==================== block 1
**Block 1: met4 routing**

The bar under the picture is 100 microns long.
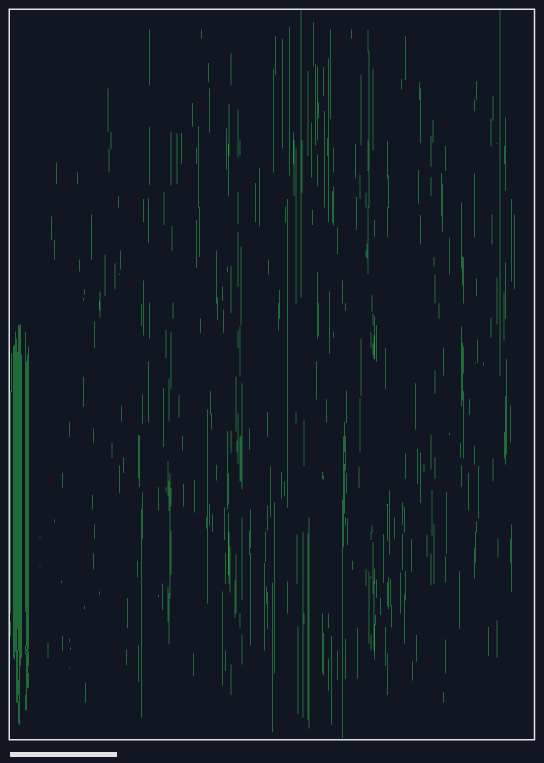

==> config.mk <==
export PLATFORM = sky130hd
export DESIGN_NAME = serpent_pipe_scheduler_flat
export DESIGN_NICKNAME = d
export VERILOG_FILES = /design/src/rtl/serpent_pipe_scheduler_if.sv /design/src/rtl/serpent_pipe_scheduler.sv /design/src/flat_wrapper.sv
export SDC_FILE = /design/constraint.sdc
export NUM_CORES = 2
export LEC_CHECK = 0
export CAP_MARGIN = 20
export CELL_PAD_IN_SITES_DETAIL_PLACEMENT = 0
export CELL_PAD_IN_SITES_GLOBAL_PLACEMENT = 1
export CORE_ASPECT_RATIO = 1.4
export CORE_MARGIN = 5
export CORE_UTILIZATION = 54
export CTS_CLUSTER_SIZE = 24
export DETAILED_ROUTE_END_ITERATION = 8
export PLACE_DENSITY = 0.78
export SLEW_MARGIN = 20
export SYNTH_ARGS = -nofsm -noshare
export SYNTH_HDL_FRONTEND = slang
export SYNTH_MEMORY_MAX_BITS = 65536
export SYNTH_SLANG_ARGS = --single-unit
==> constraint.sdc <==
create_clock -name clk -period 15.56 [get_ports clk]
set_input_delay 1.556 -clock clk [delete_from_list [all_inputs] [get_ports clk]]
set_output_delay 1.556 -clock clk [all_outputs]
set_load 0.03 [all_outputs]
==> src/rtl/serpent_pipe_scheduler_if.sv <==
// Block-stream handshake bundle between the system source/sink and the scheduler.
// master = system side, slave = scheduler side.
interface serpent_pipe_scheduler_if #(
  parameter int unsigned TAG_W = 8
) ();
  logic             s_valid;
  logic             s_ready;
  logic [127:0]     s_data;
  logic [TAG_W-1:0] s_tag;
  logic             m_valid;
  logic             m_ready;
  logic [127:0]     m_data;
  logic [TAG_W-1:0] m_tag;

  modport master (
    output s_valid, s_data, s_tag, m_ready,
    input  s_ready, m_valid, m_data, m_tag
  );

  modport slave (
    input  s_valid, s_data, s_tag, m_ready,
    output s_ready, m_valid, m_data, m_tag
  );
endinterface

==> src/rtl/serpent_pipe_scheduler.sv <==
// Flow-control wrapper for a free-running fixed-latency Serpent core: valid/tag shadow
// pipeline, credit-admitted output FIFO and an enable/drain state machine.
module serpent_pipe_scheduler #(
  parameter int unsigned LATENCY    = 17,
  parameter int unsigned FIFO_DEPTH = 32,
  parameter int unsigned TAG_W      = 8
) (
  input  logic                        clk,
  input  logic                        rst_n,
  input  logic                        enable,
  serpent_pipe_scheduler_if.slave     bus,
  output logic [127:0]                core_din,
  input  logic [127:0]                core_dout,
  output logic [$clog2(FIFO_DEPTH):0] occupancy,
  output logic                        drained
);
  localparam int unsigned PtrW = $clog2(FIFO_DEPTH);
  localparam int unsigned OccW = PtrW + 1;
  localparam int unsigned EntW = 128 + TAG_W;

  localparam logic [1:0] StIdle  = 2'd0;
  localparam logic [1:0] StRun   = 2'd1;
  localparam logic [1:0] StDrain = 2'd2;

  localparam logic [PtrW:0]   PtrOne  = 1;
  localparam logic [OccW-1:0] OccOne  = 1;
  localparam logic [OccW-1:0] OccFull = OccW'(FIFO_DEPTH);

  logic [1:0]         state_q, state_d;
  logic [LATENCY-1:0] vsr_q, vsr_d;
  logic [TAG_W-1:0]   tsr_q [LATENCY];
  logic [TAG_W-1:0]   tsr_d [LATENCY];
  logic [PtrW:0]      wr_ptr_q, wr_ptr_d;
  logic [PtrW:0]      rd_ptr_q, rd_ptr_d;
  logic [OccW-1:0]    occ_q, occ_d;
  logic [EntW-1:0]    mem_q [FIFO_DEPTH];

  logic            s_ready;
  logic            accept;
  logic            pop;
  logic            fifo_wr;
  logic            fifo_empty;
  logic [EntW-1:0] head;

  // Credits count in-flight blocks too, so every accepted block has a FIFO slot reserved.
  always_comb begin
    s_ready    = (state_q == StRun) && (occ_q < OccFull);
    accept     = bus.s_valid && s_ready;
    fifo_empty = (wr_ptr_q == rd_ptr_q);
    pop        = !fifo_empty && bus.m_ready;
    fifo_wr    = vsr_q[LATENCY-1];
    head       = mem_q[rd_ptr_q[PtrW-1:0]];

    bus.s_ready = s_ready;
    bus.m_valid = !fifo_empty;
    bus.m_data  = fifo_empty ? '0 : head[EntW-1:TAG_W];
    bus.m_tag   = fifo_empty ? '0 : head[TAG_W-1:0];
    core_din    = accept ? bus.s_data : '0;
    occupancy   = occ_q;
    drained     = (state_q == StDrain) && (occ_q == '0);
  end

  always_comb begin
    vsr_d    = {vsr_q[LATENCY-2:0], accept};
    tsr_d[0] = accept ? bus.s_tag : '0;
    for (int i = 1; i < LATENCY; i++) begin
      tsr_d[i] = tsr_q[i-1];
    end

    wr_ptr_d = fifo_wr ? wr_ptr_q + PtrOne : wr_ptr_q;
    rd_ptr_d = pop ? rd_ptr_q + PtrOne : rd_ptr_q;

    occ_d = occ_q;
    unique case ({accept, pop})
      2'b10:   occ_d = occ_q + OccOne;
      2'b01:   occ_d = occ_q - OccOne;
      default: occ_d = occ_q;
    endcase

    state_d = state_q;
    case (state_q)
      StIdle:  if (enable) state_d = StRun;
      StRun:   if (!enable) state_d = StDrain;
      StDrain: if (occ_q == '0) state_d = StIdle;
      default: state_d = StIdle;
    endcase
  end

  always_ff @(posedge clk or negedge rst_n) begin
    if (!rst_n) begin
      state_q  <= StIdle;
      vsr_q    <= '0;
      wr_ptr_q <= '0;
      rd_ptr_q <= '0;
      occ_q    <= '0;
      for (int i = 0; i < LATENCY; i++) begin
        tsr_q[i] <= '0;
      end
    end else begin
      state_q  <= state_d;
      vsr_q    <= vsr_d;
      wr_ptr_q <= wr_ptr_d;
      rd_ptr_q <= rd_ptr_d;
      occ_q    <= occ_d;
      for (int i = 0; i < LATENCY; i++) begin
        tsr_q[i] <= tsr_d[i];
      end
    end
  end

  // Storage needs no reset: only entries between the pointers are ever read out.
  always_ff @(posedge clk) begin
    if (fifo_wr) begin
      mem_q[wr_ptr_q[PtrW-1:0]] <= {core_dout, tsr_q[LATENCY-1]};
    end
  end
endmodule

==> src/flat_wrapper.sv <==
// flat-port wrapper written by rule: the top's interface ports become plain ports
module serpent_pipe_scheduler_flat 
#(
  parameter int unsigned LATENCY    = 17,
  parameter int unsigned FIFO_DEPTH = 32,
  parameter int unsigned TAG_W      = 8
)
  (clk, rst_n, enable, core_din, core_dout, occupancy, drained, bus_s_valid, bus_s_data, bus_s_tag, bus_m_ready, bus_s_ready, bus_m_valid, bus_m_data, bus_m_tag);
  serpent_pipe_scheduler_if #(.TAG_W(TAG_W)) bus_i ();
  input  logic clk;
  input  logic rst_n;
  input  logic enable;
  output logic [127:0] core_din;
  input  logic [127:0] core_dout;
  output logic [$clog2(FIFO_DEPTH):0] occupancy;
  output logic drained;
  input wire logic [$bits(bus_i.s_valid)-1:0] bus_s_valid;
  input wire logic [$bits(bus_i.s_data)-1:0] bus_s_data;
  input wire logic [$bits(bus_i.s_tag)-1:0] bus_s_tag;
  input wire logic [$bits(bus_i.m_ready)-1:0] bus_m_ready;
  output wire logic [$bits(bus_i.s_ready)-1:0] bus_s_ready;
  output wire logic [$bits(bus_i.m_valid)-1:0] bus_m_valid;
  output wire logic [$bits(bus_i.m_data)-1:0] bus_m_data;
  output wire logic [$bits(bus_i.m_tag)-1:0] bus_m_tag;
  assign bus_i.s_valid = bus_s_valid;
  assign bus_i.s_data = bus_s_data;
  assign bus_i.s_tag = bus_s_tag;
  assign bus_i.m_ready = bus_m_ready;
  assign bus_s_ready = bus_i.s_ready;
  assign bus_m_valid = bus_i.m_valid;
  assign bus_m_data = bus_i.m_data;
  assign bus_m_tag = bus_i.m_tag;
  serpent_pipe_scheduler #(.LATENCY(LATENCY), .FIFO_DEPTH(FIFO_DEPTH), .TAG_W(TAG_W)) u_core (.clk(clk), .rst_n(rst_n), .enable(enable), .bus(bus_i), .core_din(core_din), .core_dout(core_dout), .occupancy(occupancy), .drained(drained));
endmodule
==================== block 2
`src/rtl/reg_load_arb.sv`:
```
// Round-robin write arbiter: grants one requester per clock onto a shared
// register-bank load bus with a registered one-hot load strobe.
module reg_load_arb #(
  parameter int unsigned W    = 8,
  parameter int unsigned NREQ = 4,
  parameter int unsigned NREG = 4,
  parameter int unsigned AW   = 2
) (
  input  logic              ck,
  input  logic              rst_n,
  input  logic [NREQ-1:0]   req,
  input  logic [NREQ*AW-1:0] req_addr,
  input  logic [NREQ*W-1:0] req_data,
  output logic [NREQ-1:0]   gnt,
  output logic [NREG-1:0]   ld,
  output logic [W-1:0]      ld_data,
  output logic              err,
  output logic              busy
);

  localparam int unsigned PW = (NREQ > 1) ? $clog2(NREQ) : 1;

  logic [PW-1:0]   ptr;
  logic [PW-1:0]   ptr_nxt;
  logic [PW-1:0]   win;
  logic [PW-1:0]   cand;
  logic [NREQ-1:0] elig;
  logic [NREQ-1:0] gnt_nxt;
  logic [NREG-1:0] ld_nxt;
  logic [AW-1:0]   win_addr;
  logic [W-1:0]    win_data;
  logic            any;
  logic            err_nxt;

  always_comb begin
    // The requester acknowledged this cycle sits out, so a held req is never served twice.
    elig     = req & ~gnt;
    any      = 1'b0;
    win      = '0;
    cand     = '0;
    win_addr = '0;
    win_data = '0;
    for (int unsigned k = 0; k < NREQ; k++) begin
      cand = PW'((32'(ptr) + k) % NREQ);
      if (!any && elig[cand]) begin
        any = 1'b1;
        win = cand;
      end
    end
    for (int unsigned k = 0; k < NREQ; k++) begin
      if (win == PW'(k)) begin
        win_addr = req_addr[k*AW +: AW];
        win_data = req_data[k*W +: W];
      end
    end
    gnt_nxt = '0;
    for (int unsigned k = 0; k < NREQ; k++) begin
      gnt_nxt[k] = any && (win == PW'(k));
    end
    ld_nxt = '0;
    for (int unsigned k = 0; k < NREG; k++) begin
      ld_nxt[k] = any && (32'(win_addr) == k);
    end
    err_nxt = any && (32'(win_addr) >= NREG);
    ptr_nxt = any ? PW'((32'(win) + 1) % NREQ) : ptr;
  end

  always_ff @(posedge ck or negedge rst_n) begin
    if (!rst_n) begin
      gnt     <= '0;
      ld      <= '0;
      ld_data <= '0;
      err     <= 1'b0;
      busy    <= 1'b0;
      ptr     <= '0;
    end else begin
      gnt  <= gnt_nxt;
      ld   <= ld_nxt;
      err  <= err_nxt;
      busy <= any;
      ptr  <= ptr_nxt;
      if (any) ld_data <= win_data;
    end
  end

endmodule

```
`config.mk`:
```
export PLATFORM = sky130hd
export DESIGN_NAME = reg_load_arb
export DESIGN_NICKNAME = d
export VERILOG_FILES = /design/src/rtl/reg_load_arb.sv
export SDC_FILE = /design/constraint.sdc
export NUM_CORES = 1
export LEC_CHECK = 0
export CAP_MARGIN = 20
export CELL_PAD_IN_SITES_DETAIL_PLACEMENT = 0
export CELL_PAD_IN_SITES_GLOBAL_PLACEMENT = 1
export CORE_ASPECT_RATIO = 1.25
export CORE_MARGIN = 3
export CORE_UTILIZATION = 43
export CTS_CLUSTER_DIAMETER = 30
export DETAILED_ROUTE_END_ITERATION = 10
export DONT_BUFFER_PORTS = 1
export PLACE_DENSITY_LB_ADDON = 0.1
export SLEW_MARGIN = 30
export SYNTH_ARGS = -nofsm -noshare
export SYNTH_HDL_FRONTEND = slang
export SYNTH_SLANG_ARGS = --single-unit
```
`constraint.sdc`:
```
create_clock -name ck -period 2.7 [get_ports ck]
set_input_delay 0.675 -clock ck [delete_from_list [all_inputs] [get_ports ck]]
set_output_delay 0.675 -clock ck [all_outputs]
set_load 0.02 [all_outputs]
```
==================== block 3
--- src/rtl/fact_pkg.sv ---
// Shared constants and types for the memory-mapped factorial accelerator.
package fact_pkg;

  localparam logic [3:0] OFF_N      = 4'h0;
  localparam logic [3:0] OFF_GO     = 4'h4;
  localparam logic [3:0] OFF_STATUS = 4'h8;
  localparam logic [3:0] OFF_RESULT = 4'hC;

  localparam int unsigned MAX_N_DEF = 12;

  typedef enum logic {
    IDLE = 1'b0,
    CALC = 1'b1
  } state_e;

endpackage

--- src/rtl/fact_core.sv ---
// Iterative n! engine, one multiply per clock; done rises max(n,1) edges after start.
// No backpressure: a start while busy is dropped and status is left untouched.
module fact_core
  import fact_pkg::*;
#(
  parameter int unsigned MAX_N = MAX_N_DEF
) (
  input  logic        clk,
  input  logic        rst,
  input  logic        start,
  input  logic [3:0]  n,
  output logic        busy,
  output logic        done,
  output logic        err,
  output logic [31:0] result
);

  localparam logic [3:0] MAX_N4 = 4'(MAX_N);

  state_e      state_q, state_d;
  logic [31:0] prod_q, prod_d;
  logic [3:0]  cnt_q, cnt_d;
  logic        done_q, done_d;
  logic        err_q, err_d;
  logic [31:0] result_q, result_d;

  always_comb begin
    state_d  = state_q;
    prod_d   = prod_q;
    cnt_d    = cnt_q;
    done_d   = done_q;
    err_d    = err_q;
    result_d = result_q;
    case (state_q)
      IDLE: begin
        if (start) begin
          done_d = 1'b0;
          err_d  = 1'b0;
          if (n > MAX_N4) begin
            // Out-of-range n reports completion with error in one edge.
            err_d    = 1'b1;
            done_d   = 1'b1;
            result_d = '0;
          end else begin
            prod_d  = 32'd1;
            cnt_d   = n;
            state_d = CALC;
          end
        end
      end
      CALC: begin
        if (cnt_q <= 4'd1) begin
          result_d = prod_q;
          done_d   = 1'b1;
          state_d  = IDLE;
        end else begin
          prod_d = prod_q * {28'd0, cnt_q};
          cnt_d  = cnt_q - 4'd1;
        end
      end
      default: state_d = IDLE;
    endcase
  end

  always_ff @(posedge clk) begin
    if (rst) begin
      state_q  <= IDLE;
      prod_q   <= '0;
      cnt_q    <= '0;
      done_q   <= 1'b0;
      err_q    <= 1'b0;
      result_q <= '0;
    end else begin
      state_q  <= state_d;
      prod_q   <= prod_d;
      cnt_q    <= cnt_d;
      done_q   <= done_d;
      err_q    <= err_d;
      result_q <= result_d;
    end
  end

  assign busy   = (state_q == CALC);
  assign done   = done_q;
  assign err    = err_q;
  assign result = result_q;

endmodule

--- src/rtl/fact_mmio.sv ---
// Factorial accelerator on the core data-memory bus: 16-byte register window, zero-latency readback.
// No backpressure: window stores are absorbed here and never reach data memory.
module fact_mmio
  import fact_pkg::*;
#(
  parameter logic [31:0] BASE_ADDR = 32'h0000_0800,
  parameter int unsigned MAX_N     = MAX_N_DEF
) (
  input  logic        clk,
  input  logic        rst,
  input  logic        we,
  input  logic [31:0] a,
  input  logic [31:0] wd,
  input  logic [31:0] rd_dmem,
  output logic        we_dmem,
  output logic [31:0] rd,
  output logic        busy
);

  logic        hit;
  logic [3:0]  off;
  logic [3:0]  n_q, n_d;
  logic        start;
  logic        done;
  logic        err;
  logic [31:0] result;
  logic [31:0] reg_rdata;

  assign hit = (a[31:4] == BASE_ADDR[31:4]);
  // Byte lane bits are don't-care; registers are word aligned.
  assign off = 4'(a) & 4'hC;

  assign we_dmem = we & ~hit;
  assign start   = we & hit & (off == OFF_GO) & wd[0];

  always_comb begin
    n_d = n_q;
    if (we && hit && (off == OFF_N)) begin
      n_d = 4'(wd);
    end
  end

  always_ff @(posedge clk) begin
    if (rst) begin
      n_q <= '0;
    end else begin
      n_q <= n_d;
    end
  end

  fact_core #(
    .MAX_N (MAX_N)
  ) u_core (
    .clk    (clk),
    .rst    (rst),
    .start  (start),
    .n      (n_q),
    .busy   (busy),
    .done   (done),
    .err    (err),
    .result (result)
  );

  always_comb begin
    reg_rdata = '0;
    case (off)
      OFF_N:      reg_rdata = {28'd0, n_q};
      OFF_GO:     reg_rdata = {31'd0, busy};
      OFF_STATUS: reg_rdata = {30'd0, err, done};
      OFF_RESULT: reg_rdata = result;
      default:    reg_rdata = '0;
    endcase
  end

  assign rd = hit ? reg_rdata : rd_dmem;

endmodule
--- config.mk ---
export PLATFORM = sky130hd
export DESIGN_NAME = fact_mmio
export DESIGN_NICKNAME = d
export VERILOG_FILES = /design/src/rtl/fact_pkg.sv /design/src/rtl/fact_core.sv /design/src/rtl/fact_mmio.sv
export SDC_FILE = /design/constraint.sdc
export NUM_CORES = 1
export LEC_CHECK = 0
export ABC_AREA = 1
export CORE_ASPECT_RATIO = 1.25
export CORE_MARGIN = 3
export CORE_UTILIZATION = 60
export CTS_CLUSTER_DIAMETER = 120
export DETAILED_ROUTE_END_ITERATION = 8
export PLACE_DENSITY_LB_ADDON = 0.08
export SLEW_MARGIN = 20
export SYNTH_ARGS = -nofsm -noshare
export SYNTH_HDL_FRONTEND = slang
export SYNTH_SLANG_ARGS = --single-unit
--- constraint.sdc ---
create_clock -name clk -period 9.9 [get_ports clk]
set_input_delay 1.485 -clock clk [delete_from_list [all_inputs] [get_ports clk]]
set_output_delay 1.485 -clock clk [all_outputs]
set_load 0.005 [all_outputs]
==================== block 4
$ cat src/rtl/table_seq_pkg.sv
// rtl/table_seq_pkg.sv - shared types and limits for the table address sequencer
package table_seq_pkg;

    typedef enum logic [1:0] {
        IDLE  = 2'd0,
        RUN   = 2'd1,
        DRAIN = 2'd2
    } seq_state_t;

    localparam int max_read_lat = 7;

    typedef logic [2:0] lat_cnt_t;

endpackage

$ cat src/rtl/valid_delay_line.sv
// rtl/valid_delay_line.sv - shift register delaying a valid flag by depth cycles
module valid_delay_line #(
    parameter int depth = 1
) (
    input  logic clk,
    input  logic rst,
    input  logic flush,
    input  logic valid,
    output logic delayed
);

    generate
        if (depth == 0) begin : g_wire
            logic unused_ok;
            assign unused_ok = ^{clk, rst, flush};
            assign delayed   = valid;
        end else begin : g_shift
            logic [depth-1:0] sr;
            logic [depth:0]   sr_ext;

            assign sr_ext = {sr, valid};

            always_ff @(posedge clk or posedge rst) begin
                if (rst) begin
                    sr <= '0;
                end else if (flush) begin
                    sr <= '0;
                end else begin
                    sr <= sr_ext[depth-1:0];
                end
            end

            assign delayed = sr[depth-1];
        end
    endgenerate

endmodule

$ cat src/rtl/table_addr_sequencer.sv
// rtl/table_addr_sequencer.sv - sweeps a table address range and flags when table outputs are valid
module table_addr_sequencer
    import table_seq_pkg::*;
#(
    parameter int addr_bits = 1,
    parameter int read_lat  = 1
) (
    input  logic                 clk,
    input  logic                 rst,
    input  logic                 start,
    input  logic                 abort,
    input  logic                 loop,
    input  logic [addr_bits-1:0] first_addr,
    input  logic [addr_bits-1:0] last_addr,
    input  logic [addr_bits-1:0] step,
    output logic [addr_bits-1:0] addr,
    output logic                 addr_valid,
    output logic                 out_valid,
    output logic                 busy,
    output logic                 done
);

    localparam int       lat_clamped = (read_lat > max_read_lat) ? max_read_lat : read_lat;
    localparam lat_cnt_t drain_init  = (lat_clamped == 0) ? lat_cnt_t'(0) : lat_cnt_t'(lat_clamped - 1);

    seq_state_t           state, state_n;
    logic [addr_bits-1:0] addr_n, first_q, last_q, step_q;
    logic                 loop_q, addr_valid_n, latch, flush;
    lat_cnt_t             cnt, cnt_n;
    logic [addr_bits:0]   sum;
    logic                 wrap;

    // Carry bit catches strides that overflow the address width.
    assign sum  = {1'b0, addr} + {1'b0, step_q};
    assign wrap = sum[addr_bits] || (sum[addr_bits-1:0] > last_q);

    always_comb begin
        state_n      = state;
        addr_n       = addr;
        addr_valid_n = addr_valid;
        cnt_n        = cnt;
        latch        = 1'b0;
        flush        = 1'b0;
        done         = 1'b0;
        case (state)
            IDLE: begin
                if (start && !abort) begin
                    latch        = 1'b1;
                    addr_n       = first_addr;
                    addr_valid_n = 1'b1;
                    state_n      = RUN;
                end
            end
            RUN: begin
                if (abort) begin
                    state_n      = IDLE;
                    addr_valid_n = 1'b0;
                    flush        = 1'b1;
                end else if (wrap) begin
                    if (loop_q) begin
                        addr_n = first_q;
                    end else begin
                        addr_valid_n = 1'b0;
                        if (lat_clamped == 0) begin
                            done    = 1'b1;
                            state_n = IDLE;
                        end else begin
                            state_n = DRAIN;
                            cnt_n   = drain_init;
                        end
                    end
                end else begin
                    addr_n = sum[addr_bits-1:0];
                end
            end
            DRAIN: begin
                if (abort) begin
                    state_n = IDLE;
                    flush   = 1'b1;
                end else if (cnt == '0) begin
                    done    = 1'b1;
                    state_n = IDLE;
                end else begin
                    cnt_n = cnt - 3'd1;
                end
            end
            default: state_n = IDLE;
        endcase
    end

    always_ff @(posedge clk or posedge rst) begin
        if (rst) begin
            state      <= IDLE;
            addr       <= '0;
            addr_valid <= 1'b0;
            busy       <= 1'b0;
            cnt        <= '0;
            first_q    <= '0;
            last_q     <= '0;
            step_q     <= '0;
            loop_q     <= 1'b0;
        end else begin
            state      <= state_n;
            addr       <= addr_n;
            addr_valid <= addr_valid_n;
            busy       <= (state_n != IDLE);
            cnt        <= cnt_n;
            if (latch) begin
                first_q <= first_addr;
                last_q  <= last_addr;
                step_q  <= (step == '0) ? addr_bits'(1) : step;
                loop_q  <= loop;
            end
        end
    end

    valid_delay_line #(
        .depth(lat_clamped)
    ) u_delay (
        .clk    (clk),
        .rst    (rst),
        .flush  (flush),
        .valid  (addr_valid),
        .delayed(out_valid)
    );

endmodule

$ cat config.mk
export PLATFORM = sky130hd
export DESIGN_NAME = table_addr_sequencer
export DESIGN_NICKNAME = d
export VERILOG_FILES = /design/src/rtl/table_seq_pkg.sv /design/src/rtl/valid_delay_line.sv /design/src/rtl/table_addr_sequencer.sv
export SDC_FILE = /design/constraint.sdc
export NUM_CORES = 1
export LEC_CHECK = 0
export ABC_CLOCK_PERIOD_IN_PS = 1900
export CORE_MARGIN = 1.5
export CORE_UTILIZATION = 51
export DETAILED_ROUTE_END_ITERATION = 8
export PLACE_DENSITY = 0.77
export SYNTH_ARGS = -nofsm -noshare
export SYNTH_HDL_FRONTEND = slang
export SYNTH_SLANG_ARGS = --single-unit
$ cat constraint.sdc
create_clock -name clk -period 1.9 [get_ports clk]
set_input_delay 0.285 -clock clk [delete_from_list [all_inputs] [get_ports clk]]
set_output_delay 0.285 -clock clk [all_outputs]
set_load 0.01 [all_outputs]

==> gallery <==
Metal 1.
shot_01.png
The bar under the picture is 20 microns long. Cells faint in the background.
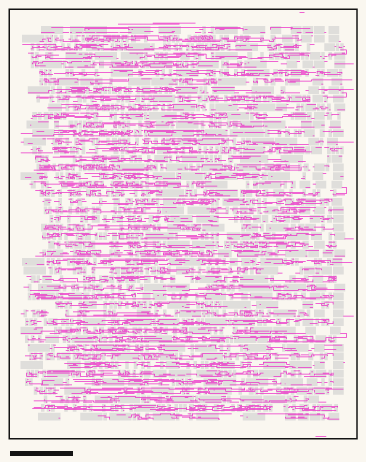
shot_02.png
The bar under the picture is 100 microns long. Cells faint in the background.
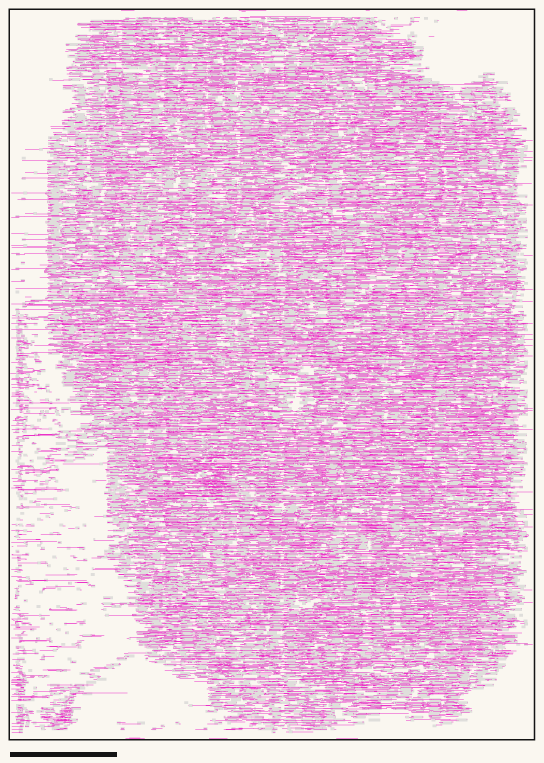
shot_03.png
The bar under the picture is 10 microns long. Cells faint in the background.
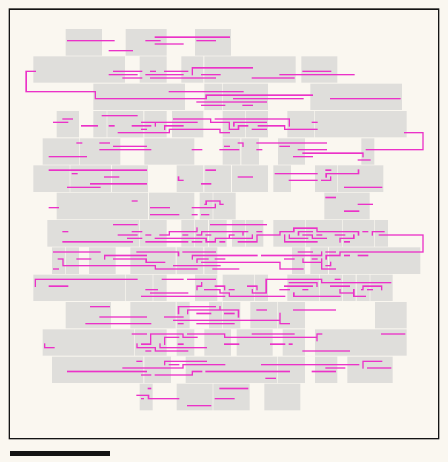
shot_04.png
The bar under the picture is 20 microns long. Cells faint in the background.
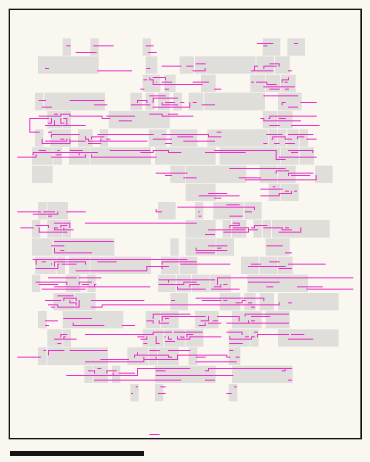
- largest die: shot_02.png
- smallest die: shot_03.png
For block 4, see shot_03.png.
For block 2, see shot_04.png.
For block 3, see shot_01.png.
For block 1, see shot_02.png.

**Block 3: clock nets**

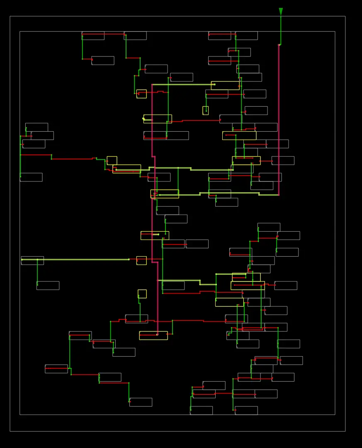
CTS Buf Count: 9
FFs & Latches: 75
clock group power: 0.367 mW
clock buffer count: 9

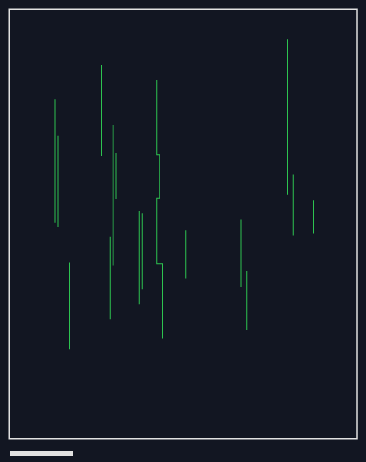
**Above:** block 3 (met4 routing).
The bar under the picture is 20 microns long.
share of all routed wire: 2.2%
wire length on this layer: 478 microns
longest straight run: 49.0 microns
via count: 8,246
final WL: 21.5 mm

==> impl_metrics.py, block 3 <==
# Metrics from the implementation run
metrics = {
    "outcome": {
        "status": "finished clean",
    },
    "timing": {
        "slew_headroom_pct": 22.9,
    },
    "layout": {
        "logic_gate_count": 927,
        "inv_count": 313,
        "drive_above_1_share_pct": 3.61,
    },
    "worst_setup_path": {
        "critPathMaxFanout": 40,
        "crit_buf_inv": 3,
        "cp.depth": 9,
        "crit_arrival_ps": 4440,
    },
    "grt": {
        "met2_usage_pct": 50.1,
    },
    "clocking": {
        "ctsHtreeMaxLevel": 3,
        "clk_pin_slew_ps": 60,
    },
    "place": {
        "gp_congestion": 0.959,
    },
    "drt": {
        "drt-met1-wl_mm": 9.00,
        "drc": 0,
        "dr.first_iter.drc_count": 530,
    },
}
[block 3: Yosys cell counts (2+ instances only)]
cell      number
clkbuf_1      24
or2_2          6
o21ai_0       12
xnor2_1        2
ha_1          34
nor2_2         9
inv_2          4
nand3b_1       5
dfxtp_1       75
nor2_1        63
a31oi_1        2
a221oi_1       2
nand2_1      525
a21oi_1       88
xor2_1         5
nand4_1       13
buf_4          2
nor3_1         4
buf_1          4
buf_2         13
and2_1         3
inv_1        308
nand2_2        2
o21bai_1       2
nand3_1       82
nand3_2        3
buf_6          3
fa_1          57
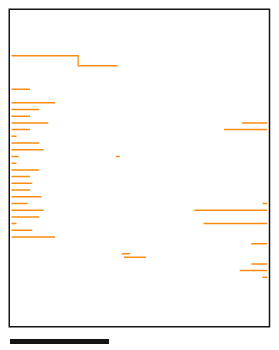
**Above:** block 2 (metal 3).
The bar under the picture is 20 microns long.
longest straight run: 14.5 microns
wire length on this layer: 177 microns
nets with wire on the layer: 34
share of all routed wire: 6.5%
main direction: horizontal

==> impl_metrics.py, block 2 <==
# Metrics from the implementation run
metrics = {
    "power": {
        "p_sw_mw": 0.833,
        "top_power_group": "combinational logic",
    },
    "worst_setup_path": {
        "cpPeakStageDelay_ps": 400,
        "r2r-end": "ld[1]",
        "worst_setup_path_end_kind": "register",
    },
    "layout": {
        "area_growth_syn_to_layout_pct": 10.4,
        "fillers": 252,
        "layout.cells.most_common": "dfrtp_1",
        "utilization_pct": 51.1,
    },
    "outcome": {
        "status": "finished clean",
    },
    "place": {
        "pre_cts_ws_ps": -5.44,
        "placement.cell_area_sq_um": 1250,
    },
    "logic_synthesis": {
        "post-synth-top-count-cell": "dfrtp_1",
        "top_logic_kind": "AND-OR/OR-AND gates",
        "top_area_cell": "dfrtp_1",
        "seq_area_frac_synth_pct": 41.1,
        "yosys.area_share.aoi_pct": 25.3,
    },
    "flow_run": {
        "warning_count": 29,
        "max_cap_violations": 0,
    },
    "clocking": {
        "cts_setup_buffers": 0,
    },
    "grt": {
        "grt_pass1_wl_mm": 4.50,
    },
    "die": {
        "rows": 20,
    },
}
==> block 2: final cells by class <==
class / instances / area (sq um) / area share [%]
Timing Repair Buffer: 14 / 105 / 8.23
Sequential cell: 19 / 475 / 37.2
Inverter: 12 / 45.0 / 3.53
Clock buffer: 4 / 26.3 / 2.06
Tap cell: 33 / 41.3 / 3.23
Multi-Input combinational cell: 85 / 584 / 45.7
==> block 2: metal layers <==
layer / part of all wire, % / track usage (%) / wire length, microns
met1: 37 / 19.3 / 1000
met3: 6.4 / 3.26 / 176
met5: 0 / 0 / 0
met4: 0.66 / 6.71 / 18
met2: 56 / 32.5 / 1540
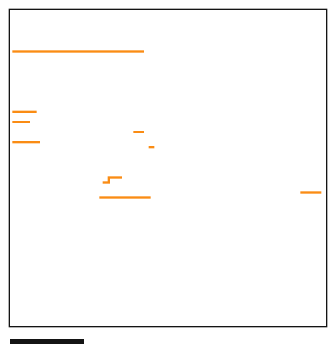
**Above:** block 4 (metal 3).
The bar under the picture is 10 microns long.
longest straight run: 17.5 microns
nets with wire on the layer: 7
wire length on this layer: 39.5 microns
final WL: 1.55 mm
via count: 629
met3 Resource Use GR: 3.83%

==> impl_metrics.py, block 4 <==
# Metrics from the implementation run
metrics = {
    "layout": {
        "antenna_cells": 0,
        "area_growth_syn_to_layout_pct": 21.8,
        "layout.cells.most_common": "dfrtp_1",
        "utilization_pct": 65.6,
        "finalInstanceArea_sq_um": 977,
        "stdcell_count": 114,
    },
    "clocking": {
        "cts_tree": "done",
        "ctsHoldBuffers": 0,
    },
    "drt": {
        "topRoutingLayerUsed": "met4",
        "drc": 0,
    },
    "worst_setup_path": {
        "endpoint": "done",
        "startpoint_type": "register",
    },
    "power": {
        "peakVddDrop_v": 0.000992,
        "pg_seq_mw": 0.471,
    },
    "grt": {
        "grt_pass1_wl_mm": 2.58,
    },
    "timing": {
        "rsz0062_at_grt": "false",
        "slew_headroom_pct": 66.5,
    },
    "place": {
        "placement.cell_area_sq_um": 946,
        "dp_cells": 110,
    },
    "logic_synthesis": {
        "ys_sh_adder_pct": 10.9,
        "top_area_cell": "dfrtp_1",
        "synth_area_sq_um": 802,
        "synthMuxAreaShare_pct": 5.46,
        "synth_cells": 81,
    },
    "die": {
        "die_x_microns": 42.7,
    },
    "outcome": {
        "status": "finished clean",
    },
    "min_path": {
        "hold_class": "input pin to asynchronous set/reset pin",
    },
    "flow_run": {
        "warning_count": 31,
    },
}
block 4: sequential cells by signal (all words and copies together), names as in the netlist:
signal / count
addr: 1
addr_valid: 1
busy: 1
cnt: 3
first_q: 1
last_q: 1
loop_q: 1
state: 2
step_q: 1
u_delay.delayed: 1
block 4: area by class of cell:
type | count | area [sq um]
fill | 122 | 512
inverter | 8 | 30.0
clock buffer | 3 | 22.5
sequential | 13 | 325
clock inverter | 1 | 5.00
multi-input combinational | 58 | 435
timing repair buffer | 15 | 139
tap | 16 | 20.0
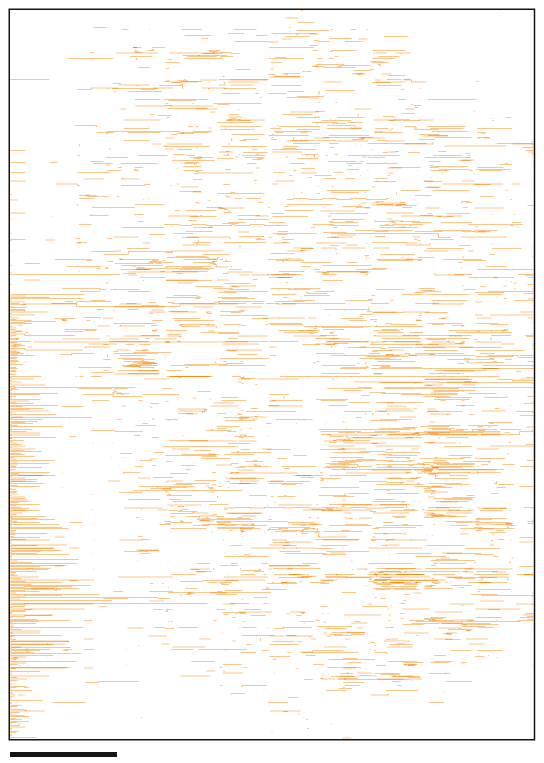
**Above:** block 1 (metal 3).
The bar under the picture is 100 microns long.
longest straight run: 200 microns
main direction: horizontal
final WL: 466 mm
met3 Resource Use GR: 5.45%

About 'met4 routing' of block 1:
longest straight run: 373 microns
wire length on this layer: 18,200 microns
main direction: vertical
via count: 87,800

==> impl_metrics.py, block 1 <==
# Metrics from the implementation run
metrics = {
    "logic_synthesis": {
        "seq_area_frac_synth_pct": 77.7,
        "synth_cell_types": 48,
        "xor_share_pct": 0.106,
        "synth_flop_count": 4525,
        "synth-warning-count": 0,
        "synth_cells": 8227,
        "fp_nets": 8504,
    },
    "timing": {
        "totalNegativeSetupSlack_ps": 0,
        "slew_headroom_pct": 19.2,
        "fmax_mhz": 112,
        "hold_ws_ps": 337,
        "final-setup-viol-count": 0,
    },
    "worst_setup_path": {
        "r2r-start": "u_core.wr_ptr_q[0]",
        "cp_slowest_cell": "dfrtp_4",
        "r2r_setup_slack_ps": 10670,
    },
    "layout": {
        "seq_area_sq_um": 135000,
        "comb_area_sq_um": 36200,
        "area_growth_syn_to_layout_pct": 13.3,
    },
    "grt": {
        "overflow": 0,
    },
    "drt": {
        "wl_per_cell_microns": 34.7,
        "dr.first_iter.drc_count": 11100,
    },
    "outcome": {
        "status": "finished clean",
    },
    "die": {
        "fp.coreArea_sq_um": 320000,
    },
    "clocking": {
        "cts.repair.resized": 0,
    },
}
-- block 1: where the power goes --
part / total [mW] / leakage [nW] / internal, mW / switching (mW)
Clock: 9.79 / 6.29 / 5.48 / 4.30
Sequential: 13.7 / 41.5 / 13.5 / 0.196
Combinational: 10.9 / 17.7 / 4.43 / 6.45
Total: 34.4 / 65.4 / 23.4 / 11.0
-- block 1: kinds of logic (layout without fill, tap and decap cells) --
group	count (synthesis)	after routing
and+or+nand+nor	647	647
DFF	4525	4525
other	0	22
AOI/OAI and AO/OA	779	779
muxes	1721	1721
xor gates and xnor gates	21	21
adders and majority gates	8	8
buffers and inverters	526	1476

==================== block 5
**Block 5: metal 3**

The bar under the picture is 100 microns long.
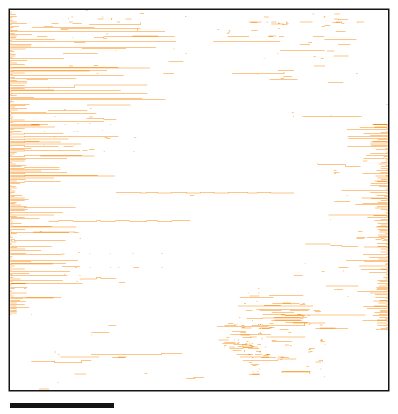

--- src/rtl/dispatch_pair_issue.sv ---
// Dual-issue dispatch stage: in-order issue of up to two queued instructions,
// gated by a register scoreboard and pairing rules, into a one-deep output register.
module dispatch_pair_issue #(
    parameter int DATA_W = 200,
    parameter int NREG   = 32,
    parameter int CNT_W  = 32
) (
    input  logic              clk,
    input  logic              rst,
    input  logic              flush,
    input  logic [1:0]        q_valid,
    input  logic [DATA_W-1:0] q_data0,
    input  logic [DATA_W-1:0] q_data1,
    input  logic [4:0]        q_rj0,
    input  logic [4:0]        q_rj1,
    input  logic [4:0]        q_rk0,
    input  logic [4:0]        q_rk1,
    input  logic [4:0]        q_rd0,
    input  logic [4:0]        q_rd1,
    input  logic              q_we0,
    input  logic              q_we1,
    input  logic              q_mem0,
    input  logic              q_mem1,
    input  logic              q_br0,
    input  logic              q_br1,
    input  logic              q_ser0,
    input  logic              q_ser1,
    output logic [1:0]        consume,
    output logic [1:0]        out_valid,
    output logic [DATA_W-1:0] out_data0,
    output logic [DATA_W-1:0] out_data1,
    input  logic              out_ready,
    input  logic [1:0]        wb_en,
    input  logic [4:0]        wb_rd0,
    input  logic [4:0]        wb_rd1,
    output logic [CNT_W-1:0]  stall_cnt,
    output logic [CNT_W-1:0]  dual_cnt
);

    logic [NREG-1:0]   r_busy;
    logic [1:0]        r_out_valid;
    logic [DATA_W-1:0] r_out_data0;
    logic [DATA_W-1:0] r_out_data1;
    logic [CNT_W-1:0]  r_stall_cnt;
    logic [CNT_W-1:0]  r_dual_cnt;

    logic [NREG-1:0]   w_busy;
    logic [NREG-1:0]   w_busy_nxt;
    logic              w_can_adv;
    logic              w_hz0;
    logic              w_hz1;
    logic              w_dep;
    logic              w_issue0;
    logic              w_issue1;

    // r0 is forced non-busy on the read side as well as never being set
    assign w_busy    = {r_busy[NREG-1:1], 1'b0};
    assign w_can_adv = !(|r_out_valid) || out_ready;

    assign w_hz0 = w_busy[q_rj0] | w_busy[q_rk0] | (q_we0 & w_busy[q_rd0]);
    assign w_hz1 = w_busy[q_rj1] | w_busy[q_rk1] | (q_we1 & w_busy[q_rd1]);
    assign w_dep = q_we0 && (q_rd0 != 5'd0) &&
                   ((q_rj1 == q_rd0) || (q_rk1 == q_rd0) || (q_we1 && (q_rd1 == q_rd0)));

    assign w_issue0 = q_valid[0] & w_can_adv & !w_hz0 & !flush & !rst
                    & !(q_ser0 & (|r_out_valid));
    assign w_issue1 = w_issue0 & q_valid[1] & !w_hz1 & !q_br0 & !q_ser0 & !q_ser1
                    & !(q_mem0 & q_mem1) & !w_dep;

    assign consume = {w_issue1, w_issue0};

    // Writebacks clear first, then issues set, so a same-cycle set survives
    always_comb begin
        w_busy_nxt = r_busy;
        if (wb_en[0] && (wb_rd0 != 5'd0)) w_busy_nxt[wb_rd0] = 1'b0;
        if (wb_en[1] && (wb_rd1 != 5'd0)) w_busy_nxt[wb_rd1] = 1'b0;
        if (w_issue0 && q_we0 && (q_rd0 != 5'd0)) w_busy_nxt[q_rd0] = 1'b1;
        if (w_issue1 && q_we1 && (q_rd1 != 5'd0)) w_busy_nxt[q_rd1] = 1'b1;
    end

    always_ff @(posedge clk) begin
        if (rst || flush) r_busy <= '0;
        else              r_busy <= w_busy_nxt;
    end

    always_ff @(posedge clk) begin
        if (rst) begin
            r_out_valid <= '0;
            r_out_data0 <= '0;
            r_out_data1 <= '0;
        end else if (flush) begin
            r_out_valid <= '0;
        end else if (w_can_adv) begin
            r_out_valid <= consume;
            r_out_data0 <= q_data0;
            r_out_data1 <= q_data1;
        end
    end

    always_ff @(posedge clk) begin
        if (rst) begin
            r_stall_cnt <= '0;
            r_dual_cnt  <= '0;
        end else if (!flush) begin
            if (q_valid[0] && (consume == 2'b00)) r_stall_cnt <= r_stall_cnt + CNT_W'(1);
            if (consume == 2'b11)                 r_dual_cnt  <= r_dual_cnt + CNT_W'(1);
        end
    end

    assign out_valid = r_out_valid;
    assign out_data0 = r_out_data0;
    assign out_data1 = r_out_data1;
    assign stall_cnt = r_stall_cnt;
    assign dual_cnt  = r_dual_cnt;

endmodule

--- config.mk ---
export PLATFORM = sky130hd
export DESIGN_NAME = dispatch_pair_issue
export DESIGN_NICKNAME = d
export VERILOG_FILES = /design/src/rtl/dispatch_pair_issue.sv
export SDC_FILE = /design/constraint.sdc
export NUM_CORES = 1
export LEC_CHECK = 0
export CAP_MARGIN = 0
export CORE_AREA = 4 4 358 360
export CTS_CLUSTER_DIAMETER = 120
export DETAILED_ROUTE_END_ITERATION = 12
export DIE_AREA = 0 0 362 364
export GPL_TIMING_DRIVEN = 1
export PLACE_DENSITY = 0.46
export SLEW_MARGIN = 15
export SYNTH_ARGS = -nofsm -noshare
export SYNTH_HDL_FRONTEND = slang
export SYNTH_SLANG_ARGS = --single-unit
export TNS_END_PERCENT = 1
--- constraint.sdc ---
create_clock -name clk -period 8.6 [get_ports clk]
set_clock_uncertainty 0.15 [all_clocks]
set_input_delay 1.72 -clock clk [delete_from_list [all_inputs] [get_ports clk]]
set_output_delay 1.72 -clock clk [all_outputs]
set_load 0.02 [all_outputs]
==================== block 6
==> src/rtl/cnn_pkg.sv <==
// Shared constants and helpers for the convolution datapath blocks.
//   MULT_PIPE_MAX : deepest supported latency of the shared multiply-add unit
//   clog2         : ceiling log2, usable in parameter expressions
//   tag_width     : lane-index width, never narrower than one bit
package cnn_pkg;

    localparam int unsigned MULT_PIPE_MAX = 4;

    function automatic int unsigned clog2(input int unsigned value);
        int unsigned result;
        result = 0;
        for (int i = 0; i < 32; i++) begin
            if ((32'd1 << i) < value) begin
                result = i + 1;
            end
        end
        return result;
    endfunction

    function automatic int unsigned tag_width(input int unsigned nreq);
        return (clog2(nreq) > 0) ? clog2(nreq) : 1;
    endfunction

endpackage

==> src/rtl/rr_arbiter.sv <==
// Combinational round-robin arbiter.
//   req       : request vector, one bit per lane
//   ptr       : highest-priority lane this cycle (must be < NREQ)
//   grant     : one-hot grant of the first requester at or after ptr, cyclically
//   grant_idx : binary index of the granted lane (0 when nothing is granted)
//   any_grant : at least one lane is requesting
module rr_arbiter
    import cnn_pkg::*;
#(
    parameter int unsigned NREQ = 4,
    parameter int unsigned TAGW = tag_width(NREQ)
) (
    input  logic [NREQ-1:0] req,
    input  logic [TAGW-1:0] ptr,
    output logic [NREQ-1:0] grant,
    output logic [TAGW-1:0] grant_idx,
    output logic            any_grant
);

    // One spare bit so ptr + offset cannot overflow before the wrap.
    logic [TAGW:0] cand;

    always_comb begin
        grant     = '0;
        grant_idx = '0;
        any_grant = 1'b0;
        cand      = '0;
        for (int unsigned k = 0; k < NREQ; k++) begin
            cand = (TAGW+1)'(ptr) + (TAGW+1)'(k);
            if (cand >= (TAGW+1)'(NREQ)) begin
                cand = cand - (TAGW+1)'(NREQ);
            end
            if (!any_grant && req[cand[TAGW-1:0]]) begin
                any_grant              = 1'b1;
                grant_idx              = cand[TAGW-1:0];
                grant[cand[TAGW-1:0]]  = 1'b1;
            end
        end
    end

endmodule

==> src/rtl/mult_share_arb.sv <==
// Shares one pipelined multiply-add unit among NREQ lanes.
// Each cycle at most one lane's (a, b, sum) triple is registered onto the unit
// inputs; the owner tag travels down a PIPE-deep shift register alongside the
// unit so the result can be steered back as a one-cycle rsp_valid pulse.
//   clock, aclr                 : clock and synchronous active-high reset
//   req_valid / req_ready       : per-lane handshake, req_ready is one-hot
//   req_dataa/datab/sum         : packed per-lane operands
//   mul_dataa/datab/sum, clken  : registered operands and clock enable to the unit
//   mul_result                  : unit output, PIPE edges after the operands
//   rsp_valid / rsp_result      : one-hot response strobe and unit result
// PIPE must lie in 1..MULT_PIPE_MAX.
module mult_share_arb
    import cnn_pkg::*;
#(
    parameter int unsigned NREQ   = 4,
    parameter int unsigned WIDTHA = 8,
    parameter int unsigned WIDTHB = 8,
    parameter int unsigned WIDTHS = 16,
    parameter int unsigned WIDTHP = 16,
    parameter int unsigned PIPE   = 1
) (
    input  logic                     clock,
    input  logic                     aclr,
    input  logic [NREQ-1:0]          req_valid,
    output logic [NREQ-1:0]          req_ready,
    input  logic [NREQ*WIDTHA-1:0]   req_dataa,
    input  logic [NREQ*WIDTHB-1:0]   req_datab,
    input  logic [NREQ*WIDTHS-1:0]   req_sum,
    output logic [WIDTHA-1:0]        mul_dataa,
    output logic [WIDTHB-1:0]        mul_datab,
    output logic [WIDTHS-1:0]        mul_sum,
    output logic                     mul_clken,
    input  logic [WIDTHP-1:0]        mul_result,
    output logic [NREQ-1:0]          rsp_valid,
    output logic [WIDTHP-1:0]        rsp_result
);

    localparam int unsigned TAGW = tag_width(NREQ);

    logic [TAGW-1:0] ptr;
    logic            iss_vld;
    logic [TAGW-1:0] iss_tag;
    logic [PIPE-1:0] stg_vld;
    logic [TAGW-1:0] stg_tag [PIPE];

    logic [NREQ-1:0] arb_grant;
    logic [TAGW-1:0] arb_idx;
    logic            arb_any;
    logic [TAGW-1:0] next_ptr;

    logic [WIDTHA-1:0] sel_a;
    logic [WIDTHB-1:0] sel_b;
    logic [WIDTHS-1:0] sel_s;

    rr_arbiter #(
        .NREQ (NREQ),
        .TAGW (TAGW)
    ) u_arb (
        .req       (req_valid),
        .ptr       (ptr),
        .grant     (arb_grant),
        .grant_idx (arb_idx),
        .any_grant (arb_any)
    );

    assign req_ready = aclr ? '0 : arb_grant;
    assign next_ptr  = (arb_idx == TAGW'(NREQ - 1)) ? '0 : arb_idx + 1'b1;

    // Grant is one-hot, so an AND-OR select is enough.
    always_comb begin
        sel_a = '0;
        sel_b = '0;
        sel_s = '0;
        for (int i = 0; i < int'(NREQ); i++) begin
            if (arb_grant[i]) begin
                sel_a = req_dataa[i*WIDTHA +: WIDTHA];
                sel_b = req_datab[i*WIDTHB +: WIDTHB];
                sel_s = req_sum[i*WIDTHS +: WIDTHS];
            end
        end
    end

    // Operands only load on a transfer so the unit inputs stay quiet when idle.
    always_ff @(posedge clock) begin
        if (aclr) begin
            ptr       <= '0;
            iss_vld   <= 1'b0;
            iss_tag   <= '0;
            mul_dataa <= '0;
            mul_datab <= '0;
            mul_sum   <= '0;
        end else begin
            iss_vld <= arb_any;
            if (arb_any) begin
                mul_dataa <= sel_a;
                mul_datab <= sel_b;
                mul_sum   <= sel_s;
                iss_tag   <= arb_idx;
                ptr       <= next_ptr;
            end
        end
    end

    // Owner tags shadow the unit's internal pipeline stage for stage.
    always_ff @(posedge clock) begin
        if (aclr) begin
            stg_vld <= '0;
            for (int i = 0; i < int'(PIPE); i++) begin
                stg_tag[i] <= '0;
            end
        end else begin
            stg_vld[0] <= iss_vld;
            stg_tag[0] <= iss_tag;
            for (int i = 1; i < int'(PIPE); i++) begin
                stg_vld[i] <= stg_vld[i-1];
                stg_tag[i] <= stg_tag[i-1];
            end
        end
    end

    always_comb begin
        rsp_valid = '0;
        if (stg_vld[PIPE-1]) begin
            rsp_valid[stg_tag[PIPE-1]] = 1'b1;
        end
    end

    assign rsp_result = mul_result;
    assign mul_clken  = iss_vld | (|stg_vld);

endmodule
==> config.mk <==
export PLATFORM = sky130hd
export DESIGN_NAME = mult_share_arb
export DESIGN_NICKNAME = d
export VERILOG_FILES = /design/src/rtl/cnn_pkg.sv /design/src/rtl/rr_arbiter.sv /design/src/rtl/mult_share_arb.sv
export SDC_FILE = /design/constraint.sdc
export NUM_CORES = 1
export LEC_CHECK = 0
export CORE_ASPECT_RATIO = 1.25
export CORE_MARGIN = 2
export CORE_UTILIZATION = 43
export DETAILED_ROUTE_END_ITERATION = 8
export GPL_ROUTABILITY_DRIVEN = 0
export PLACE_DENSITY = 0.93
export SETUP_SLACK_MARGIN = 0.02
export SYNTH_ARGS = -nofsm -noshare
export SYNTH_HDL_FRONTEND = slang
export SYNTH_SLANG_ARGS = --single-unit
==> constraint.sdc <==
create_clock -name clock -period 7.79 [get_ports clock]
set_input_delay 1.558 -clock clock [delete_from_list [all_inputs] [get_ports clock]]
set_output_delay 1.558 -clock clock [all_outputs]
set_load 0.1 [all_outputs]

==> screenshots <==
Signal wires on met2.
panel A
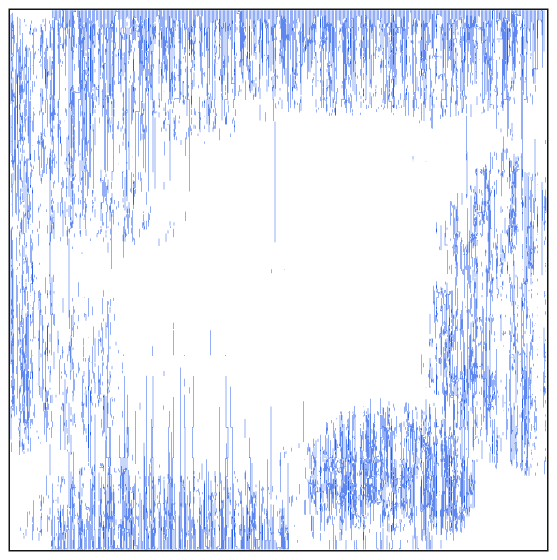
panel B
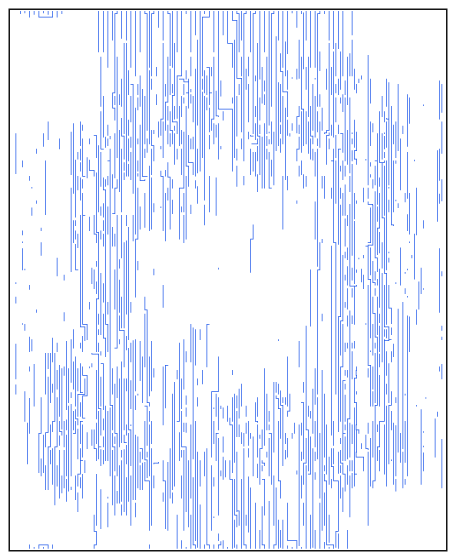
block 5: panel A
block 6: panel B

**Block 5: met4 routing**

The bar under the picture is 100 microns long.
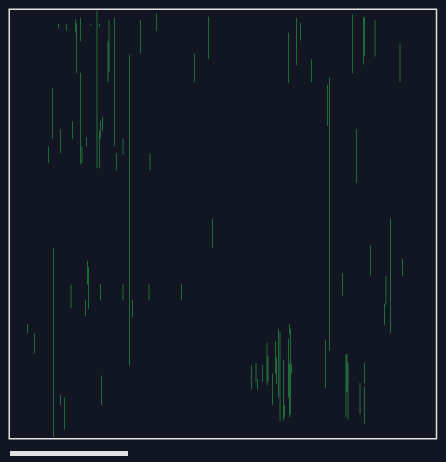
share of all routed wire: 2.8%
longest straight run: 264 microns
nets with wire on the layer: 61
main direction: vertical
wire length on this layer: 3,110 microns
final WL: 111 mm
via count: 22,200

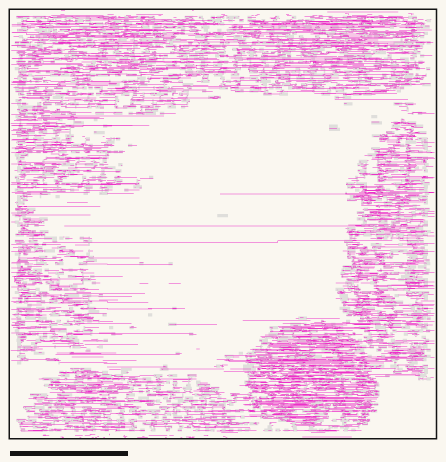
**Above:** block 5 (metal 1).
The bar under the picture is 100 microns long. Cells faint in the background.
wire length on this layer: 44.8 mm
main direction: horizontal
GR Util met1: 19.0%

## Picture notes: 'metal 3' of block 5
share of all routed wire: 9.4%
nets with wire on the layer: 514
wire length on this layer: 10,500 microns
main direction: horizontal
met3 Resource Use GR: 6.10%

==> impl_metrics.py, block 5 <==
# Metrics from the implementation run
metrics = {
    "place": {
        "gp_congestion": 0.854,
        "place_hpwl_mm": 82.8,
        "pre_cts_ws_ps": 1090,
    },
    "logic_synthesis": {
        "synth_flop_count": 497,
        "synth.avg_cell_area_sq_um": 7.91,
        "synth_cells": 2615,
        "ys_area_sq_um": 20700,
        "ys_cells": 2615,
    },
    "power": {
        "clk-power_mw": 2.77,
        "peakVddDrop_v": 0.000128,
        "seqPwrFrac_pct": 39.9,
        "swShare_pct": 27.6,
    },
    "layout": {
        "flop-count": 497,
        "utilization_pct": 26.9,
        "layout.cells.most_common": "clkdlybuf4s50_1",
        "inv_count": 28,
        "clkCellAreaFrac_pct": 6.32,
    },
    "grt": {
        "antenna_found_initial": 27,
        "track_usage_pct": 15.9,
    },
    "worst_setup_path": {
        "endpoint": "consume[1]",
    },
    "outcome": {
        "status": "finished clean",
    },
    "clocking": {
        "cts.repair.resized": 0,
        "cts_buffer_depth": 3,
    },
    "timing": {
        "drv_slew": 0,
        "fin_ws_ps": 1100,
    },
    "drt": {
        "drtPass1Iterations": 5,
    },
}
==> block 5: state kept, by name, summed over array words and instances, names as in the netlist <==
name and count:
r_busy 31, out_data1 200, out_valid 2, stall_cnt 32, dual_cnt 32, out_data0 200
==> block 5: per-layer routing <==
metal	wire, microns	track usage [%]	up-vias
li1	-	-	10600
met2	52600	26.1	889
met4	3110	5.68	4
met1	44800	19.0	10600
met3	10500	6.10	190
met5	14	0	-
==> block 5: worst max-delay path, delay by kind of cell <==
kind,cells,cell delay [ps]
buffers and inverters,4,1870
and+or+nand+nor,4,1270
muxes,2,760
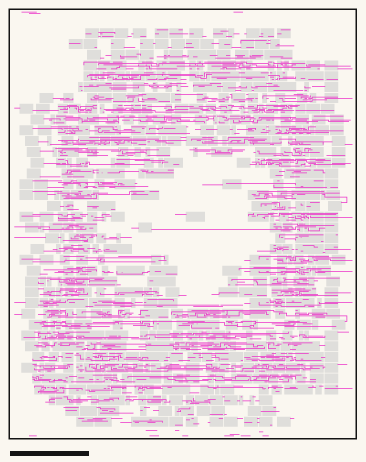
**Above:** block 6 (metal 1).
The bar under the picture is 20 microns long. Cells faint in the background.
share of all routed wire: 37%
main direction: horizontal
nets with wire on the layer: 621
wire length on this layer: 4,650 microns
longest straight run: 36.3 microns

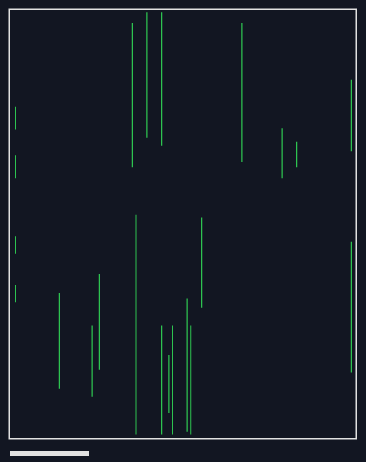
**Above:** block 6 (met4 routing).
The bar under the picture is 20 microns long.
main direction: vertical
longest straight run: 55.1 microns
nets with wire on the layer: 22

==> impl_metrics.py, block 6 <==
# Metrics from the implementation run
metrics = {
    "power": {
        "swShare_pct": 60.1,
        "p_total_mw": 2.56,
        "seqPwrFrac_pct": 14.6,
    },
    "worst_setup_path": {
        "startpoint_type": "input pin",
        "crit_buf_inv": 2,
        "cp.depth": 6,
        "crit_arrival_ps": 5060,
        "critPathMaxFanout": 33,
    },
    "layout": {
        "final_cell_mix": "clkdlybuf4s50_1, nor2_1, dfxtp_1, a21oi_1, inv_1",
        "largest_registers": "mul_sum: 16 flops, mul_dataa: 8 flops, mul_datab: 8 flops",
        "inv_count": 35,
        "num-nonclk-buffers": 181,
        "clockBufferCount": 8,
        "logic_gate_count": 309,
    },
    "logic_synthesis": {
        "yosys.area_share.aoi_pct": 49.6,
        "ys_area_sq_um": 3710,
        "synthArstFlopShare_pct": 0,
        "ys_cells": 454,
    },
    "place": {
        "placement.cell_area_sq_um": 5310,
        "pre_cts_ws_ps": 1200,
    },
    "drt": {
        "topRoutingLayerUsed": "met4",
    },
    "min_path": {
        "hold_class": "register to register",
    },
    "timing": {
        "final-setup-viol-count": 0,
    },
    "outcome": {
        "status": "finished clean",
    },
}
==> block 6: Yosys cell counts (all sizes together) (2+ instances only) <==
cell,count
nor2,44
buf,43
a21oi,40
dfxtp,40
inv,35
a211oi,33
o21a,33
o21bai,33
a2111oi,32
o311ai,32
clkbuf,27
nor2b,10
ha,7
nand3b,4
nor3,4
mux4,3
o21ai,3
or2,3
a21boi,2
a221oi,2
a22oi,2
nand2,2
nor3b,2
or3,2

==================== block 7
===== config.mk =====
export PLATFORM = sky130hd
export DESIGN_NAME = pc_redirect_ctrl
export DESIGN_NICKNAME = d
export VERILOG_FILES = /design/src/rtl/pc_redirect_ctrl.sv
export SDC_FILE = /design/constraint.sdc
export NUM_CORES = 1
export LEC_CHECK = 0
export CAP_MARGIN = 20
export CORE_UTILIZATION = 35
export CTS_CLUSTER_SIZE = 14
export DETAILED_ROUTE_END_ITERATION = 8
export PLACE_DENSITY = 0.83
export SLEW_MARGIN = 20
export SYNTH_ARGS = -nofsm -noshare
export SYNTH_HDL_FRONTEND = slang
export SYNTH_SLANG_ARGS = --single-unit
export TNS_END_PERCENT = 1

===== constraint.sdc =====
create_clock -name clk -period 2.4 [get_ports clk]
set_clock_uncertainty 0.2 [all_clocks]
set_input_delay 0.24 -clock clk [delete_from_list [all_inputs] [get_ports clk]]
set_output_delay 0.24 -clock clk [all_outputs]
set_load 0.005 [all_outputs]

===== src/rtl/pc_redirect_ctrl.sv =====
// pc_redirect_ctrl: arbitrates trap/branch/jump redirects and drives PC load, hold and flush controls
module pc_redirect_ctrl #(
  parameter int XLEN       = 32,
  parameter int TRAP_DRAIN = 3
) (
  input  logic            clk,
  input  logic            resetIn,
  input  logic            stall,
  input  logic            trapReq,
  input  logic [XLEN-1:0] trapVec,
  input  logic            exBrValid,
  input  logic [XLEN-1:0] exBrTarget,
  input  logic            idJmpValid,
  input  logic [XLEN-1:0] idJmpTarget,
  output logic            locker,
  output logic            select,
  output logic [XLEN-1:0] addrJump,
  output logic            flushIF_ID,
  output logic            flushID_EX,
  output logic            busy
);
  localparam logic [1:0] IDLE  = 2'd0;
  localparam logic [1:0] PEND  = 2'd1;
  localparam logic [1:0] DRAIN = 2'd2;
  // Source codes are ordered so a numerically larger code means higher priority.
  localparam logic [1:0] S_NONE = 2'd0;
  localparam logic [1:0] S_ID   = 2'd1;
  localparam logic [1:0] S_EX   = 2'd2;
  localparam logic [1:0] S_TRAP = 2'd3;
  localparam logic [3:0] DRAIN_INIT = 4'(TRAP_DRAIN);
  localparam logic [1:0] TRAP_STATE = (TRAP_DRAIN == 0) ? PEND : DRAIN;
  logic [1:0]      state, state_n, src, src_n, req_src;
  logic [XLEN-1:0] tgt_n, req_tgt;
  logic [3:0]      cnt, cnt_n;
  logic            consume, first_drain;
  assign req_src = trapReq ? S_TRAP : exBrValid ? S_EX : idJmpValid ? S_ID : S_NONE;
  assign req_tgt = trapReq ? trapVec : exBrValid ? exBrTarget : idJmpTarget;
  assign locker = !stall && state != DRAIN;
  assign select = state == PEND;
  assign consume = select && locker;
  assign first_drain = state == DRAIN && cnt == DRAIN_INIT;
  assign flushIF_ID = consume || first_drain;
  assign flushID_EX = (consume && (src == S_EX || src == S_TRAP)) || first_drain;
  assign busy = state != IDLE;
  // Next-state: drain countdown, trap capture, consume retirement, or priority capture/replace.
  // The trap vector is latched into the target at capture so it is ready when the drain ends.
  always_comb begin
    state_n = state;
    src_n   = src;
    tgt_n   = addrJump;
    cnt_n   = cnt;
    if (state == DRAIN) begin
      cnt_n   = cnt - 4'd1;
      state_n = (cnt <= 4'd1) ? PEND : DRAIN;
    end else if (trapReq && (state == IDLE || consume)) begin
      state_n = TRAP_STATE;
      src_n   = S_TRAP;
      tgt_n   = trapVec;
      cnt_n   = DRAIN_INIT;
    end else if (consume) begin
      state_n = IDLE;
      src_n   = S_NONE;
    end else if (req_src > src) begin
      state_n = PEND;
      src_n   = req_src;
      tgt_n   = req_tgt;
    end
  end
  // State registers with synchronous active-low reset discarding any pending or draining redirect.
  always_ff @(posedge clk) begin
    if (!resetIn) begin
      state    <= IDLE;
      src      <= S_NONE;
      addrJump <= '0;
      cnt      <= '0;
    end else begin
      state    <= state_n;
      src      <= src_n;
      addrJump <= tgt_n;
      cnt      <= cnt_n;
    end
  end
endmodule


==================== block 8
$ cat config.mk
export PLATFORM = sky130hd
export DESIGN_NAME = fifo_burst_reader
export DESIGN_NICKNAME = d
export VERILOG_FILES = /design/src/rtl/fifo_burst_reader.sv
export SDC_FILE = /design/constraint.sdc
export NUM_CORES = 1
export LEC_CHECK = 0
export CAP_MARGIN = 20
export CORE_MARGIN = 8
export CORE_UTILIZATION = 35
export DETAILED_ROUTE_END_ITERATION = 8
export GPL_ROUTABILITY_DRIVEN = 0
export PLACE_DENSITY = 0.67
export SYNTH_ARGS = -nofsm -noshare
export SYNTH_HDL_FRONTEND = slang
export SYNTH_SLANG_ARGS = --single-unit
$ cat constraint.sdc
create_clock -name clk -period 2.5 [get_ports clk]
set_clock_uncertainty 0.1 [all_clocks]
set_input_delay 0.75 -clock clk [delete_from_list [all_inputs] [get_ports clk]]
set_output_delay 0.75 -clock clk [all_outputs]
set_load 0.01 [all_outputs]
$ cat src/rtl/fifo_burst_reader.sv
// Read-side burst controller for the synchronous FIFO: drains bursts of up to BURST_LEN
// words onto a valid/ready stream. Define FIFO_BURST_READER_TIMEOUT_EN to flush partial bursts.
module fifo_burst_reader #(
    parameter int WIDTH     = 8,
    parameter int DEPTH     = 4,
    parameter int BURST_LEN = 4,
    parameter int TIMEOUT   = 16
) (
    input  logic                  clk,
    input  logic                  rst,
    input  logic                  fifo_empty,
    input  logic                  fifo_full,
    input  logic [(DEPTH>>1)-1:0] fifo_usedw,
    input  logic [WIDTH-1:0]      fifo_q,
    output logic                  fifo_rd,
    output logic [WIDTH-1:0]      m_data,
    output logic                  m_valid,
    input  logic                  m_ready,
    output logic                  m_last,
    output logic                  busy
);
    localparam int CW = $clog2(DEPTH) + 1;

    if (BURST_LEN < 1 || BURST_LEN > DEPTH || TIMEOUT < 1) begin : g_bad_param
        $error("fifo_burst_reader: parameter out of range");
    end

    typedef enum logic [1:0] {IDLE, BURST, FLUSH} state_t;

    state_t          state, state_nxt;
    logic [CW-1:0]   rd_left, tx_left, avail, start_len;
    logic [1:0]      occ;
    logic            inflight, pop, start;
    logic [WIDTH-1:0] buf0, buf1;

    // usedw cannot represent a full FIFO, so the full flag supplies DEPTH
    assign avail   = fifo_full ? CW'(DEPTH) : CW'(fifo_usedw);
    assign m_valid = (occ != 2'd0);
    assign pop     = m_valid && m_ready;
    assign m_data  = buf0;
    assign m_last  = m_valid && (tx_left == CW'(1));
    assign busy    = (state != IDLE);

    // Reads already in flight reserve a buffer slot; a pop this cycle frees one
    assign fifo_rd = (state == BURST) && !fifo_empty && (rd_left != '0) &&
                     (({1'b0, occ} + {2'b00, inflight}) < (3'd2 + {2'b00, pop}));

`ifdef FIFO_BURST_READER_TIMEOUT_EN
    localparam int TW = $clog2(TIMEOUT + 1);

    logic [TW-1:0] idle_cnt;
    logic          idle_cond, to_hit;

    assign idle_cond = (state == IDLE) && !fifo_empty && (avail < CW'(BURST_LEN));
    assign to_hit    = idle_cond && (idle_cnt == TW'(TIMEOUT - 1));

    always_ff @(posedge clk) begin
        if (rst) begin
            idle_cnt <= '0;
        end else if (idle_cond && !to_hit) begin
            idle_cnt <= idle_cnt + TW'(1);
        end else begin
            idle_cnt <= '0;
        end
    end
`endif

    always_comb begin
        state_nxt = state;
        start     = 1'b0;
        start_len = CW'(BURST_LEN);
        case (state)
            IDLE: begin
                if (avail >= CW'(BURST_LEN)) begin
                    start = 1'b1;
                end
`ifdef FIFO_BURST_READER_TIMEOUT_EN
                else if (to_hit) begin
                    start     = 1'b1;
                    start_len = avail;
                end
`endif
                if (start) state_nxt = BURST;
            end
            BURST: if (rd_left == '0) state_nxt = FLUSH;
            FLUSH: if (pop && m_last) state_nxt = IDLE;
            default: state_nxt = IDLE;
        endcase
    end

    always_ff @(posedge clk) begin
        if (rst) begin
            state    <= IDLE;
            rd_left  <= '0;
            tx_left  <= '0;
            inflight <= 1'b0;
        end else begin
            state    <= state_nxt;
            inflight <= fifo_rd;
            if (start) begin
                rd_left <= start_len;
                tx_left <= start_len;
            end else begin
                if (fifo_rd) rd_left <= rd_left - CW'(1);
                if (pop)     tx_left <= tx_left - CW'(1);
            end
        end
    end

    // Two-entry skid buffer: buf0 is the head and drives m_data directly
    always_ff @(posedge clk) begin
        if (rst) begin
            occ  <= 2'd0;
            buf0 <= '0;
            buf1 <= '0;
        end else begin
            case ({inflight, pop})
                2'b10: begin
                    if (occ == 2'd0) buf0 <= fifo_q;
                    else             buf1 <= fifo_q;
                    occ <= occ + 2'd1;
                end
                2'b01: begin
                    buf0 <= buf1;
                    occ  <= occ - 2'd1;
                end
                2'b11: begin
                    if (occ == 2'd1) begin
                        buf0 <= fifo_q;
                    end else begin
                        buf0 <= buf1;
                        buf1 <= fifo_q;
                    end
                end
                default: ;
            endcase
        end
    end
endmodule

==================== block 9
`config.mk`:
```
export PLATFORM = sky130hd
export DESIGN_NAME = usb_tx_packet_ctrl_flat
export DESIGN_NICKNAME = d
export VERILOG_FILES = /design/src/rtl/usb_pkg.sv /design/src/rtl/if_transceiver.sv /design/src/rtl/usb_tx_packet_ctrl.sv /design/src/flat_wrapper.sv
export SDC_FILE = /design/constraint.sdc
export NUM_CORES = 1
export LEC_CHECK = 0
export CAP_MARGIN = 20
export CORE_UTILIZATION = 40
export CTS_BUF_LIST = sky130_fd_sc_hd__clkbuf_16
export CTS_CLUSTER_DIAMETER = 30
export CTS_CLUSTER_SIZE = 25
export DETAILED_ROUTE_END_ITERATION = 10
export PLACE_DENSITY = 0.66
export REMOVE_ABC_BUFFERS = 1
export SETUP_SLACK_MARGIN = 0.3
export SLEW_MARGIN = 20
export SYNTH_ARGS = -nofsm -noshare
export SYNTH_HDL_FRONTEND = slang
export SYNTH_SLANG_ARGS = --single-unit
```
`constraint.sdc`:
```
create_clock -name clk -period 2.4 [get_ports clk]
set_clock_uncertainty 0.1 [all_clocks]
set_input_delay 0.48 -clock clk [delete_from_list [all_inputs] [get_ports clk]]
set_output_delay 0.48 -clock clk [all_outputs]
set_load 0.02 [all_outputs]
```
`src/rtl/usb_pkg.sv`:
```
// Shared USB definitions: PID codes and the CRC16 step used by TX (and later RX).
package usb_pkg;

  typedef enum logic [3:0] {
    PID_OUT   = 4'b0001,
    PID_IN    = 4'b1001,
    PID_SOF   = 4'b0101,
    PID_SETUP = 4'b1101,
    PID_DATA0 = 4'b0011,
    PID_DATA1 = 4'b1011,
    PID_ACK   = 4'b0010,
    PID_NAK   = 4'b1010,
    PID_STALL = 4'b1110
  } pid_t;

  localparam logic [15:0] CRC16_INIT     = 16'hFFFF;
  localparam logic [15:0] CRC16_POLY     = 16'h8005;  // x^16+x^15+x^2+1
  localparam logic [15:0] CRC16_POLY_REF = 16'hA001;  // bit-reversed, for LSB-first shifting

  // Advance the CRC16 register by one byte, data bits taken LSB first.
  function automatic logic [15:0] crc16_byte(input logic [15:0] crc, input logic [7:0] data);
    logic [15:0] c;
    c = crc;
    for (int i = 0; i < 8; i++) begin
      if (c[0] ^ data[i]) c = (c >> 1) ^ CRC16_POLY_REF;
      else                c = c >> 1;
    end
    return c;
  endfunction

endpackage

```
`src/rtl/if_transceiver.sv`:
```
// PHY transceiver bundle. The SIE side drives TX bytes and observes RX/bus reset.
interface if_transceiver;
  logic       usb_reset;
  logic [7:0] tx_data;
  logic       tx_valid;
  logic       tx_ready;
  logic [7:0] rx_data;
  logic       rx_valid;
  logic       rx_active;

  modport sie (
    input  usb_reset, tx_ready, rx_data, rx_valid, rx_active,
    output tx_data, tx_valid
  );

  modport phy (
    output usb_reset, tx_ready, rx_data, rx_valid, rx_active,
    input  tx_data, tx_valid
  );
endinterface

```
`src/rtl/usb_tx_packet_ctrl.sv`:
```
// TX packet sequencer: PID byte, optional FIFO payload, complemented CRC16.
module usb_tx_packet_ctrl
  import usb_pkg::*;
#(
  parameter int MAX_PKT = 64
) (
  input  logic                           clk,
  input  logic                           reset,
  if_transceiver.sie                     transceiver,
  input  logic                           start,
  input  logic [3:0]                     pid,
  input  logic                           with_data,
  input  logic [7:0]                     fifo_q,
  input  logic                           fifo_empty,
  output logic                           fifo_rdreq,
  output logic                           fifo_sclr,
  output logic                           busy,
  output logic                           done,
  output logic [$clog2(MAX_PKT+1)-1:0]   byte_count
);

  localparam int CW = $clog2(MAX_PKT + 1);
  localparam logic [CW-1:0] MAX_CNT = CW'(MAX_PKT);

  // State names the byte currently presented on tx_data.
  typedef enum logic [2:0] {S_IDLE, S_PID, S_DATA, S_CRC_LO, S_CRC_HI} tx_state_t;

  tx_state_t      state_q;
  logic [7:0]     tx_data_q;
  logic           tx_valid_q;
  logic           done_q;
  logic           with_data_q;
  logic [15:0]    crc_q;
  logic [CW-1:0]  byte_cnt_q;

  logic want_byte;
  logic take_byte;

  // A next-byte decision is due; pop only if a payload byte is available and allowed.
  always_comb begin
    want_byte = transceiver.tx_ready && !transceiver.usb_reset &&
                ((state_q == S_PID && with_data_q) || state_q == S_DATA);
    take_byte = want_byte && !fifo_empty && (byte_cnt_q < MAX_CNT);
  end

  assign fifo_rdreq           = take_byte && !reset;
  assign fifo_sclr            = transceiver.usb_reset && !reset;
  assign busy                 = (state_q != S_IDLE);
  assign done                 = done_q;
  assign byte_count           = byte_cnt_q;
  assign transceiver.tx_data  = tx_data_q;
  assign transceiver.tx_valid = tx_valid_q;

  // Packet sequencer; bus reset aborts from any state without a done pulse.
  always_ff @(posedge clk or posedge reset) begin
    if (reset) begin
      state_q     <= S_IDLE;
      tx_data_q   <= 8'h00;
      tx_valid_q  <= 1'b0;
      done_q      <= 1'b0;
      with_data_q <= 1'b0;
      crc_q       <= CRC16_INIT;
      byte_cnt_q  <= '0;
    end else begin
      done_q <= 1'b0;
      if (transceiver.usb_reset) begin
        state_q    <= S_IDLE;
        tx_valid_q <= 1'b0;
      end else begin
        case (state_q)
          S_IDLE: begin
            if (start) begin
              tx_data_q   <= {~pid, pid};
              tx_valid_q  <= 1'b1;
              crc_q       <= CRC16_INIT;
              byte_cnt_q  <= '0;
              with_data_q <= with_data;
              state_q     <= S_PID;
            end
          end
          S_PID: begin
            if (transceiver.tx_ready && !with_data_q) begin
              tx_valid_q <= 1'b0;
              done_q     <= 1'b1;
              state_q    <= S_IDLE;
            end
          end
          S_CRC_LO: begin
            if (transceiver.tx_ready) begin
              tx_data_q <= ~crc_q[15:8];
              state_q   <= S_CRC_HI;
            end
          end
          S_CRC_HI: begin
            if (transceiver.tx_ready) begin
              tx_valid_q <= 1'b0;
              done_q     <= 1'b1;
              state_q    <= S_IDLE;
            end
          end
          default: ;
        endcase

        // Shared next-byte step for PID-with-data and DATA.
        if (want_byte) begin
          if (take_byte) begin
            tx_data_q  <= fifo_q;
            crc_q      <= crc16_byte(crc_q, fifo_q);
            byte_cnt_q <= byte_cnt_q + CW'(1);
            state_q    <= S_DATA;
          end else begin
            tx_data_q <= ~crc_q[7:0];
            state_q   <= S_CRC_LO;
          end
        end
      end
    end
  end

endmodule

```
`src/flat_wrapper.sv`:
```
// flat-port wrapper written by rule: the top's interface ports become plain ports
module usb_tx_packet_ctrl_flat import usb_pkg::*;
#(
  parameter int MAX_PKT = 64
)
  (clk, reset, start, pid, with_data, fifo_q, fifo_empty, fifo_rdreq, fifo_sclr, busy, done, byte_count, transceiver_usb_reset, transceiver_tx_ready, transceiver_rx_data, transceiver_rx_valid, transceiver_rx_active, transceiver_tx_data, transceiver_tx_valid);
  if_transceiver transceiver_i ();
  input  logic clk;
  input  logic reset;
  input  logic start;
  input  logic [3:0] pid;
  input  logic with_data;
  input  logic [7:0] fifo_q;
  input  logic fifo_empty;
  output logic fifo_rdreq;
  output logic fifo_sclr;
  output logic busy;
  output logic done;
  output logic [$clog2(MAX_PKT+1)-1:0] byte_count;
  input wire logic [$bits(transceiver_i.usb_reset)-1:0] transceiver_usb_reset;
  input wire logic [$bits(transceiver_i.tx_ready)-1:0] transceiver_tx_ready;
  input wire logic [$bits(transceiver_i.rx_data)-1:0] transceiver_rx_data;
  input wire logic [$bits(transceiver_i.rx_valid)-1:0] transceiver_rx_valid;
  input wire logic [$bits(transceiver_i.rx_active)-1:0] transceiver_rx_active;
  output wire logic [$bits(transceiver_i.tx_data)-1:0] transceiver_tx_data;
  output wire logic [$bits(transceiver_i.tx_valid)-1:0] transceiver_tx_valid;
  assign transceiver_i.usb_reset = transceiver_usb_reset;
  assign transceiver_i.tx_ready = transceiver_tx_ready;
  assign transceiver_i.rx_data = transceiver_rx_data;
  assign transceiver_i.rx_valid = transceiver_rx_valid;
  assign transceiver_i.rx_active = transceiver_rx_active;
  assign transceiver_tx_data = transceiver_i.tx_data;
  assign transceiver_tx_valid = transceiver_i.tx_valid;
  usb_tx_packet_ctrl #(.MAX_PKT(MAX_PKT)) u_core (.clk(clk), .reset(reset), .transceiver(transceiver_i), .start(start), .pid(pid), .with_data(with_data), .fifo_q(fifo_q), .fifo_empty(fifo_empty), .fifo_rdreq(fifo_rdreq), .fifo_sclr(fifo_sclr), .busy(busy), .done(done), .byte_count(byte_count));
endmodule
```
==================== block 10
$ cat config.mk
export PLATFORM = sky130hd
export DESIGN_NAME = sop_lut_engine
export DESIGN_NICKNAME = d
export VERILOG_FILES = /design/src/rtl/sop_lut_engine.sv
export SDC_FILE = /design/constraint.sdc
export NUM_CORES = 1
export LEC_CHECK = 0
export CELL_PAD_IN_SITES_DETAIL_PLACEMENT = 2
export CELL_PAD_IN_SITES_GLOBAL_PLACEMENT = 2
export CORE_ASPECT_RATIO = 0.5
export CORE_UTILIZATION = 35
export DETAILED_ROUTE_END_ITERATION = 6
export PLACE_DENSITY = 0.84
export SYNTH_ARGS = -nofsm -noshare
export SYNTH_HDL_FRONTEND = slang
export SYNTH_SLANG_ARGS = --single-unit
$ cat constraint.sdc
create_clock -name clk -period 2.4 [get_ports clk]
set_input_delay 0.24 -clock clk [delete_from_list [all_inputs] [get_ports clk]]
set_output_delay 0.24 -clock clk [all_outputs]
set_load 0.02 [all_outputs]
$ cat src/rtl/sop_lut_engine.sv
// sop_lut_engine: serially loaded 2^N-entry truth table with handshaked single
// evaluation and full-table sweep. Macro SOP_LUT_ONES_COUNT_EN builds the ones counter.
module sop_lut_engine #(
    parameter int unsigned N = 4
) (
    input  logic         clk,
    input  logic         rst_n,
    input  logic         cfg_valid,
    input  logic         cfg_bit,
    output logic         cfg_ready,
    input  logic         in_valid,
    input  logic [N-1:0] in_vec,
    output logic         in_ready,
    input  logic         sweep_start,
    output logic         out_valid,
    output logic         out_s,
    output logic [N-1:0] out_idx,
    input  logic         out_ready,
    output logic         sweep_done,
    output logic [N:0]   ones_count
);
    localparam int unsigned T        = 1 << N;
    localparam int unsigned CW       = N + 1;
    localparam logic [N-1:0] LAST_IDX = N'(T - 1);

    typedef enum logic [1:0] {
        EMPTY = 2'd0,
        LOAD  = 2'd1,
        RUN   = 2'd2,
        SWEEP = 2'd3
    } state_e;

    state_e         state_q;
    logic [T-1:0]   table_q;
    logic [N-1:0]   load_cnt_q;
    logic [N-1:0]   load_cnt_d;
    logic           out_valid_q;
    logic           out_s_q;
    logic [N-1:0]   out_idx_q;
    logic [N-1:0]   sweep_idx_d;
    logic           sweep_done_q;
    logic           cfg_fire;
    logic           in_fire;
    logic           sweep_go;
    logic           out_fire;

    // Handshake qualifiers; RUN priority is cfg > sweep > eval.
    always_comb begin
        cfg_ready = 1'b0;
        case (state_q)
            EMPTY, LOAD: cfg_ready = 1'b1;
            RUN:         cfg_ready = !out_valid_q;
            default:     cfg_ready = 1'b0;
        endcase
        in_ready    = (state_q == RUN) && (!out_valid_q || out_ready)
                      && !cfg_valid && !sweep_start;
        cfg_fire    = cfg_valid && cfg_ready;
        in_fire     = in_valid && in_ready;
        sweep_go    = (state_q == RUN) && !out_valid_q && !cfg_valid && sweep_start;
        out_fire    = out_valid_q && out_ready;
        sweep_idx_d = out_idx_q + N'(1);
        load_cnt_d  = load_cnt_q + N'(1);
    end

    always_ff @(posedge clk or negedge rst_n) begin
        if (!rst_n) begin
            state_q      <= EMPTY;
            table_q      <= '0;
            load_cnt_q   <= '0;
            out_valid_q  <= 1'b0;
            out_s_q      <= 1'b0;
            out_idx_q    <= '0;
            sweep_done_q <= 1'b0;
        end else begin
            sweep_done_q <= 1'b0;
            case (state_q)
                EMPTY: begin
                    if (cfg_fire) begin
                        table_q[0] <= cfg_bit;
                        load_cnt_q <= N'(1);
                        state_q    <= LOAD;
                    end
                end
                LOAD: begin
                    if (cfg_fire) begin
                        table_q[load_cnt_q] <= cfg_bit;
                        if (load_cnt_q == LAST_IDX) begin
                            load_cnt_q <= '0;
                            state_q    <= RUN;
                        end else begin
                            load_cnt_q <= load_cnt_d;
                        end
                    end
                    if (out_fire) out_valid_q <= 1'b0;
                end
                RUN: begin
                    if (cfg_fire) begin
                        // A new load always restarts at minterm 0.
                        table_q[0] <= cfg_bit;
                        load_cnt_q <= N'(1);
                        state_q    <= LOAD;
                    end else if (sweep_go) begin
                        out_valid_q <= 1'b1;
                        out_idx_q   <= '0;
                        out_s_q     <= table_q[0];
                        state_q     <= SWEEP;
                    end else if (in_fire) begin
                        out_valid_q <= 1'b1;
                        out_idx_q   <= in_vec;
                        out_s_q     <= table_q[in_vec];
                    end else if (out_fire) begin
                        out_valid_q <= 1'b0;
                    end
                end
                SWEEP: begin
                    if (out_fire) begin
                        if (out_idx_q == LAST_IDX) begin
                            out_valid_q  <= 1'b0;
                            sweep_done_q <= 1'b1;
                            state_q      <= RUN;
                        end else begin
                            out_idx_q <= sweep_idx_d;
                            out_s_q   <= table_q[sweep_idx_d];
                        end
                    end
                end
                default: state_q <= EMPTY;
            endcase
        end
    end

`ifdef SOP_LUT_ONES_COUNT_EN
    logic [N:0] acc_q;
    logic [N:0] acc_d;
    logic [N:0] ones_q;

    assign acc_d = acc_q + CW'(out_s_q);

    // Accumulated count includes the final beat's bit when it is accepted.
    always_ff @(posedge clk or negedge rst_n) begin
        if (!rst_n) begin
            acc_q  <= '0;
            ones_q <= '0;
        end else if (sweep_go) begin
            acc_q <= '0;
        end else if ((state_q == SWEEP) && out_fire) begin
            acc_q <= acc_d;
            if (out_idx_q == LAST_IDX) ones_q <= acc_d;
        end
    end

    assign ones_count = ones_q;
`else
    assign ones_count = CW'(0);
`endif

    assign out_valid  = out_valid_q;
    assign out_s      = out_s_q;
    assign out_idx    = out_idx_q;
    assign sweep_done = sweep_done_q;

endmodule
==================== block 11
File: src/rtl/spi_arb_pkg.sv
// Shared types and helpers for the SPI transaction arbiter.
package spi_arb_pkg;

    typedef enum logic [1:0] {
        IDLE,
        START,
        WAIT,
        RESP
    } arb_state_t;

    localparam int DEFAULT_TIMEOUT = 1023;

    // Index width for n requesters, never narrower than one bit.
    function automatic int idx_w(input int n);
        return (n > 1) ? $clog2(n) : 1;
    endfunction

endpackage

File: src/rtl/rr_arbiter.sv
// Combinational round-robin search: first set request at or above rr_ptr,
// wrapping around to index 0.
module rr_arbiter
    import spi_arb_pkg::*;
#(
    parameter int NUM_REQ = 4
) (
    input  logic [NUM_REQ-1:0]        req,
    input  logic [idx_w(NUM_REQ)-1:0] rr_ptr,
    output logic [idx_w(NUM_REQ)-1:0] owner,
    output logic                      valid
);

    localparam int SEL_W = idx_w(NUM_REQ);

    logic [SEL_W-1:0] cand;

    always_comb begin
        owner = '0;
        valid = 1'b0;
        cand  = '0;
        for (int unsigned i = 0; i < NUM_REQ; i++) begin
            cand = SEL_W'((32'(rr_ptr) + i) % NUM_REQ);
            if (!valid && req[cand]) begin
                owner = cand;
                valid = 1'b1;
            end
        end
    end

endmodule

File: src/rtl/spi_txn_arbiter.sv
// Round-robin sharing of one SPI master between NUM_REQ requesters.
// Optional WAIT-state timeout enabled by defining SPI_ARB_TIMEOUT_EN.
module spi_txn_arbiter
    import spi_arb_pkg::*;
#(
    parameter int NUM_REQ = 4,
    parameter int DATA_W  = 8,
    parameter int TIMEOUT = DEFAULT_TIMEOUT
) (
    input  logic                        clk,
    input  logic                        reset,
    input  logic [NUM_REQ-1:0]          req,
    input  logic [NUM_REQ*DATA_W-1:0]   req_data,
    output logic [NUM_REQ-1:0]          gnt,
    output logic [NUM_REQ-1:0]          rsp_valid,
    output logic [DATA_W-1:0]           rsp_data,
    output logic                        rsp_err,
    output logic                        spi_start,
    output logic [DATA_W-1:0]           spi_data_in,
    output logic [idx_w(NUM_REQ)-1:0]   spi_sel,
    input  logic                        spi_done,
    input  logic [DATA_W-1:0]           spi_data_out,
    output logic                        busy
);

    localparam int SEL_W = idx_w(NUM_REQ);

    if (NUM_REQ < 2 || NUM_REQ > 8 || DATA_W < 1 || TIMEOUT < 1) begin : g_bad_param
        $error("spi_txn_arbiter: parameter out of range");
    end

    arb_state_t         state;
    logic [SEL_W-1:0]   rr_ptr;
    logic [SEL_W-1:0]   arb_owner;
    logic               arb_valid;
    logic [NUM_REQ-1:0] arb_onehot;
    logic [NUM_REQ-1:0] sel_onehot;
    logic [DATA_W-1:0]  req_word [NUM_REQ];

    for (genvar g = 0; g < NUM_REQ; g++) begin : g_unpack
        assign req_word[g] = req_data[g*DATA_W +: DATA_W];
    end

    assign arb_onehot = NUM_REQ'(1) << arb_owner;
    assign sel_onehot = NUM_REQ'(1) << spi_sel;

    rr_arbiter #(
        .NUM_REQ (NUM_REQ)
    ) u_rr (
        .req    (req),
        .rr_ptr (rr_ptr),
        .owner  (arb_owner),
        .valid  (arb_valid)
    );

`ifdef SPI_ARB_TIMEOUT_EN
    localparam int CNT_W = $clog2(TIMEOUT + 1);
    logic [CNT_W-1:0] wait_cnt;
`else
    assign rsp_err = 1'b0;
`endif

    // spi_sel doubles as the owner register: it is latched at grant and held to completion.
    always_ff @(posedge clk or negedge reset) begin
        if (!reset) begin
            state       <= IDLE;
            rr_ptr      <= '0;
            gnt         <= '0;
            rsp_valid   <= '0;
            rsp_data    <= '0;
            spi_start   <= 1'b0;
            spi_data_in <= '0;
            spi_sel     <= '0;
            busy        <= 1'b0;
`ifdef SPI_ARB_TIMEOUT_EN
            rsp_err     <= 1'b0;
            wait_cnt    <= '0;
`endif
        end else begin
            case (state)
                IDLE: begin
                    if (arb_valid) begin
                        spi_sel     <= arb_owner;
                        spi_data_in <= req_word[arb_owner];
                        gnt         <= arb_onehot;
                        spi_start   <= 1'b1;
                        busy        <= 1'b1;
                        state       <= START;
                    end
                end
                START: begin
                    gnt       <= '0;
                    spi_start <= 1'b0;
`ifdef SPI_ARB_TIMEOUT_EN
                    wait_cnt  <= '0;
`endif
                    state     <= WAIT;
                end
                WAIT: begin
                    if (spi_done) begin
                        rsp_data  <= spi_data_out;
                        rsp_valid <= sel_onehot;
                        state     <= RESP;
                    end
`ifdef SPI_ARB_TIMEOUT_EN
                    // Leave on the edge where the count would reach TIMEOUT.
                    else if (wait_cnt == CNT_W'(TIMEOUT - 1)) begin
                        rsp_data  <= '0;
                        rsp_valid <= sel_onehot;
                        rsp_err   <= 1'b1;
                        state     <= RESP;
                    end else begin
                        wait_cnt <= wait_cnt + 1'b1;
                    end
`endif
                end
                RESP: begin
                    rsp_valid <= '0;
                    busy      <= 1'b0;
                    rr_ptr    <= (spi_sel == SEL_W'(NUM_REQ - 1)) ? '0 : spi_sel + 1'b1;
`ifdef SPI_ARB_TIMEOUT_EN
                    rsp_err   <= 1'b0;
`endif
                    state     <= IDLE;
                end
                default: state <= IDLE;
            endcase
        end
    end

endmodule
File: config.mk
export PLATFORM = sky130hd
export DESIGN_NAME = spi_txn_arbiter
export DESIGN_NICKNAME = d
export VERILOG_FILES = /design/src/rtl/spi_arb_pkg.sv /design/src/rtl/rr_arbiter.sv /design/src/rtl/spi_txn_arbiter.sv
export SDC_FILE = /design/constraint.sdc
export NUM_CORES = 1
export LEC_CHECK = 0
export CAP_MARGIN = 15
export CORE_MARGIN = 2
export CORE_UTILIZATION = 26
export CTS_CLUSTER_SIZE = 16
export DETAILED_ROUTE_END_ITERATION = 16
export SLEW_MARGIN = 20
export SYNTH_ARGS = -nofsm -noshare
export SYNTH_HDL_FRONTEND = slang
export SYNTH_SLANG_ARGS = --single-unit
File: constraint.sdc
create_clock -name clk -period 2.2 [get_ports clk]
set_input_delay 0.44 -clock clk [delete_from_list [all_inputs] [get_ports clk]]
set_output_delay 0.44 -clock clk [all_outputs]
set_load 0.03 [all_outputs]
**Block 7: metal 3**

The bar under the picture is 20 microns long.
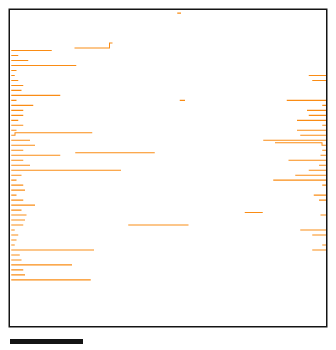
main direction: horizontal
longest straight run: 29.7 microns
wire length on this layer: 468 microns
nets with wire on the layer: 78
via count: 2,467
met3 Resource Use GR: 4.86%
final WL: 6.53 mm

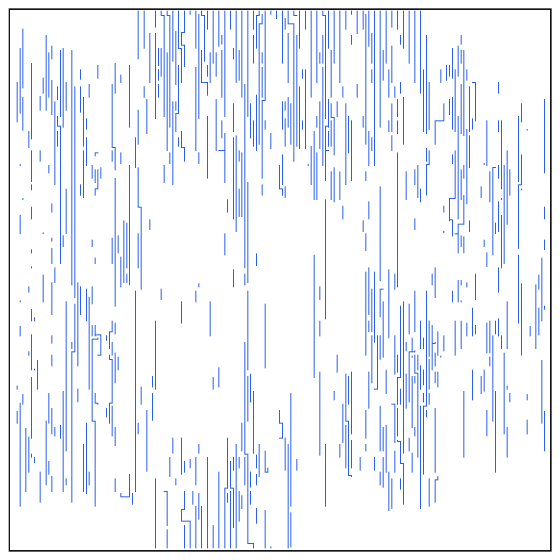
**Above:** block 7 (signal wires on met2).
share of all routed wire: 52%
wire length on this layer: 3,400 microns
main direction: vertical

==> impl_metrics.py, block 7 <==
# Metrics from the implementation run
metrics = {
    "outcome": {
        "status": "finished clean",
    },
    "die": {
        "fp.coreArea_sq_um": 6830,
        "die_x_microns": 86.2,
        "fp-utilization_pct": 36.3,
    },
    "layout": {
        "antenna_cells": 0,
        "layout.cells.most_common": "clkdlybuf4s50_1",
        "stdcell_count": 512,
    },
    "worst_setup_path": {
        "r2r-end": "addrJump[17]",
    },
    "drt": {
        "wl_per_cell_microns": 12.7,
        "drc": 0,
    },
    "power": {
        "swShare_pct": 29.9,
        "p_total_mw": 2.37,
        "powerComb_mw": 1.06,
        "clk-power_mw": 0.419,
    },
    "logic_synthesis": {
        "yosys.area.top_type_share_pct": 32.3,
        "synthSimpleGateAreaFrac_pct": 16.0,
        "yosys.area_share.aoi_pct": 14.9,
        "synthMuxAreaShare_pct": 26.6,
    },
    "clocking": {
        "clock_latency_ps": 280,
        "ctsHtreeMaxLevel": 2,
    },
    "timing": {
        "hold_ws_ps": 219,
        "rsz0062_at_grt": "false",
    },
    "min_path": {
        "min_path_cells": 5,
    },
    "grt": {
        "grt_pass1_wl_mm": 10.8,
        "grt_pass1_vias": 2507,
    },
}
## block 7: state kept, by name (all words and copies together) (netlist names)
register / count
addrJump: 32
cnt: 4
src: 2
state: 2
## block 7: worst max-delay path: stages
cell and delay (ps):
clkdlybuf4s50_1 480, or3b_1 410, o21ai_0 150, clkdlybuf4s50_1 520
## block 7: layout make-up
class	count	area, sq um
Timing Repair Buffer	150	1490
Inverter	5	18.8
Tap cell	96	120
Clock inverter	2	12.5
Sequential cell	40	803
Multi-Input combinational cell	214	1510
Clock buffer	5	68.8
Fill cell	622	2810
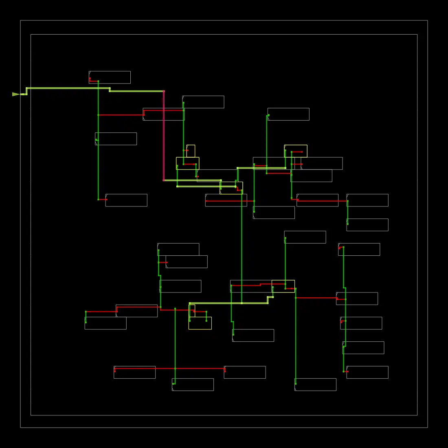
**Above:** block 11 (clock nets).
CTS sink count: 32
FFs & Latches: 32
clock buffer count: 6
clk latency of the worst-skew pair: 280 ps

==> impl_metrics.py, block 11 <==
# Metrics from the implementation run
metrics = {
    "outcome": {
        "status": "finished clean",
    },
    "min_path": {
        "hold_class": "input pin to asynchronous set/reset pin",
    },
    "clocking": {
        "ctsHtreeMaxLevel": 2,
        "cts_buffer_depth": 2,
    },
    "die": {
        "dieArea_sq_um": 8130,
        "rows": 31,
        "fp.coreArea_sq_um": 7210,
    },
    "timing": {
        "rsz0062_at_grt": "false",
        "drv_slew": 0,
        "finalCritPeriodShare_pct": 90.3,
        "finalClockSkew_ps": 7.41,
    },
    "flow_run": {
        "max_cap_violations": 0,
        "warning_count": 33,
    },
    "layout": {
        "stdcell_count": 351,
        "antenna_cells": 0,
        "fillers": 744,
    },
    "worst_setup_path": {
        "cp.depth": 7,
    },
    "logic_synthesis": {
        "common_cells": "dfrtp_1, nand2_1, nor2_1",
        "edf_count": 0,
        "synth-warning-count": 0,
        "yosys.area.top_type_share_pct": 41.5,
        "synthMuxAreaShare_pct": 9.92,
        "xor_share_pct": 0,
    },
    "power": {
        "pwr-share-clk_pct": 11.2,
        "powerDensity_nw_per_um2": 1320,
    },
    "grt": {
        "grt_pass1_vias": 1615,
    },
    "drt": {
        "num_vias": 1564,
    },
}
==> block 11: placed cells by master (no fill, tap or decap), types with 3 or more instances in the layout <==
cell / Yosys / routed
a2111oi_4: 8 / 8
buf_4: 2 / 9
mux2_2: 9 / 9
nor2_1: 15 / 15
clkdlybuf4s50_1: 0 / 73
clkbuf_8: 0 / 5
ha_1: 9 / 9
nor2b_1: 6 / 6
inv_1: 5 / 5
a31oi_1: 4 / 4
a21boi_0: 8 / 8
o21ai_0: 11 / 11
nand2b_1: 3 / 3
nand2_1: 16 / 16
dfrtp_1: 32 / 32
a211oi_1: 8 / 8
mux2i_1: 9 / 9
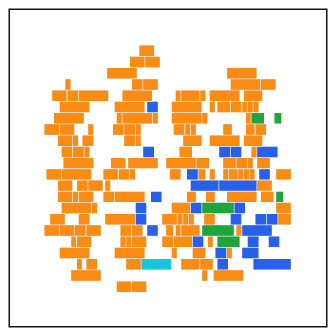
**Above:** block 8 (cell sizes after repair).
legend:
  cyan:
    size: _6 and larger
    cells: 1
    share: 0.57%
    most_used: buf_12
  blue:
    size: _3 and _4 cells
    cells: 26
    share: 15%
    most_used: buf_4
  orange:
    size: _0 and _1 cells
    cells: 143
    share: 81%
  green:
    size: _2 cells
    cells: 6
    share: 3.4%
Setup WS post-layout: -210 ps
cell area after layout: 1760 sq um

==> impl_metrics.py, block 8 <==
# Metrics from the implementation run
metrics = {
    "outcome": {
        "status": "complete, but fails checks",
        "violations": "negative setup slack",
    },
    "power": {
        "pg_seq_mw": 0.547,
        "internal_power_mw": 0.856,
    },
    "logic_synthesis": {
        "common_cells": "dfxtp_1, nor2_1, inv_1",
        "top_logic_kind": "AND-OR/OR-AND gates",
        "flop_cell": "dfxtp_1",
    },
    "flow_run": {
        "warning_count": 35,
    },
    "timing": {
        "fin_ws_ps": -210,
        "final-setup-viol-count": 1,
    },
    "layout": {
        "fillers": 356,
        "num-nonclk-buffers": 41,
    },
    "clocking": {
        "cts.sinks": 27,
        "cts_buffers": 3,
    },
    "worst_setup_path": {
        "crit_arrival_ps": 1860,
    },
}
block 8: state kept, by name, summed over array words and instances, names as in the netlist:
signal    flops
state         2
rd_left       3
inflight      1
tx_left       3
m_data        8
buf1          8
occ           2
block 8: per-layer routing:
layer	up-vias	routed length (microns)
met3	2	132
met2	21	1770
met5	-	0
met4	0	5
li1	549	-
met1	526	1280
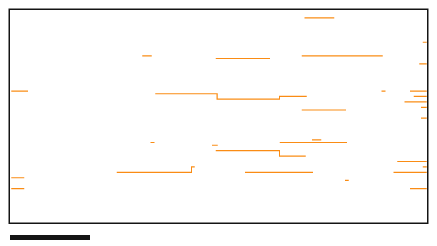
**Above:** block 10 (metal 3).
The bar under the picture is 20 microns long.
main direction: horizontal
share of all routed wire: 3.9%
met3 Resource Use GR: 5.67%
final WL: 5.67 mm
via count: 1,476

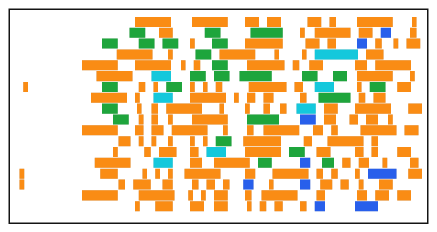
**Above:** block 10 (cell sizes after repair).
legend:
  blue:
    size: _3 and _4 cells
    cells: 9
    share: 4.6%
    most_used: buf_4
  cyan:
    size: _6 and larger
    cells: 7
    share: 3.6%
    most_used: clkbuf_8
  green:
    size: _2 cells
    cells: 25
    share: 13%
    most_used: mux2_2
  orange:
    size: _0 and _1 cells
    cells: 155
    share: 79%
    most_used: dfrtp_1

==> impl_metrics.py, block 10 <==
# Metrics from the implementation run
metrics = {
    "outcome": {
        "status": "finished clean",
    },
    "worst_setup_path": {
        "critPathLaunch": "cfg_valid",
        "r2r-end": "out_idx[0]",
    },
    "clocking": {
        "cts.sinks": 29,
    },
    "drt": {
        "drt-met1-wl_mm": 2.65,
        "topRoutingLayerUsed": "met4",
    },
    "layout": {
        "seq_area_share_pct": 32.9,
        "flop-count": 29,
        "comb_area_share_pct": 46.2,
        "largest_register": "table_q",
        "clockBufferCount": 6,
        "finalInstanceArea_sq_um": 2210,
        "dominant_cells": "multi-input combinational cells",
    },
    "timing": {
        "final-setup-viol-count": 0,
        "hold_ws_ps": 346,
    },
    "logic_synthesis": {
        "synthSimpleGateAreaFrac_pct": 15.5,
        "synth-warning-count": 0,
        "xor_share_pct": 0.950,
    },
    "place": {
        "placement.cell_area_sq_um": 2090,
        "place_hpwl_mm": 4.07,
    },
    "power": {
        "p_total_mw": 2.62,
        "pg_seq_mw": 0.871,
    },
}
## block 10: cells in the mapped netlist, types with 2 or more instances
cell,instances
a31oi_1,4
mux2_2,18
a22o_1,3
nor3b_1,2
nor2_1,17
buf_2,2
o21a_1,2
inv_1,6
nor2b_1,2
buf_4,5
a21oi_1,6
buf_6,2
mux4_1,4
ha_1,5
nand2b_1,3
mux4_2,4
nand3_1,4
clkbuf_1,3
and3_1,2
nand2_1,13
o21ai_0,11
nor3_1,4
nand4_1,2
dfrtp_1,29
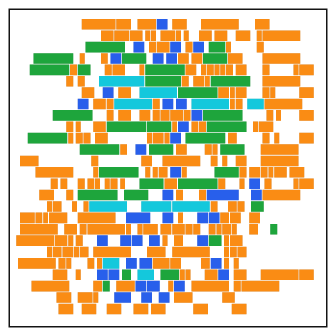
**Above:** block 9 (cell sizes after repair).
legend:
  green:
    size: _2 cells
    cells: 33
    share: 11%
    most_used: dfstp_2
  cyan:
    size: _6 and larger
    cells: 10
    share: 3.2%
    most_used: clkbuf_16
  blue:
    size: _3 and _4 cells
    cells: 41
    share: 13%
    most_used: buf_4
  orange:
    size: _0 and _1 cells
    cells: 225
    share: 73%
    most_used: nand2_1

==> impl_metrics.py, block 9 <==
# Metrics from the implementation run
metrics = {
    "logic_synthesis": {
        "ys_cells": 241,
        "synth_flop_count": 37,
        "top_logic_kind": "AND-OR/OR-AND gates",
        "yosys.area_share.aoi_pct": 19.9,
    },
    "die": {
        "dieArea_sq_um": 5700,
        "taps": 70,
    },
    "outcome": {
        "status": "finished clean",
    },
    "power": {
        "internal_power_mw": 2.19,
        "pwr-share-clk_pct": 22.4,
        "p_comb_share_pct": 48.1,
    },
    "grt": {
        "antenna_found_initial": 0,
    },
    "timing": {
        "hold_viol_final": 0,
        "fmax_mhz": 482,
        "fin_crit_ps": 2070,
        "slew_headroom_pct": 68.6,
    },
    "flow_run": {
        "warning_count": 37,
    },
    "layout": {
        "seq_area_sq_um": 946,
        "logic_gate_count": 178,
        "seq_area_share_pct": 30.5,
        "comb_area_sq_um": 1180,
    },
    "worst_setup_path": {
        "cp_top_family": "simple AND/OR/NAND/NOR gates",
        "path_class": "register to output port",
        "cp_cell_sequence": "and3b_1, o211ai_2, or2_4, nor2_4, buf_6",
    },
    "min_path": {
        "min_path_cells": 2,
    },
    "clocking": {
        "ctsHoldBuffers": 0,
        "cts_tree": "done",
        "cts_setup_buffers": 5,
        "cts.sinks": 37,
    },
    "drt": {
        "drtPass1Iterations": 4,
    },
}
-- block 9: metal layers --
metal  global-route usage, %  share of wire [%]  up-vias
li1                        -                  -      982
met3                    4.76                4.6        6
met5                       0                  0        -
met4                    4.53                1.0        0
met1                    30.4                 45      943
met2                    34.0                 50       67
-- block 9: through the flow --
stage	cell area, sq um	hold WS, ps	utilization (%)	power, mW	std cells
detailed placement	2800	388	54.5	2.46	364
global route	3100	434	60.3	3.54	379
CTS	3040	397	59.2	3.33	377
floorplan	2090	365	-	1.86	225
finish	3100	393	60.3	3.32	379
global placement	2800	374	54.5	2.44	364

==================== block 12
**Block 12: metal 1**

The bar under the picture is 50 microns long. Cells faint in the background.
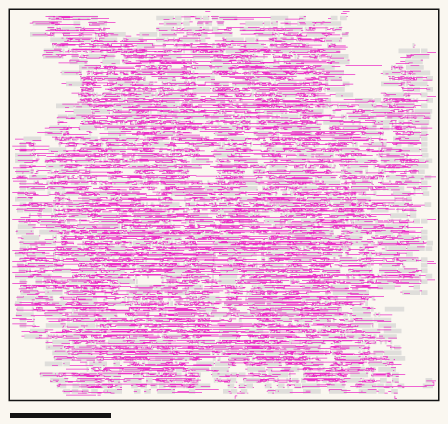

[src/rtl/fantasticfft_sample_collector.sv]
// Groups a serial Q8.8 sample stream into 8-sample frames using two ping-pong banks.
// Optional macro FANTASTICFFT_COLLECT_BITREV_EN stores samples in bit-reversed slot order.
module fantasticfft_sample_collector #(
  parameter int unsigned DATA_W  = 16,
  parameter int unsigned FRAME_N = 8,
  parameter int unsigned CNT_W   = 16
) (
  input  logic                      clk,
  input  logic                      rst_n,
  input  logic                      in_valid,
  output logic                      in_ready,
  input  logic [DATA_W-1:0]         in_data,
  input  logic                      flush,
  output logic                      frame_valid,
  input  logic                      frame_ready,
  output logic [FRAME_N*DATA_W-1:0] frame_x,
  output logic [CNT_W-1:0]          frame_count
);

  if (FRAME_N != 8) begin : g_bad_frame_n
    $error("fantasticfft_sample_collector supports FRAME_N == 8 only");
  end

  typedef enum logic [1:0] {StEmpty, StFilling, StFull} bank_state_e;

  logic [DATA_W-1:0]         bank_q [2][FRAME_N];
  logic [DATA_W-1:0]         bank_d [2][FRAME_N];
  bank_state_e               state_q [2];
  bank_state_e               state_d [2];
  logic                      wb_q, wb_d, rb_q, rb_d;
  logic [2:0]                wr_idx_q, wr_idx_d;
  logic                      in_ready_q, in_ready_d;
  logic                      frame_valid_q, frame_valid_d;
  logic [FRAME_N*DATA_W-1:0] frame_x_q, frame_x_d;
  logic [CNT_W-1:0]          frame_count_q, frame_count_d;

  logic        accept, do_flush, consume, complete;
  int unsigned pad_from;

  function automatic logic [2:0] slot_map(input logic [2:0] idx);
`ifdef FANTASTICFFT_COLLECT_BITREV_EN
    return {idx[0], idx[1], idx[2]};
`else
    return idx;
`endif
  endfunction

  always_comb begin
    bank_d        = bank_q;
    state_d       = state_q;
    wb_d          = wb_q;
    rb_d          = rb_q;
    wr_idx_d      = wr_idx_q;
    frame_valid_d = frame_valid_q;
    frame_x_d     = frame_x_q;
    frame_count_d = frame_count_q;

    accept   = in_valid && in_ready_q;
    do_flush = flush && in_ready_q && ((wr_idx_q != 3'd0) || accept);
    consume  = frame_valid_q && frame_ready;
    complete = (accept && (wr_idx_q == 3'd7)) || do_flush;
    pad_from = int'(wr_idx_q) + (accept ? 1 : 0);

    // Write side: store, zero-pad on flush, close the bank when complete.
    if (accept) begin
      bank_d[wb_q][slot_map(wr_idx_q)] = in_data;
      state_d[wb_q]                    = StFilling;
      wr_idx_d                         = wr_idx_q + 3'd1;
    end
    if (do_flush) begin
      for (int k = 0; k < 8; k++) begin
        if (k >= pad_from) bank_d[wb_q][slot_map(3'(k))] = '0;
      end
    end
    if (complete) begin
      state_d[wb_q] = StFull;
      wb_d          = ~wb_q;
      wr_idx_d      = 3'd0;
    end

    // Read side: decisions use pre-edge bank state, so a bank closed this edge shows next cycle.
    if (consume) begin
      state_d[rb_q] = StEmpty;
      rb_d          = ~rb_q;
      frame_count_d = frame_count_q + CNT_W'(1);
      frame_valid_d = (state_q[~rb_q] == StFull);
      if (state_q[~rb_q] == StFull) begin
        for (int k = 0; k < 8; k++) frame_x_d[k*DATA_W +: DATA_W] = bank_q[~rb_q][k];
      end
    end else if (!frame_valid_q && (state_q[rb_q] == StFull)) begin
      frame_valid_d = 1'b1;
      for (int k = 0; k < 8; k++) frame_x_d[k*DATA_W +: DATA_W] = bank_q[rb_q][k];
    end

    in_ready_d = (state_d[wb_d] != StFull);
  end

  always_ff @(posedge clk or negedge rst_n) begin
    if (!rst_n) begin
      for (int b = 0; b < 2; b++) begin
        state_q[b] <= StEmpty;
        for (int k = 0; k < FRAME_N; k++) bank_q[b][k] <= '0;
      end
      wb_q          <= 1'b0;
      rb_q          <= 1'b0;
      wr_idx_q      <= 3'd0;
      in_ready_q    <= 1'b1;
      frame_valid_q <= 1'b0;
      frame_x_q     <= '0;
      frame_count_q <= '0;
    end else begin
      bank_q        <= bank_d;
      state_q       <= state_d;
      wb_q          <= wb_d;
      rb_q          <= rb_d;
      wr_idx_q      <= wr_idx_d;
      in_ready_q    <= in_ready_d;
      frame_valid_q <= frame_valid_d;
      frame_x_q     <= frame_x_d;
      frame_count_q <= frame_count_d;
    end
  end

  assign in_ready    = in_ready_q;
  assign frame_valid = frame_valid_q;
  assign frame_x     = frame_x_q;
  assign frame_count = frame_count_q;

endmodule
[config.mk]
export PLATFORM = sky130hd
export DESIGN_NAME = fantasticfft_sample_collector
export DESIGN_NICKNAME = d
export VERILOG_FILES = /design/src/rtl/fantasticfft_sample_collector.sv
export SDC_FILE = /design/constraint.sdc
export NUM_CORES = 1
export LEC_CHECK = 0
export ABC_AREA = 1
export CORE_AREA = 2 2 210 191
export DETAILED_ROUTE_END_ITERATION = 7
export DIE_AREA = 0 0 212 193
export GPL_ROUTABILITY_DRIVEN = 1
export GPL_TIMING_DRIVEN = 0
export PLACE_DENSITY = 0.75
export SETUP_SLACK_MARGIN = 0.02
export SLEW_MARGIN = 20
export SYNTH_ARGS = -nofsm -noshare
export SYNTH_HDL_FRONTEND = slang
export SYNTH_SLANG_ARGS = --single-unit
[constraint.sdc]
create_clock -name clk -period 2.6 [get_ports clk]
set_clock_uncertainty 0.15 [all_clocks]
set_input_delay 0.52 -clock clk [delete_from_list [all_inputs] [get_ports clk]]
set_output_delay 0.52 -clock clk [all_outputs]
set_load 0.01 [all_outputs]
==================== block 13
==> src/rtl/opcode_encoder_issuer.sv <==
// Encodes instruction-type requests into 4-bit opcodes and issues them through a small FWFT FIFO.
// Optional macro OPCODE_PARITY_EN adds a per-entry even-parity bit and the out_parity port.
`timescale 1ns / 1ps
module opcode_encoder_issuer #(
  parameter int unsigned DEPTH = 4,
  parameter int unsigned CNT_W = 8
) (
  input  logic             clk,
  input  logic             rst,
  input  logic             in_valid,
  output logic             in_ready,
  input  logic [1:0]       in_type,
  input  logic [1:0]       in_arg,
  output logic             out_valid,
  input  logic             out_ready,
  output logic [3:0]       out_opcode,
  output logic             err_pulse,
  output logic [CNT_W-1:0] issue_cnt,
  output logic [CNT_W-1:0] err_cnt
`ifdef OPCODE_PARITY_EN
  ,
  output logic             out_parity
`endif
);

  localparam int unsigned PtrW = (DEPTH > 1) ? $clog2(DEPTH) : 1;
  localparam logic [PtrW:0] Full = DEPTH[PtrW:0];
`ifdef OPCODE_PARITY_EN
  localparam int unsigned EntW = 5;
`else
  localparam int unsigned EntW = 4;
`endif

  logic [EntW-1:0]  r_mem [DEPTH];
  logic [PtrW-1:0]  r_wr_ptr;
  logic [PtrW-1:0]  r_rd_ptr;
  logic [PtrW:0]    r_count;
  logic             r_err_pulse;
  logic [CNT_W-1:0] r_issue_cnt;
  logic [CNT_W-1:0] r_err_cnt;

  logic            w_accept;
  logic            w_unknown;
  logic            w_push;
  logic            w_pop;
  logic [3:0]      w_enc;
  logic [EntW-1:0] w_entry;
  logic [EntW-1:0] w_head;

  always_comb begin
    w_enc = 4'b0000;
    unique case (in_type)
      2'b01:   w_enc = {2'b10, in_arg};
      2'b10:   w_enc = {3'b010, in_arg[0]};
      2'b11:   w_enc = 4'b0011;
      default: w_enc = 4'b0000;
    endcase
  end

`ifdef OPCODE_PARITY_EN
  assign w_entry = {^w_enc, w_enc};
`else
  assign w_entry = w_enc;
`endif

  // in_ready depends only on occupancy, so a same-cycle pop never frees a full FIFO
  assign in_ready  = (r_count != Full);
  assign w_accept  = in_valid && in_ready;
  assign w_unknown = (in_type == 2'b00);
  assign w_push    = w_accept && !w_unknown;
  assign out_valid = (r_count != '0);
  assign w_pop     = out_valid && out_ready;
  assign w_head    = out_valid ? r_mem[r_rd_ptr] : '0;

  assign out_opcode = w_head[3:0];
  assign err_pulse  = r_err_pulse;
  assign issue_cnt  = r_issue_cnt;
  assign err_cnt    = r_err_cnt;
`ifdef OPCODE_PARITY_EN
  assign out_parity = w_head[4];
`endif

  always_ff @(posedge clk) begin
    if (w_push && !rst) begin
      r_mem[r_wr_ptr] <= w_entry;
    end
  end

  always_ff @(posedge clk) begin
    if (rst) begin
      r_wr_ptr    <= '0;
      r_rd_ptr    <= '0;
      r_count     <= '0;
      r_err_pulse <= 1'b0;
      r_issue_cnt <= '0;
      r_err_cnt   <= '0;
    end else begin
      r_err_pulse <= w_accept && w_unknown;
      if (w_push) begin
        r_wr_ptr <= r_wr_ptr + PtrW'(1);
      end
      if (w_pop) begin
        r_rd_ptr <= r_rd_ptr + PtrW'(1);
      end
      case ({w_push, w_pop})
        2'b10:   r_count <= r_count + 1'b1;
        2'b01:   r_count <= r_count - 1'b1;
        default: r_count <= r_count;
      endcase
      if (w_pop && (r_issue_cnt != '1)) begin
        r_issue_cnt <= r_issue_cnt + 1'b1;
      end
      if (w_accept && w_unknown && (r_err_cnt != '1)) begin
        r_err_cnt <= r_err_cnt + 1'b1;
      end
    end
  end

endmodule

==> config.mk <==
export PLATFORM = sky130hd
export DESIGN_NAME = opcode_encoder_issuer
export DESIGN_NICKNAME = d
export VERILOG_FILES = /design/src/rtl/opcode_encoder_issuer.sv
export SDC_FILE = /design/constraint.sdc
export NUM_CORES = 1
export LEC_CHECK = 0
export ABC_CLOCK_PERIOD_IN_PS = 2050
export CORE_MARGIN = 8
export CORE_UTILIZATION = 30
export DETAILED_ROUTE_END_ITERATION = 10
export PLACE_DENSITY_LB_ADDON = 0.15
export SYNTH_ARGS = -nofsm -noshare
export SYNTH_HDL_FRONTEND = slang
export SYNTH_SLANG_ARGS = --single-unit
==> constraint.sdc <==
create_clock -name clk -period 2.05 [get_ports clk]
set_input_delay 0.3075 -clock clk [delete_from_list [all_inputs] [get_ports clk]]
set_output_delay 0.3075 -clock clk [all_outputs]
set_load 0.05 [all_outputs]

## Gallery

Clock nets.
image #1
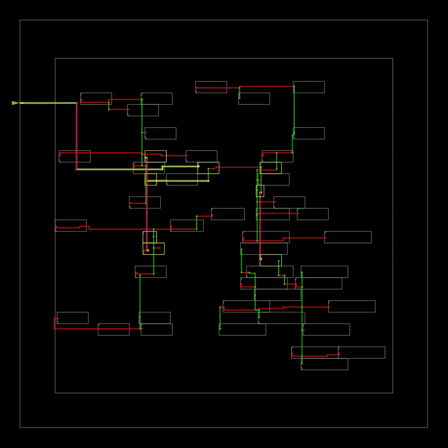
image #2
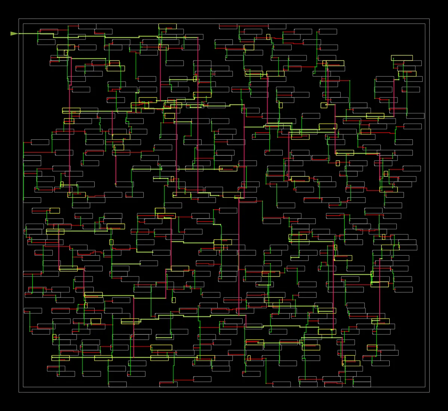
block 12: image #2
block 13: image #1
Of these, most sequential cells: image #2
Of these, most clock buffers: image #2

**Block 13: signal wires on met2**

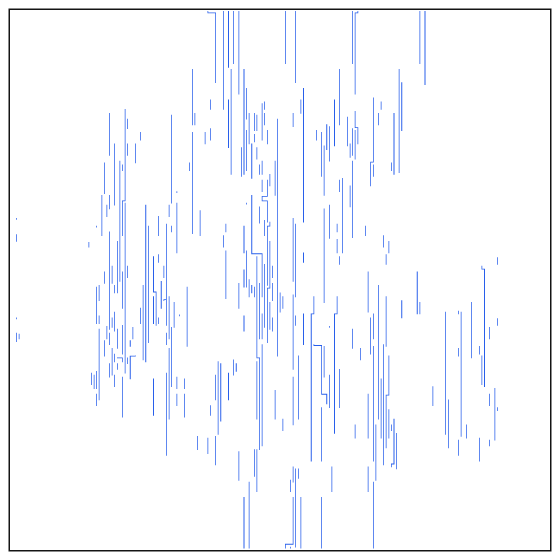
wire length on this layer: 1,860 microns
nets with wire on the layer: 197
longest straight run: 42.2 microns
main direction: vertical
final WL: 3.97 mm
met2 usage: 14.8%
via count: 1,401

==> impl_metrics.py, block 13 <==
# Metrics from the implementation run
metrics = {
    "worst_setup_path": {
        "startpoint_type": "register",
        "cp_top_family": "simple AND/OR/NAND/NOR gates",
        "cpPeakStageDelay_ps": 400,
        "path_class": "register to register",
    },
    "clocking": {
        "cts_buffers": 5,
        "ctsHtreeMaxLevel": 2,
        "cts_tree": "done",
    },
    "die": {
        "fp-utilization_pct": 30.6,
    },
    "outcome": {
        "status": "complete, but fails checks",
        "violations": "negative setup slack",
    },
    "drt": {
        "ant_nets": 0,
    },
    "logic_synthesis": {
        "synth_cells": 174,
        "edf_count": 16,
        "top_logic_kind": "simple AND/OR/NAND/NOR gates",
        "post-synth-top-count-cell": "dfxtp_1",
        "ys_sh_adder_pct": 6.12,
        "xor_share_pct": 4.10,
    },
    "place": {
        "pre_cts_ws_ps": -193,
        "place_hpwl_mm": 2.90,
    },
    "power": {
        "power.leakage_nw": 0.882,
        "p_total_mw": 2.65,
        "swShare_pct": 37.8,
    },
    "timing": {
        "fin_ws_ps": -28.0,
        "final-setup-viol-count": 1,
        "finalClockSkew_ps": 3.86,
    },
    "layout": {
        "utilization_pct": 39.8,
        "stdcell_count": 300,
    },
    "grt": {
        "grt_pass1_vias": 1380,
    },
    "min_path": {
        "hold_class": "register to register",
    },
}
[block 13: cell type report]
type                       count  area share, %
clock inverter                 3          0.850
timing repair buffer          46           16.2
multi-input combinational    119           35.0
tap                           77           3.85
sequential                    42           40.2
inverter                       8           1.20
clock buffer                   5           2.75
[block 13: path summary, 6_finish.rpt]
check             start          to  slack [ps]  cells after the start
max          r_count[1]  r_count[2]         -30                      8
max reg2reg  r_count[1]  r_count[2]         -30                      8
min          err_cnt[5]  err_cnt[5]         520                      2
min reg2reg  err_cnt[5]  err_cnt[5]         520                      2
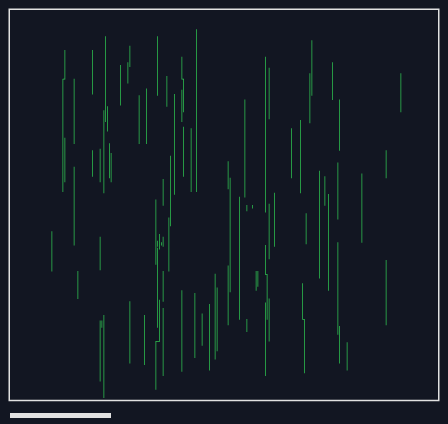
**Above:** block 12 (met4 routing).
The bar under the picture is 50 microns long.
main direction: vertical
wire length on this layer: 2,350 microns
final WL: 67.0 mm
via count: 20,500

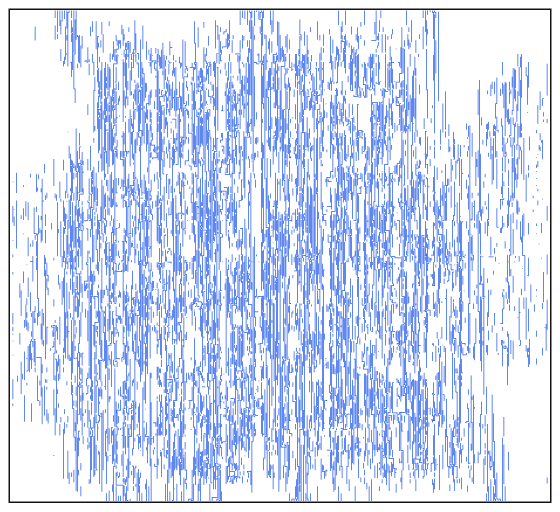
**Above:** block 12 (signal wires on met2).
wire length on this layer: 29.5 mm
main direction: vertical
share of all routed wire: 44%

Notes on 'metal 1' of block 12 above:
wire length on this layer: 27.9 mm
longest straight run: 105 microns
main direction: horizontal

==> impl_metrics.py, block 12 <==
# Metrics from the implementation run
metrics = {
    "outcome": {
        "status": "finished clean",
    },
    "logic_synthesis": {
        "synth_flop_count": 411,
        "synth_cell_types": 32,
        "ys_area_sq_um": 20600,
        "top_area_cell": "dfrtp_1",
        "synth-warning-count": 0,
        "edf_count": 0,
        "ys_cells": 2762,
    },
    "layout": {
        "stdcell_count": 3554,
        "clkCellAreaFrac_pct": 6.06,
        "area_growth_syn_to_layout_pct": 19.8,
        "clockBufferCount": 68,
        "fillers": 3384,
        "largest_reg_flops": 256,
    },
    "drt": {
        "routed-wl-met3_mm": 7.34,
        "dr.first_iter.drc_count": 2400,
    },
    "worst_setup_path": {
        "critPathLaunch": "in_ready",
        "critPathMaxFanout": 10,
    },
    "grt": {
        "met2_usage_pct": 50.0,
        "grt_max_degree": 97,
    },
    "clocking": {
        "cts_setup_buffers": 4,
        "ctsHtreeMaxLevel": 2,
    },
    "timing": {
        "hold_ws_ps": 315,
    },
    "flow_run": {
        "max_cap_violations": 0,
    },
    "power": {
        "peakVddDrop_v": 0.000594,
    },
}
-- block 12: critical path, stage by stage, from the launching register on --
cell	delay, ps
dfstp_2	540
nand2_2	70
inv_2	100
ha_2	190
ha_2	170
inv_1	40
nand2_1	80
nand3_2	100
nor2_4	210
clkinv_4	100
nor2_4	240
buf_4	240
nand3_1	100
nand2_1	110
-- block 12: power breakdown --
part | total, mW | internal, mW | switching, mW
combinational | 12.2 | 4.20 | 8.04
sequential | 9.69 | 8.32 | 1.37
clock | 6.55 | 3.86 | 2.69
total | 28.5 | 16.4 | 12.1


## Gallery

Clock nets.
Plate I
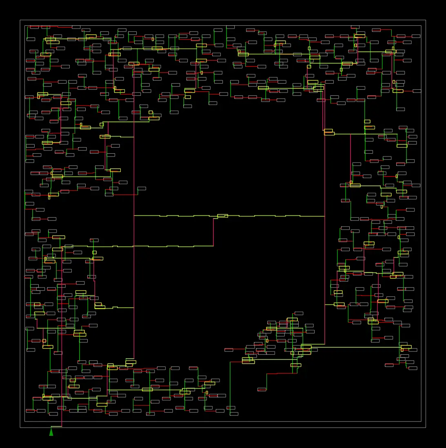
Plate II
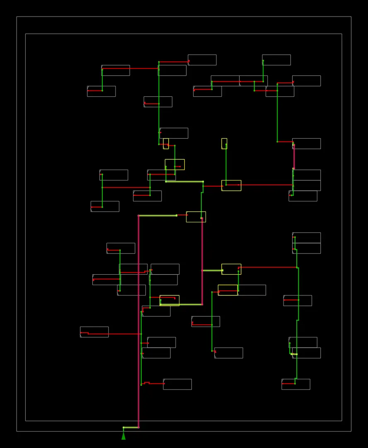
Plate III
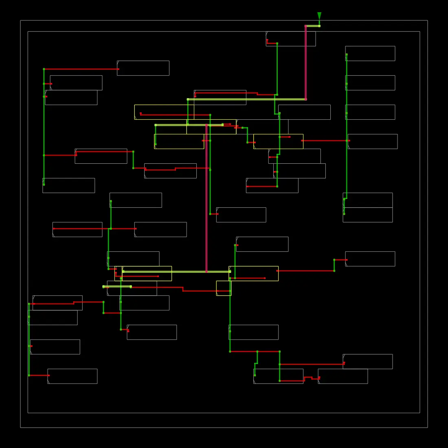
Plate IV
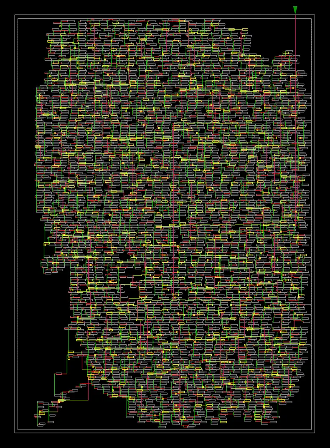
Plate V
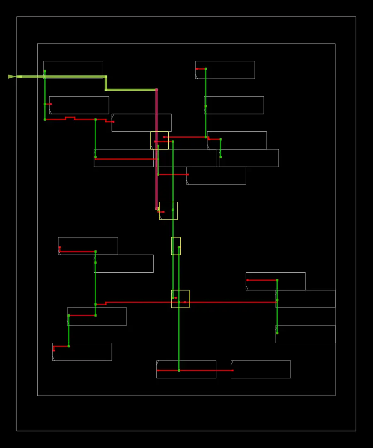
Plate VI
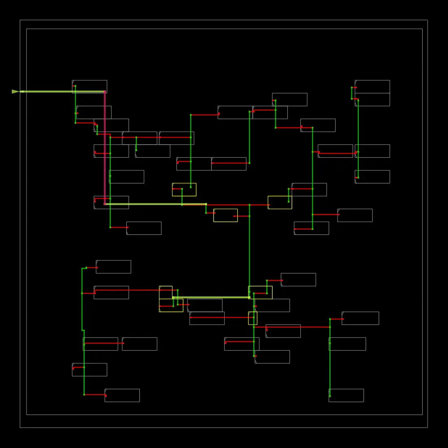
| from | picture |
|---|---|
| block 2 | Plate V |
| block 6 | Plate II |
| block 1 | Plate IV |
| block 7 | Plate VI |
| block 5 | Plate I |
| block 9 | Plate III |
Of these, fewest sequential cells: Plate V
Of these, most clock buffers: Plate IV


## Gallery

Signal wires on met2.
(a)
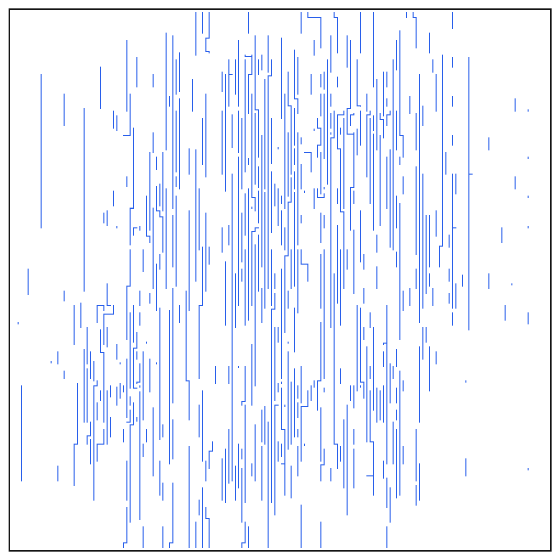
(b)
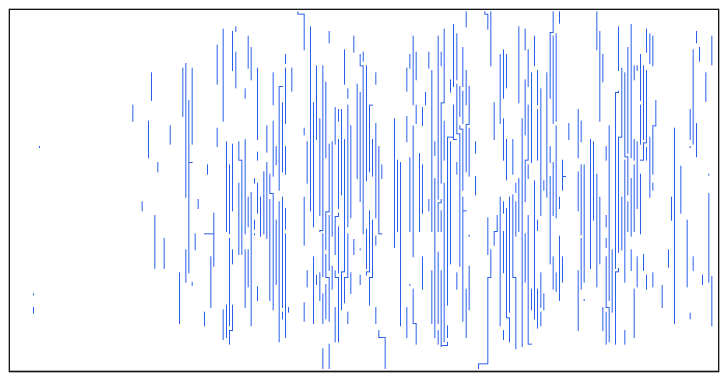
(c)
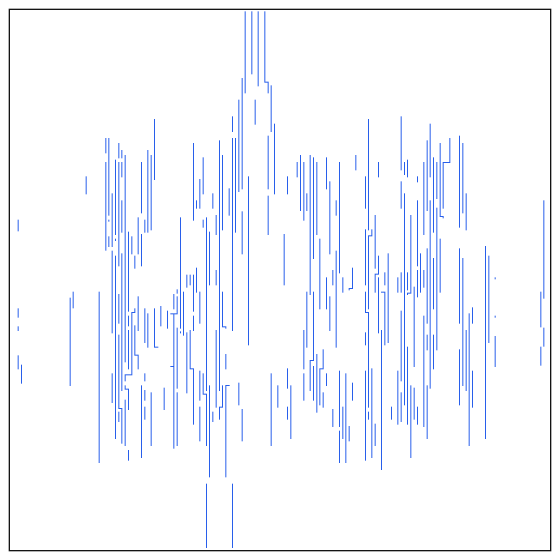
(d)
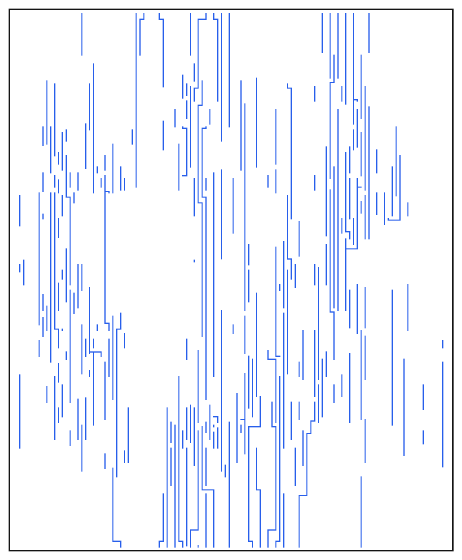
(e)
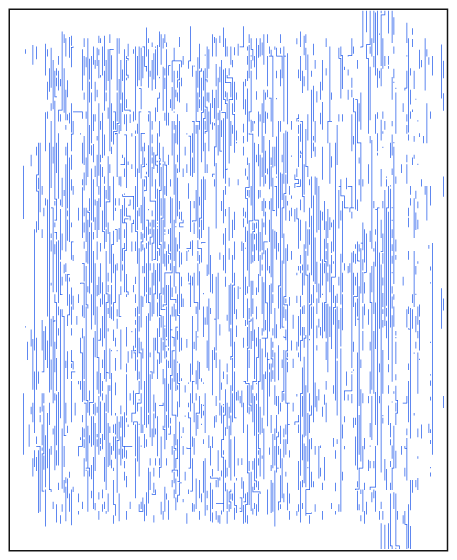
(f)
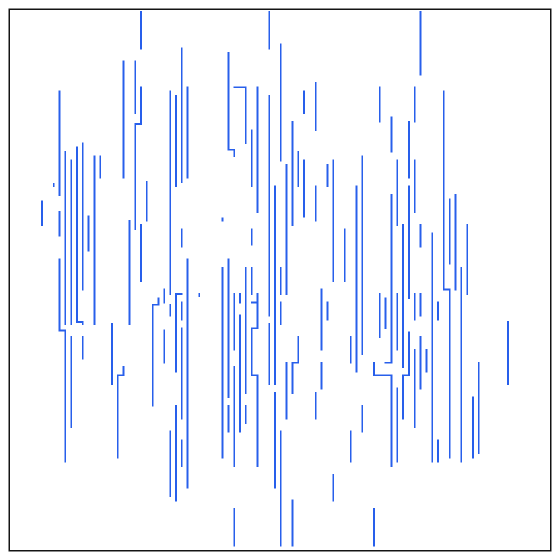
- block 4 = (f)
- block 3 = (e)
- block 9 = (a)
- block 10 = (b)
- block 2 = (d)
- block 8 = (c)

Key to (a):
share of all routed wire: 50%
main direction: vertical
longest straight run: 42.8 microns
nets with wire on the layer: 268

No activity file was given, so power comes from the tool's default toggle rates.
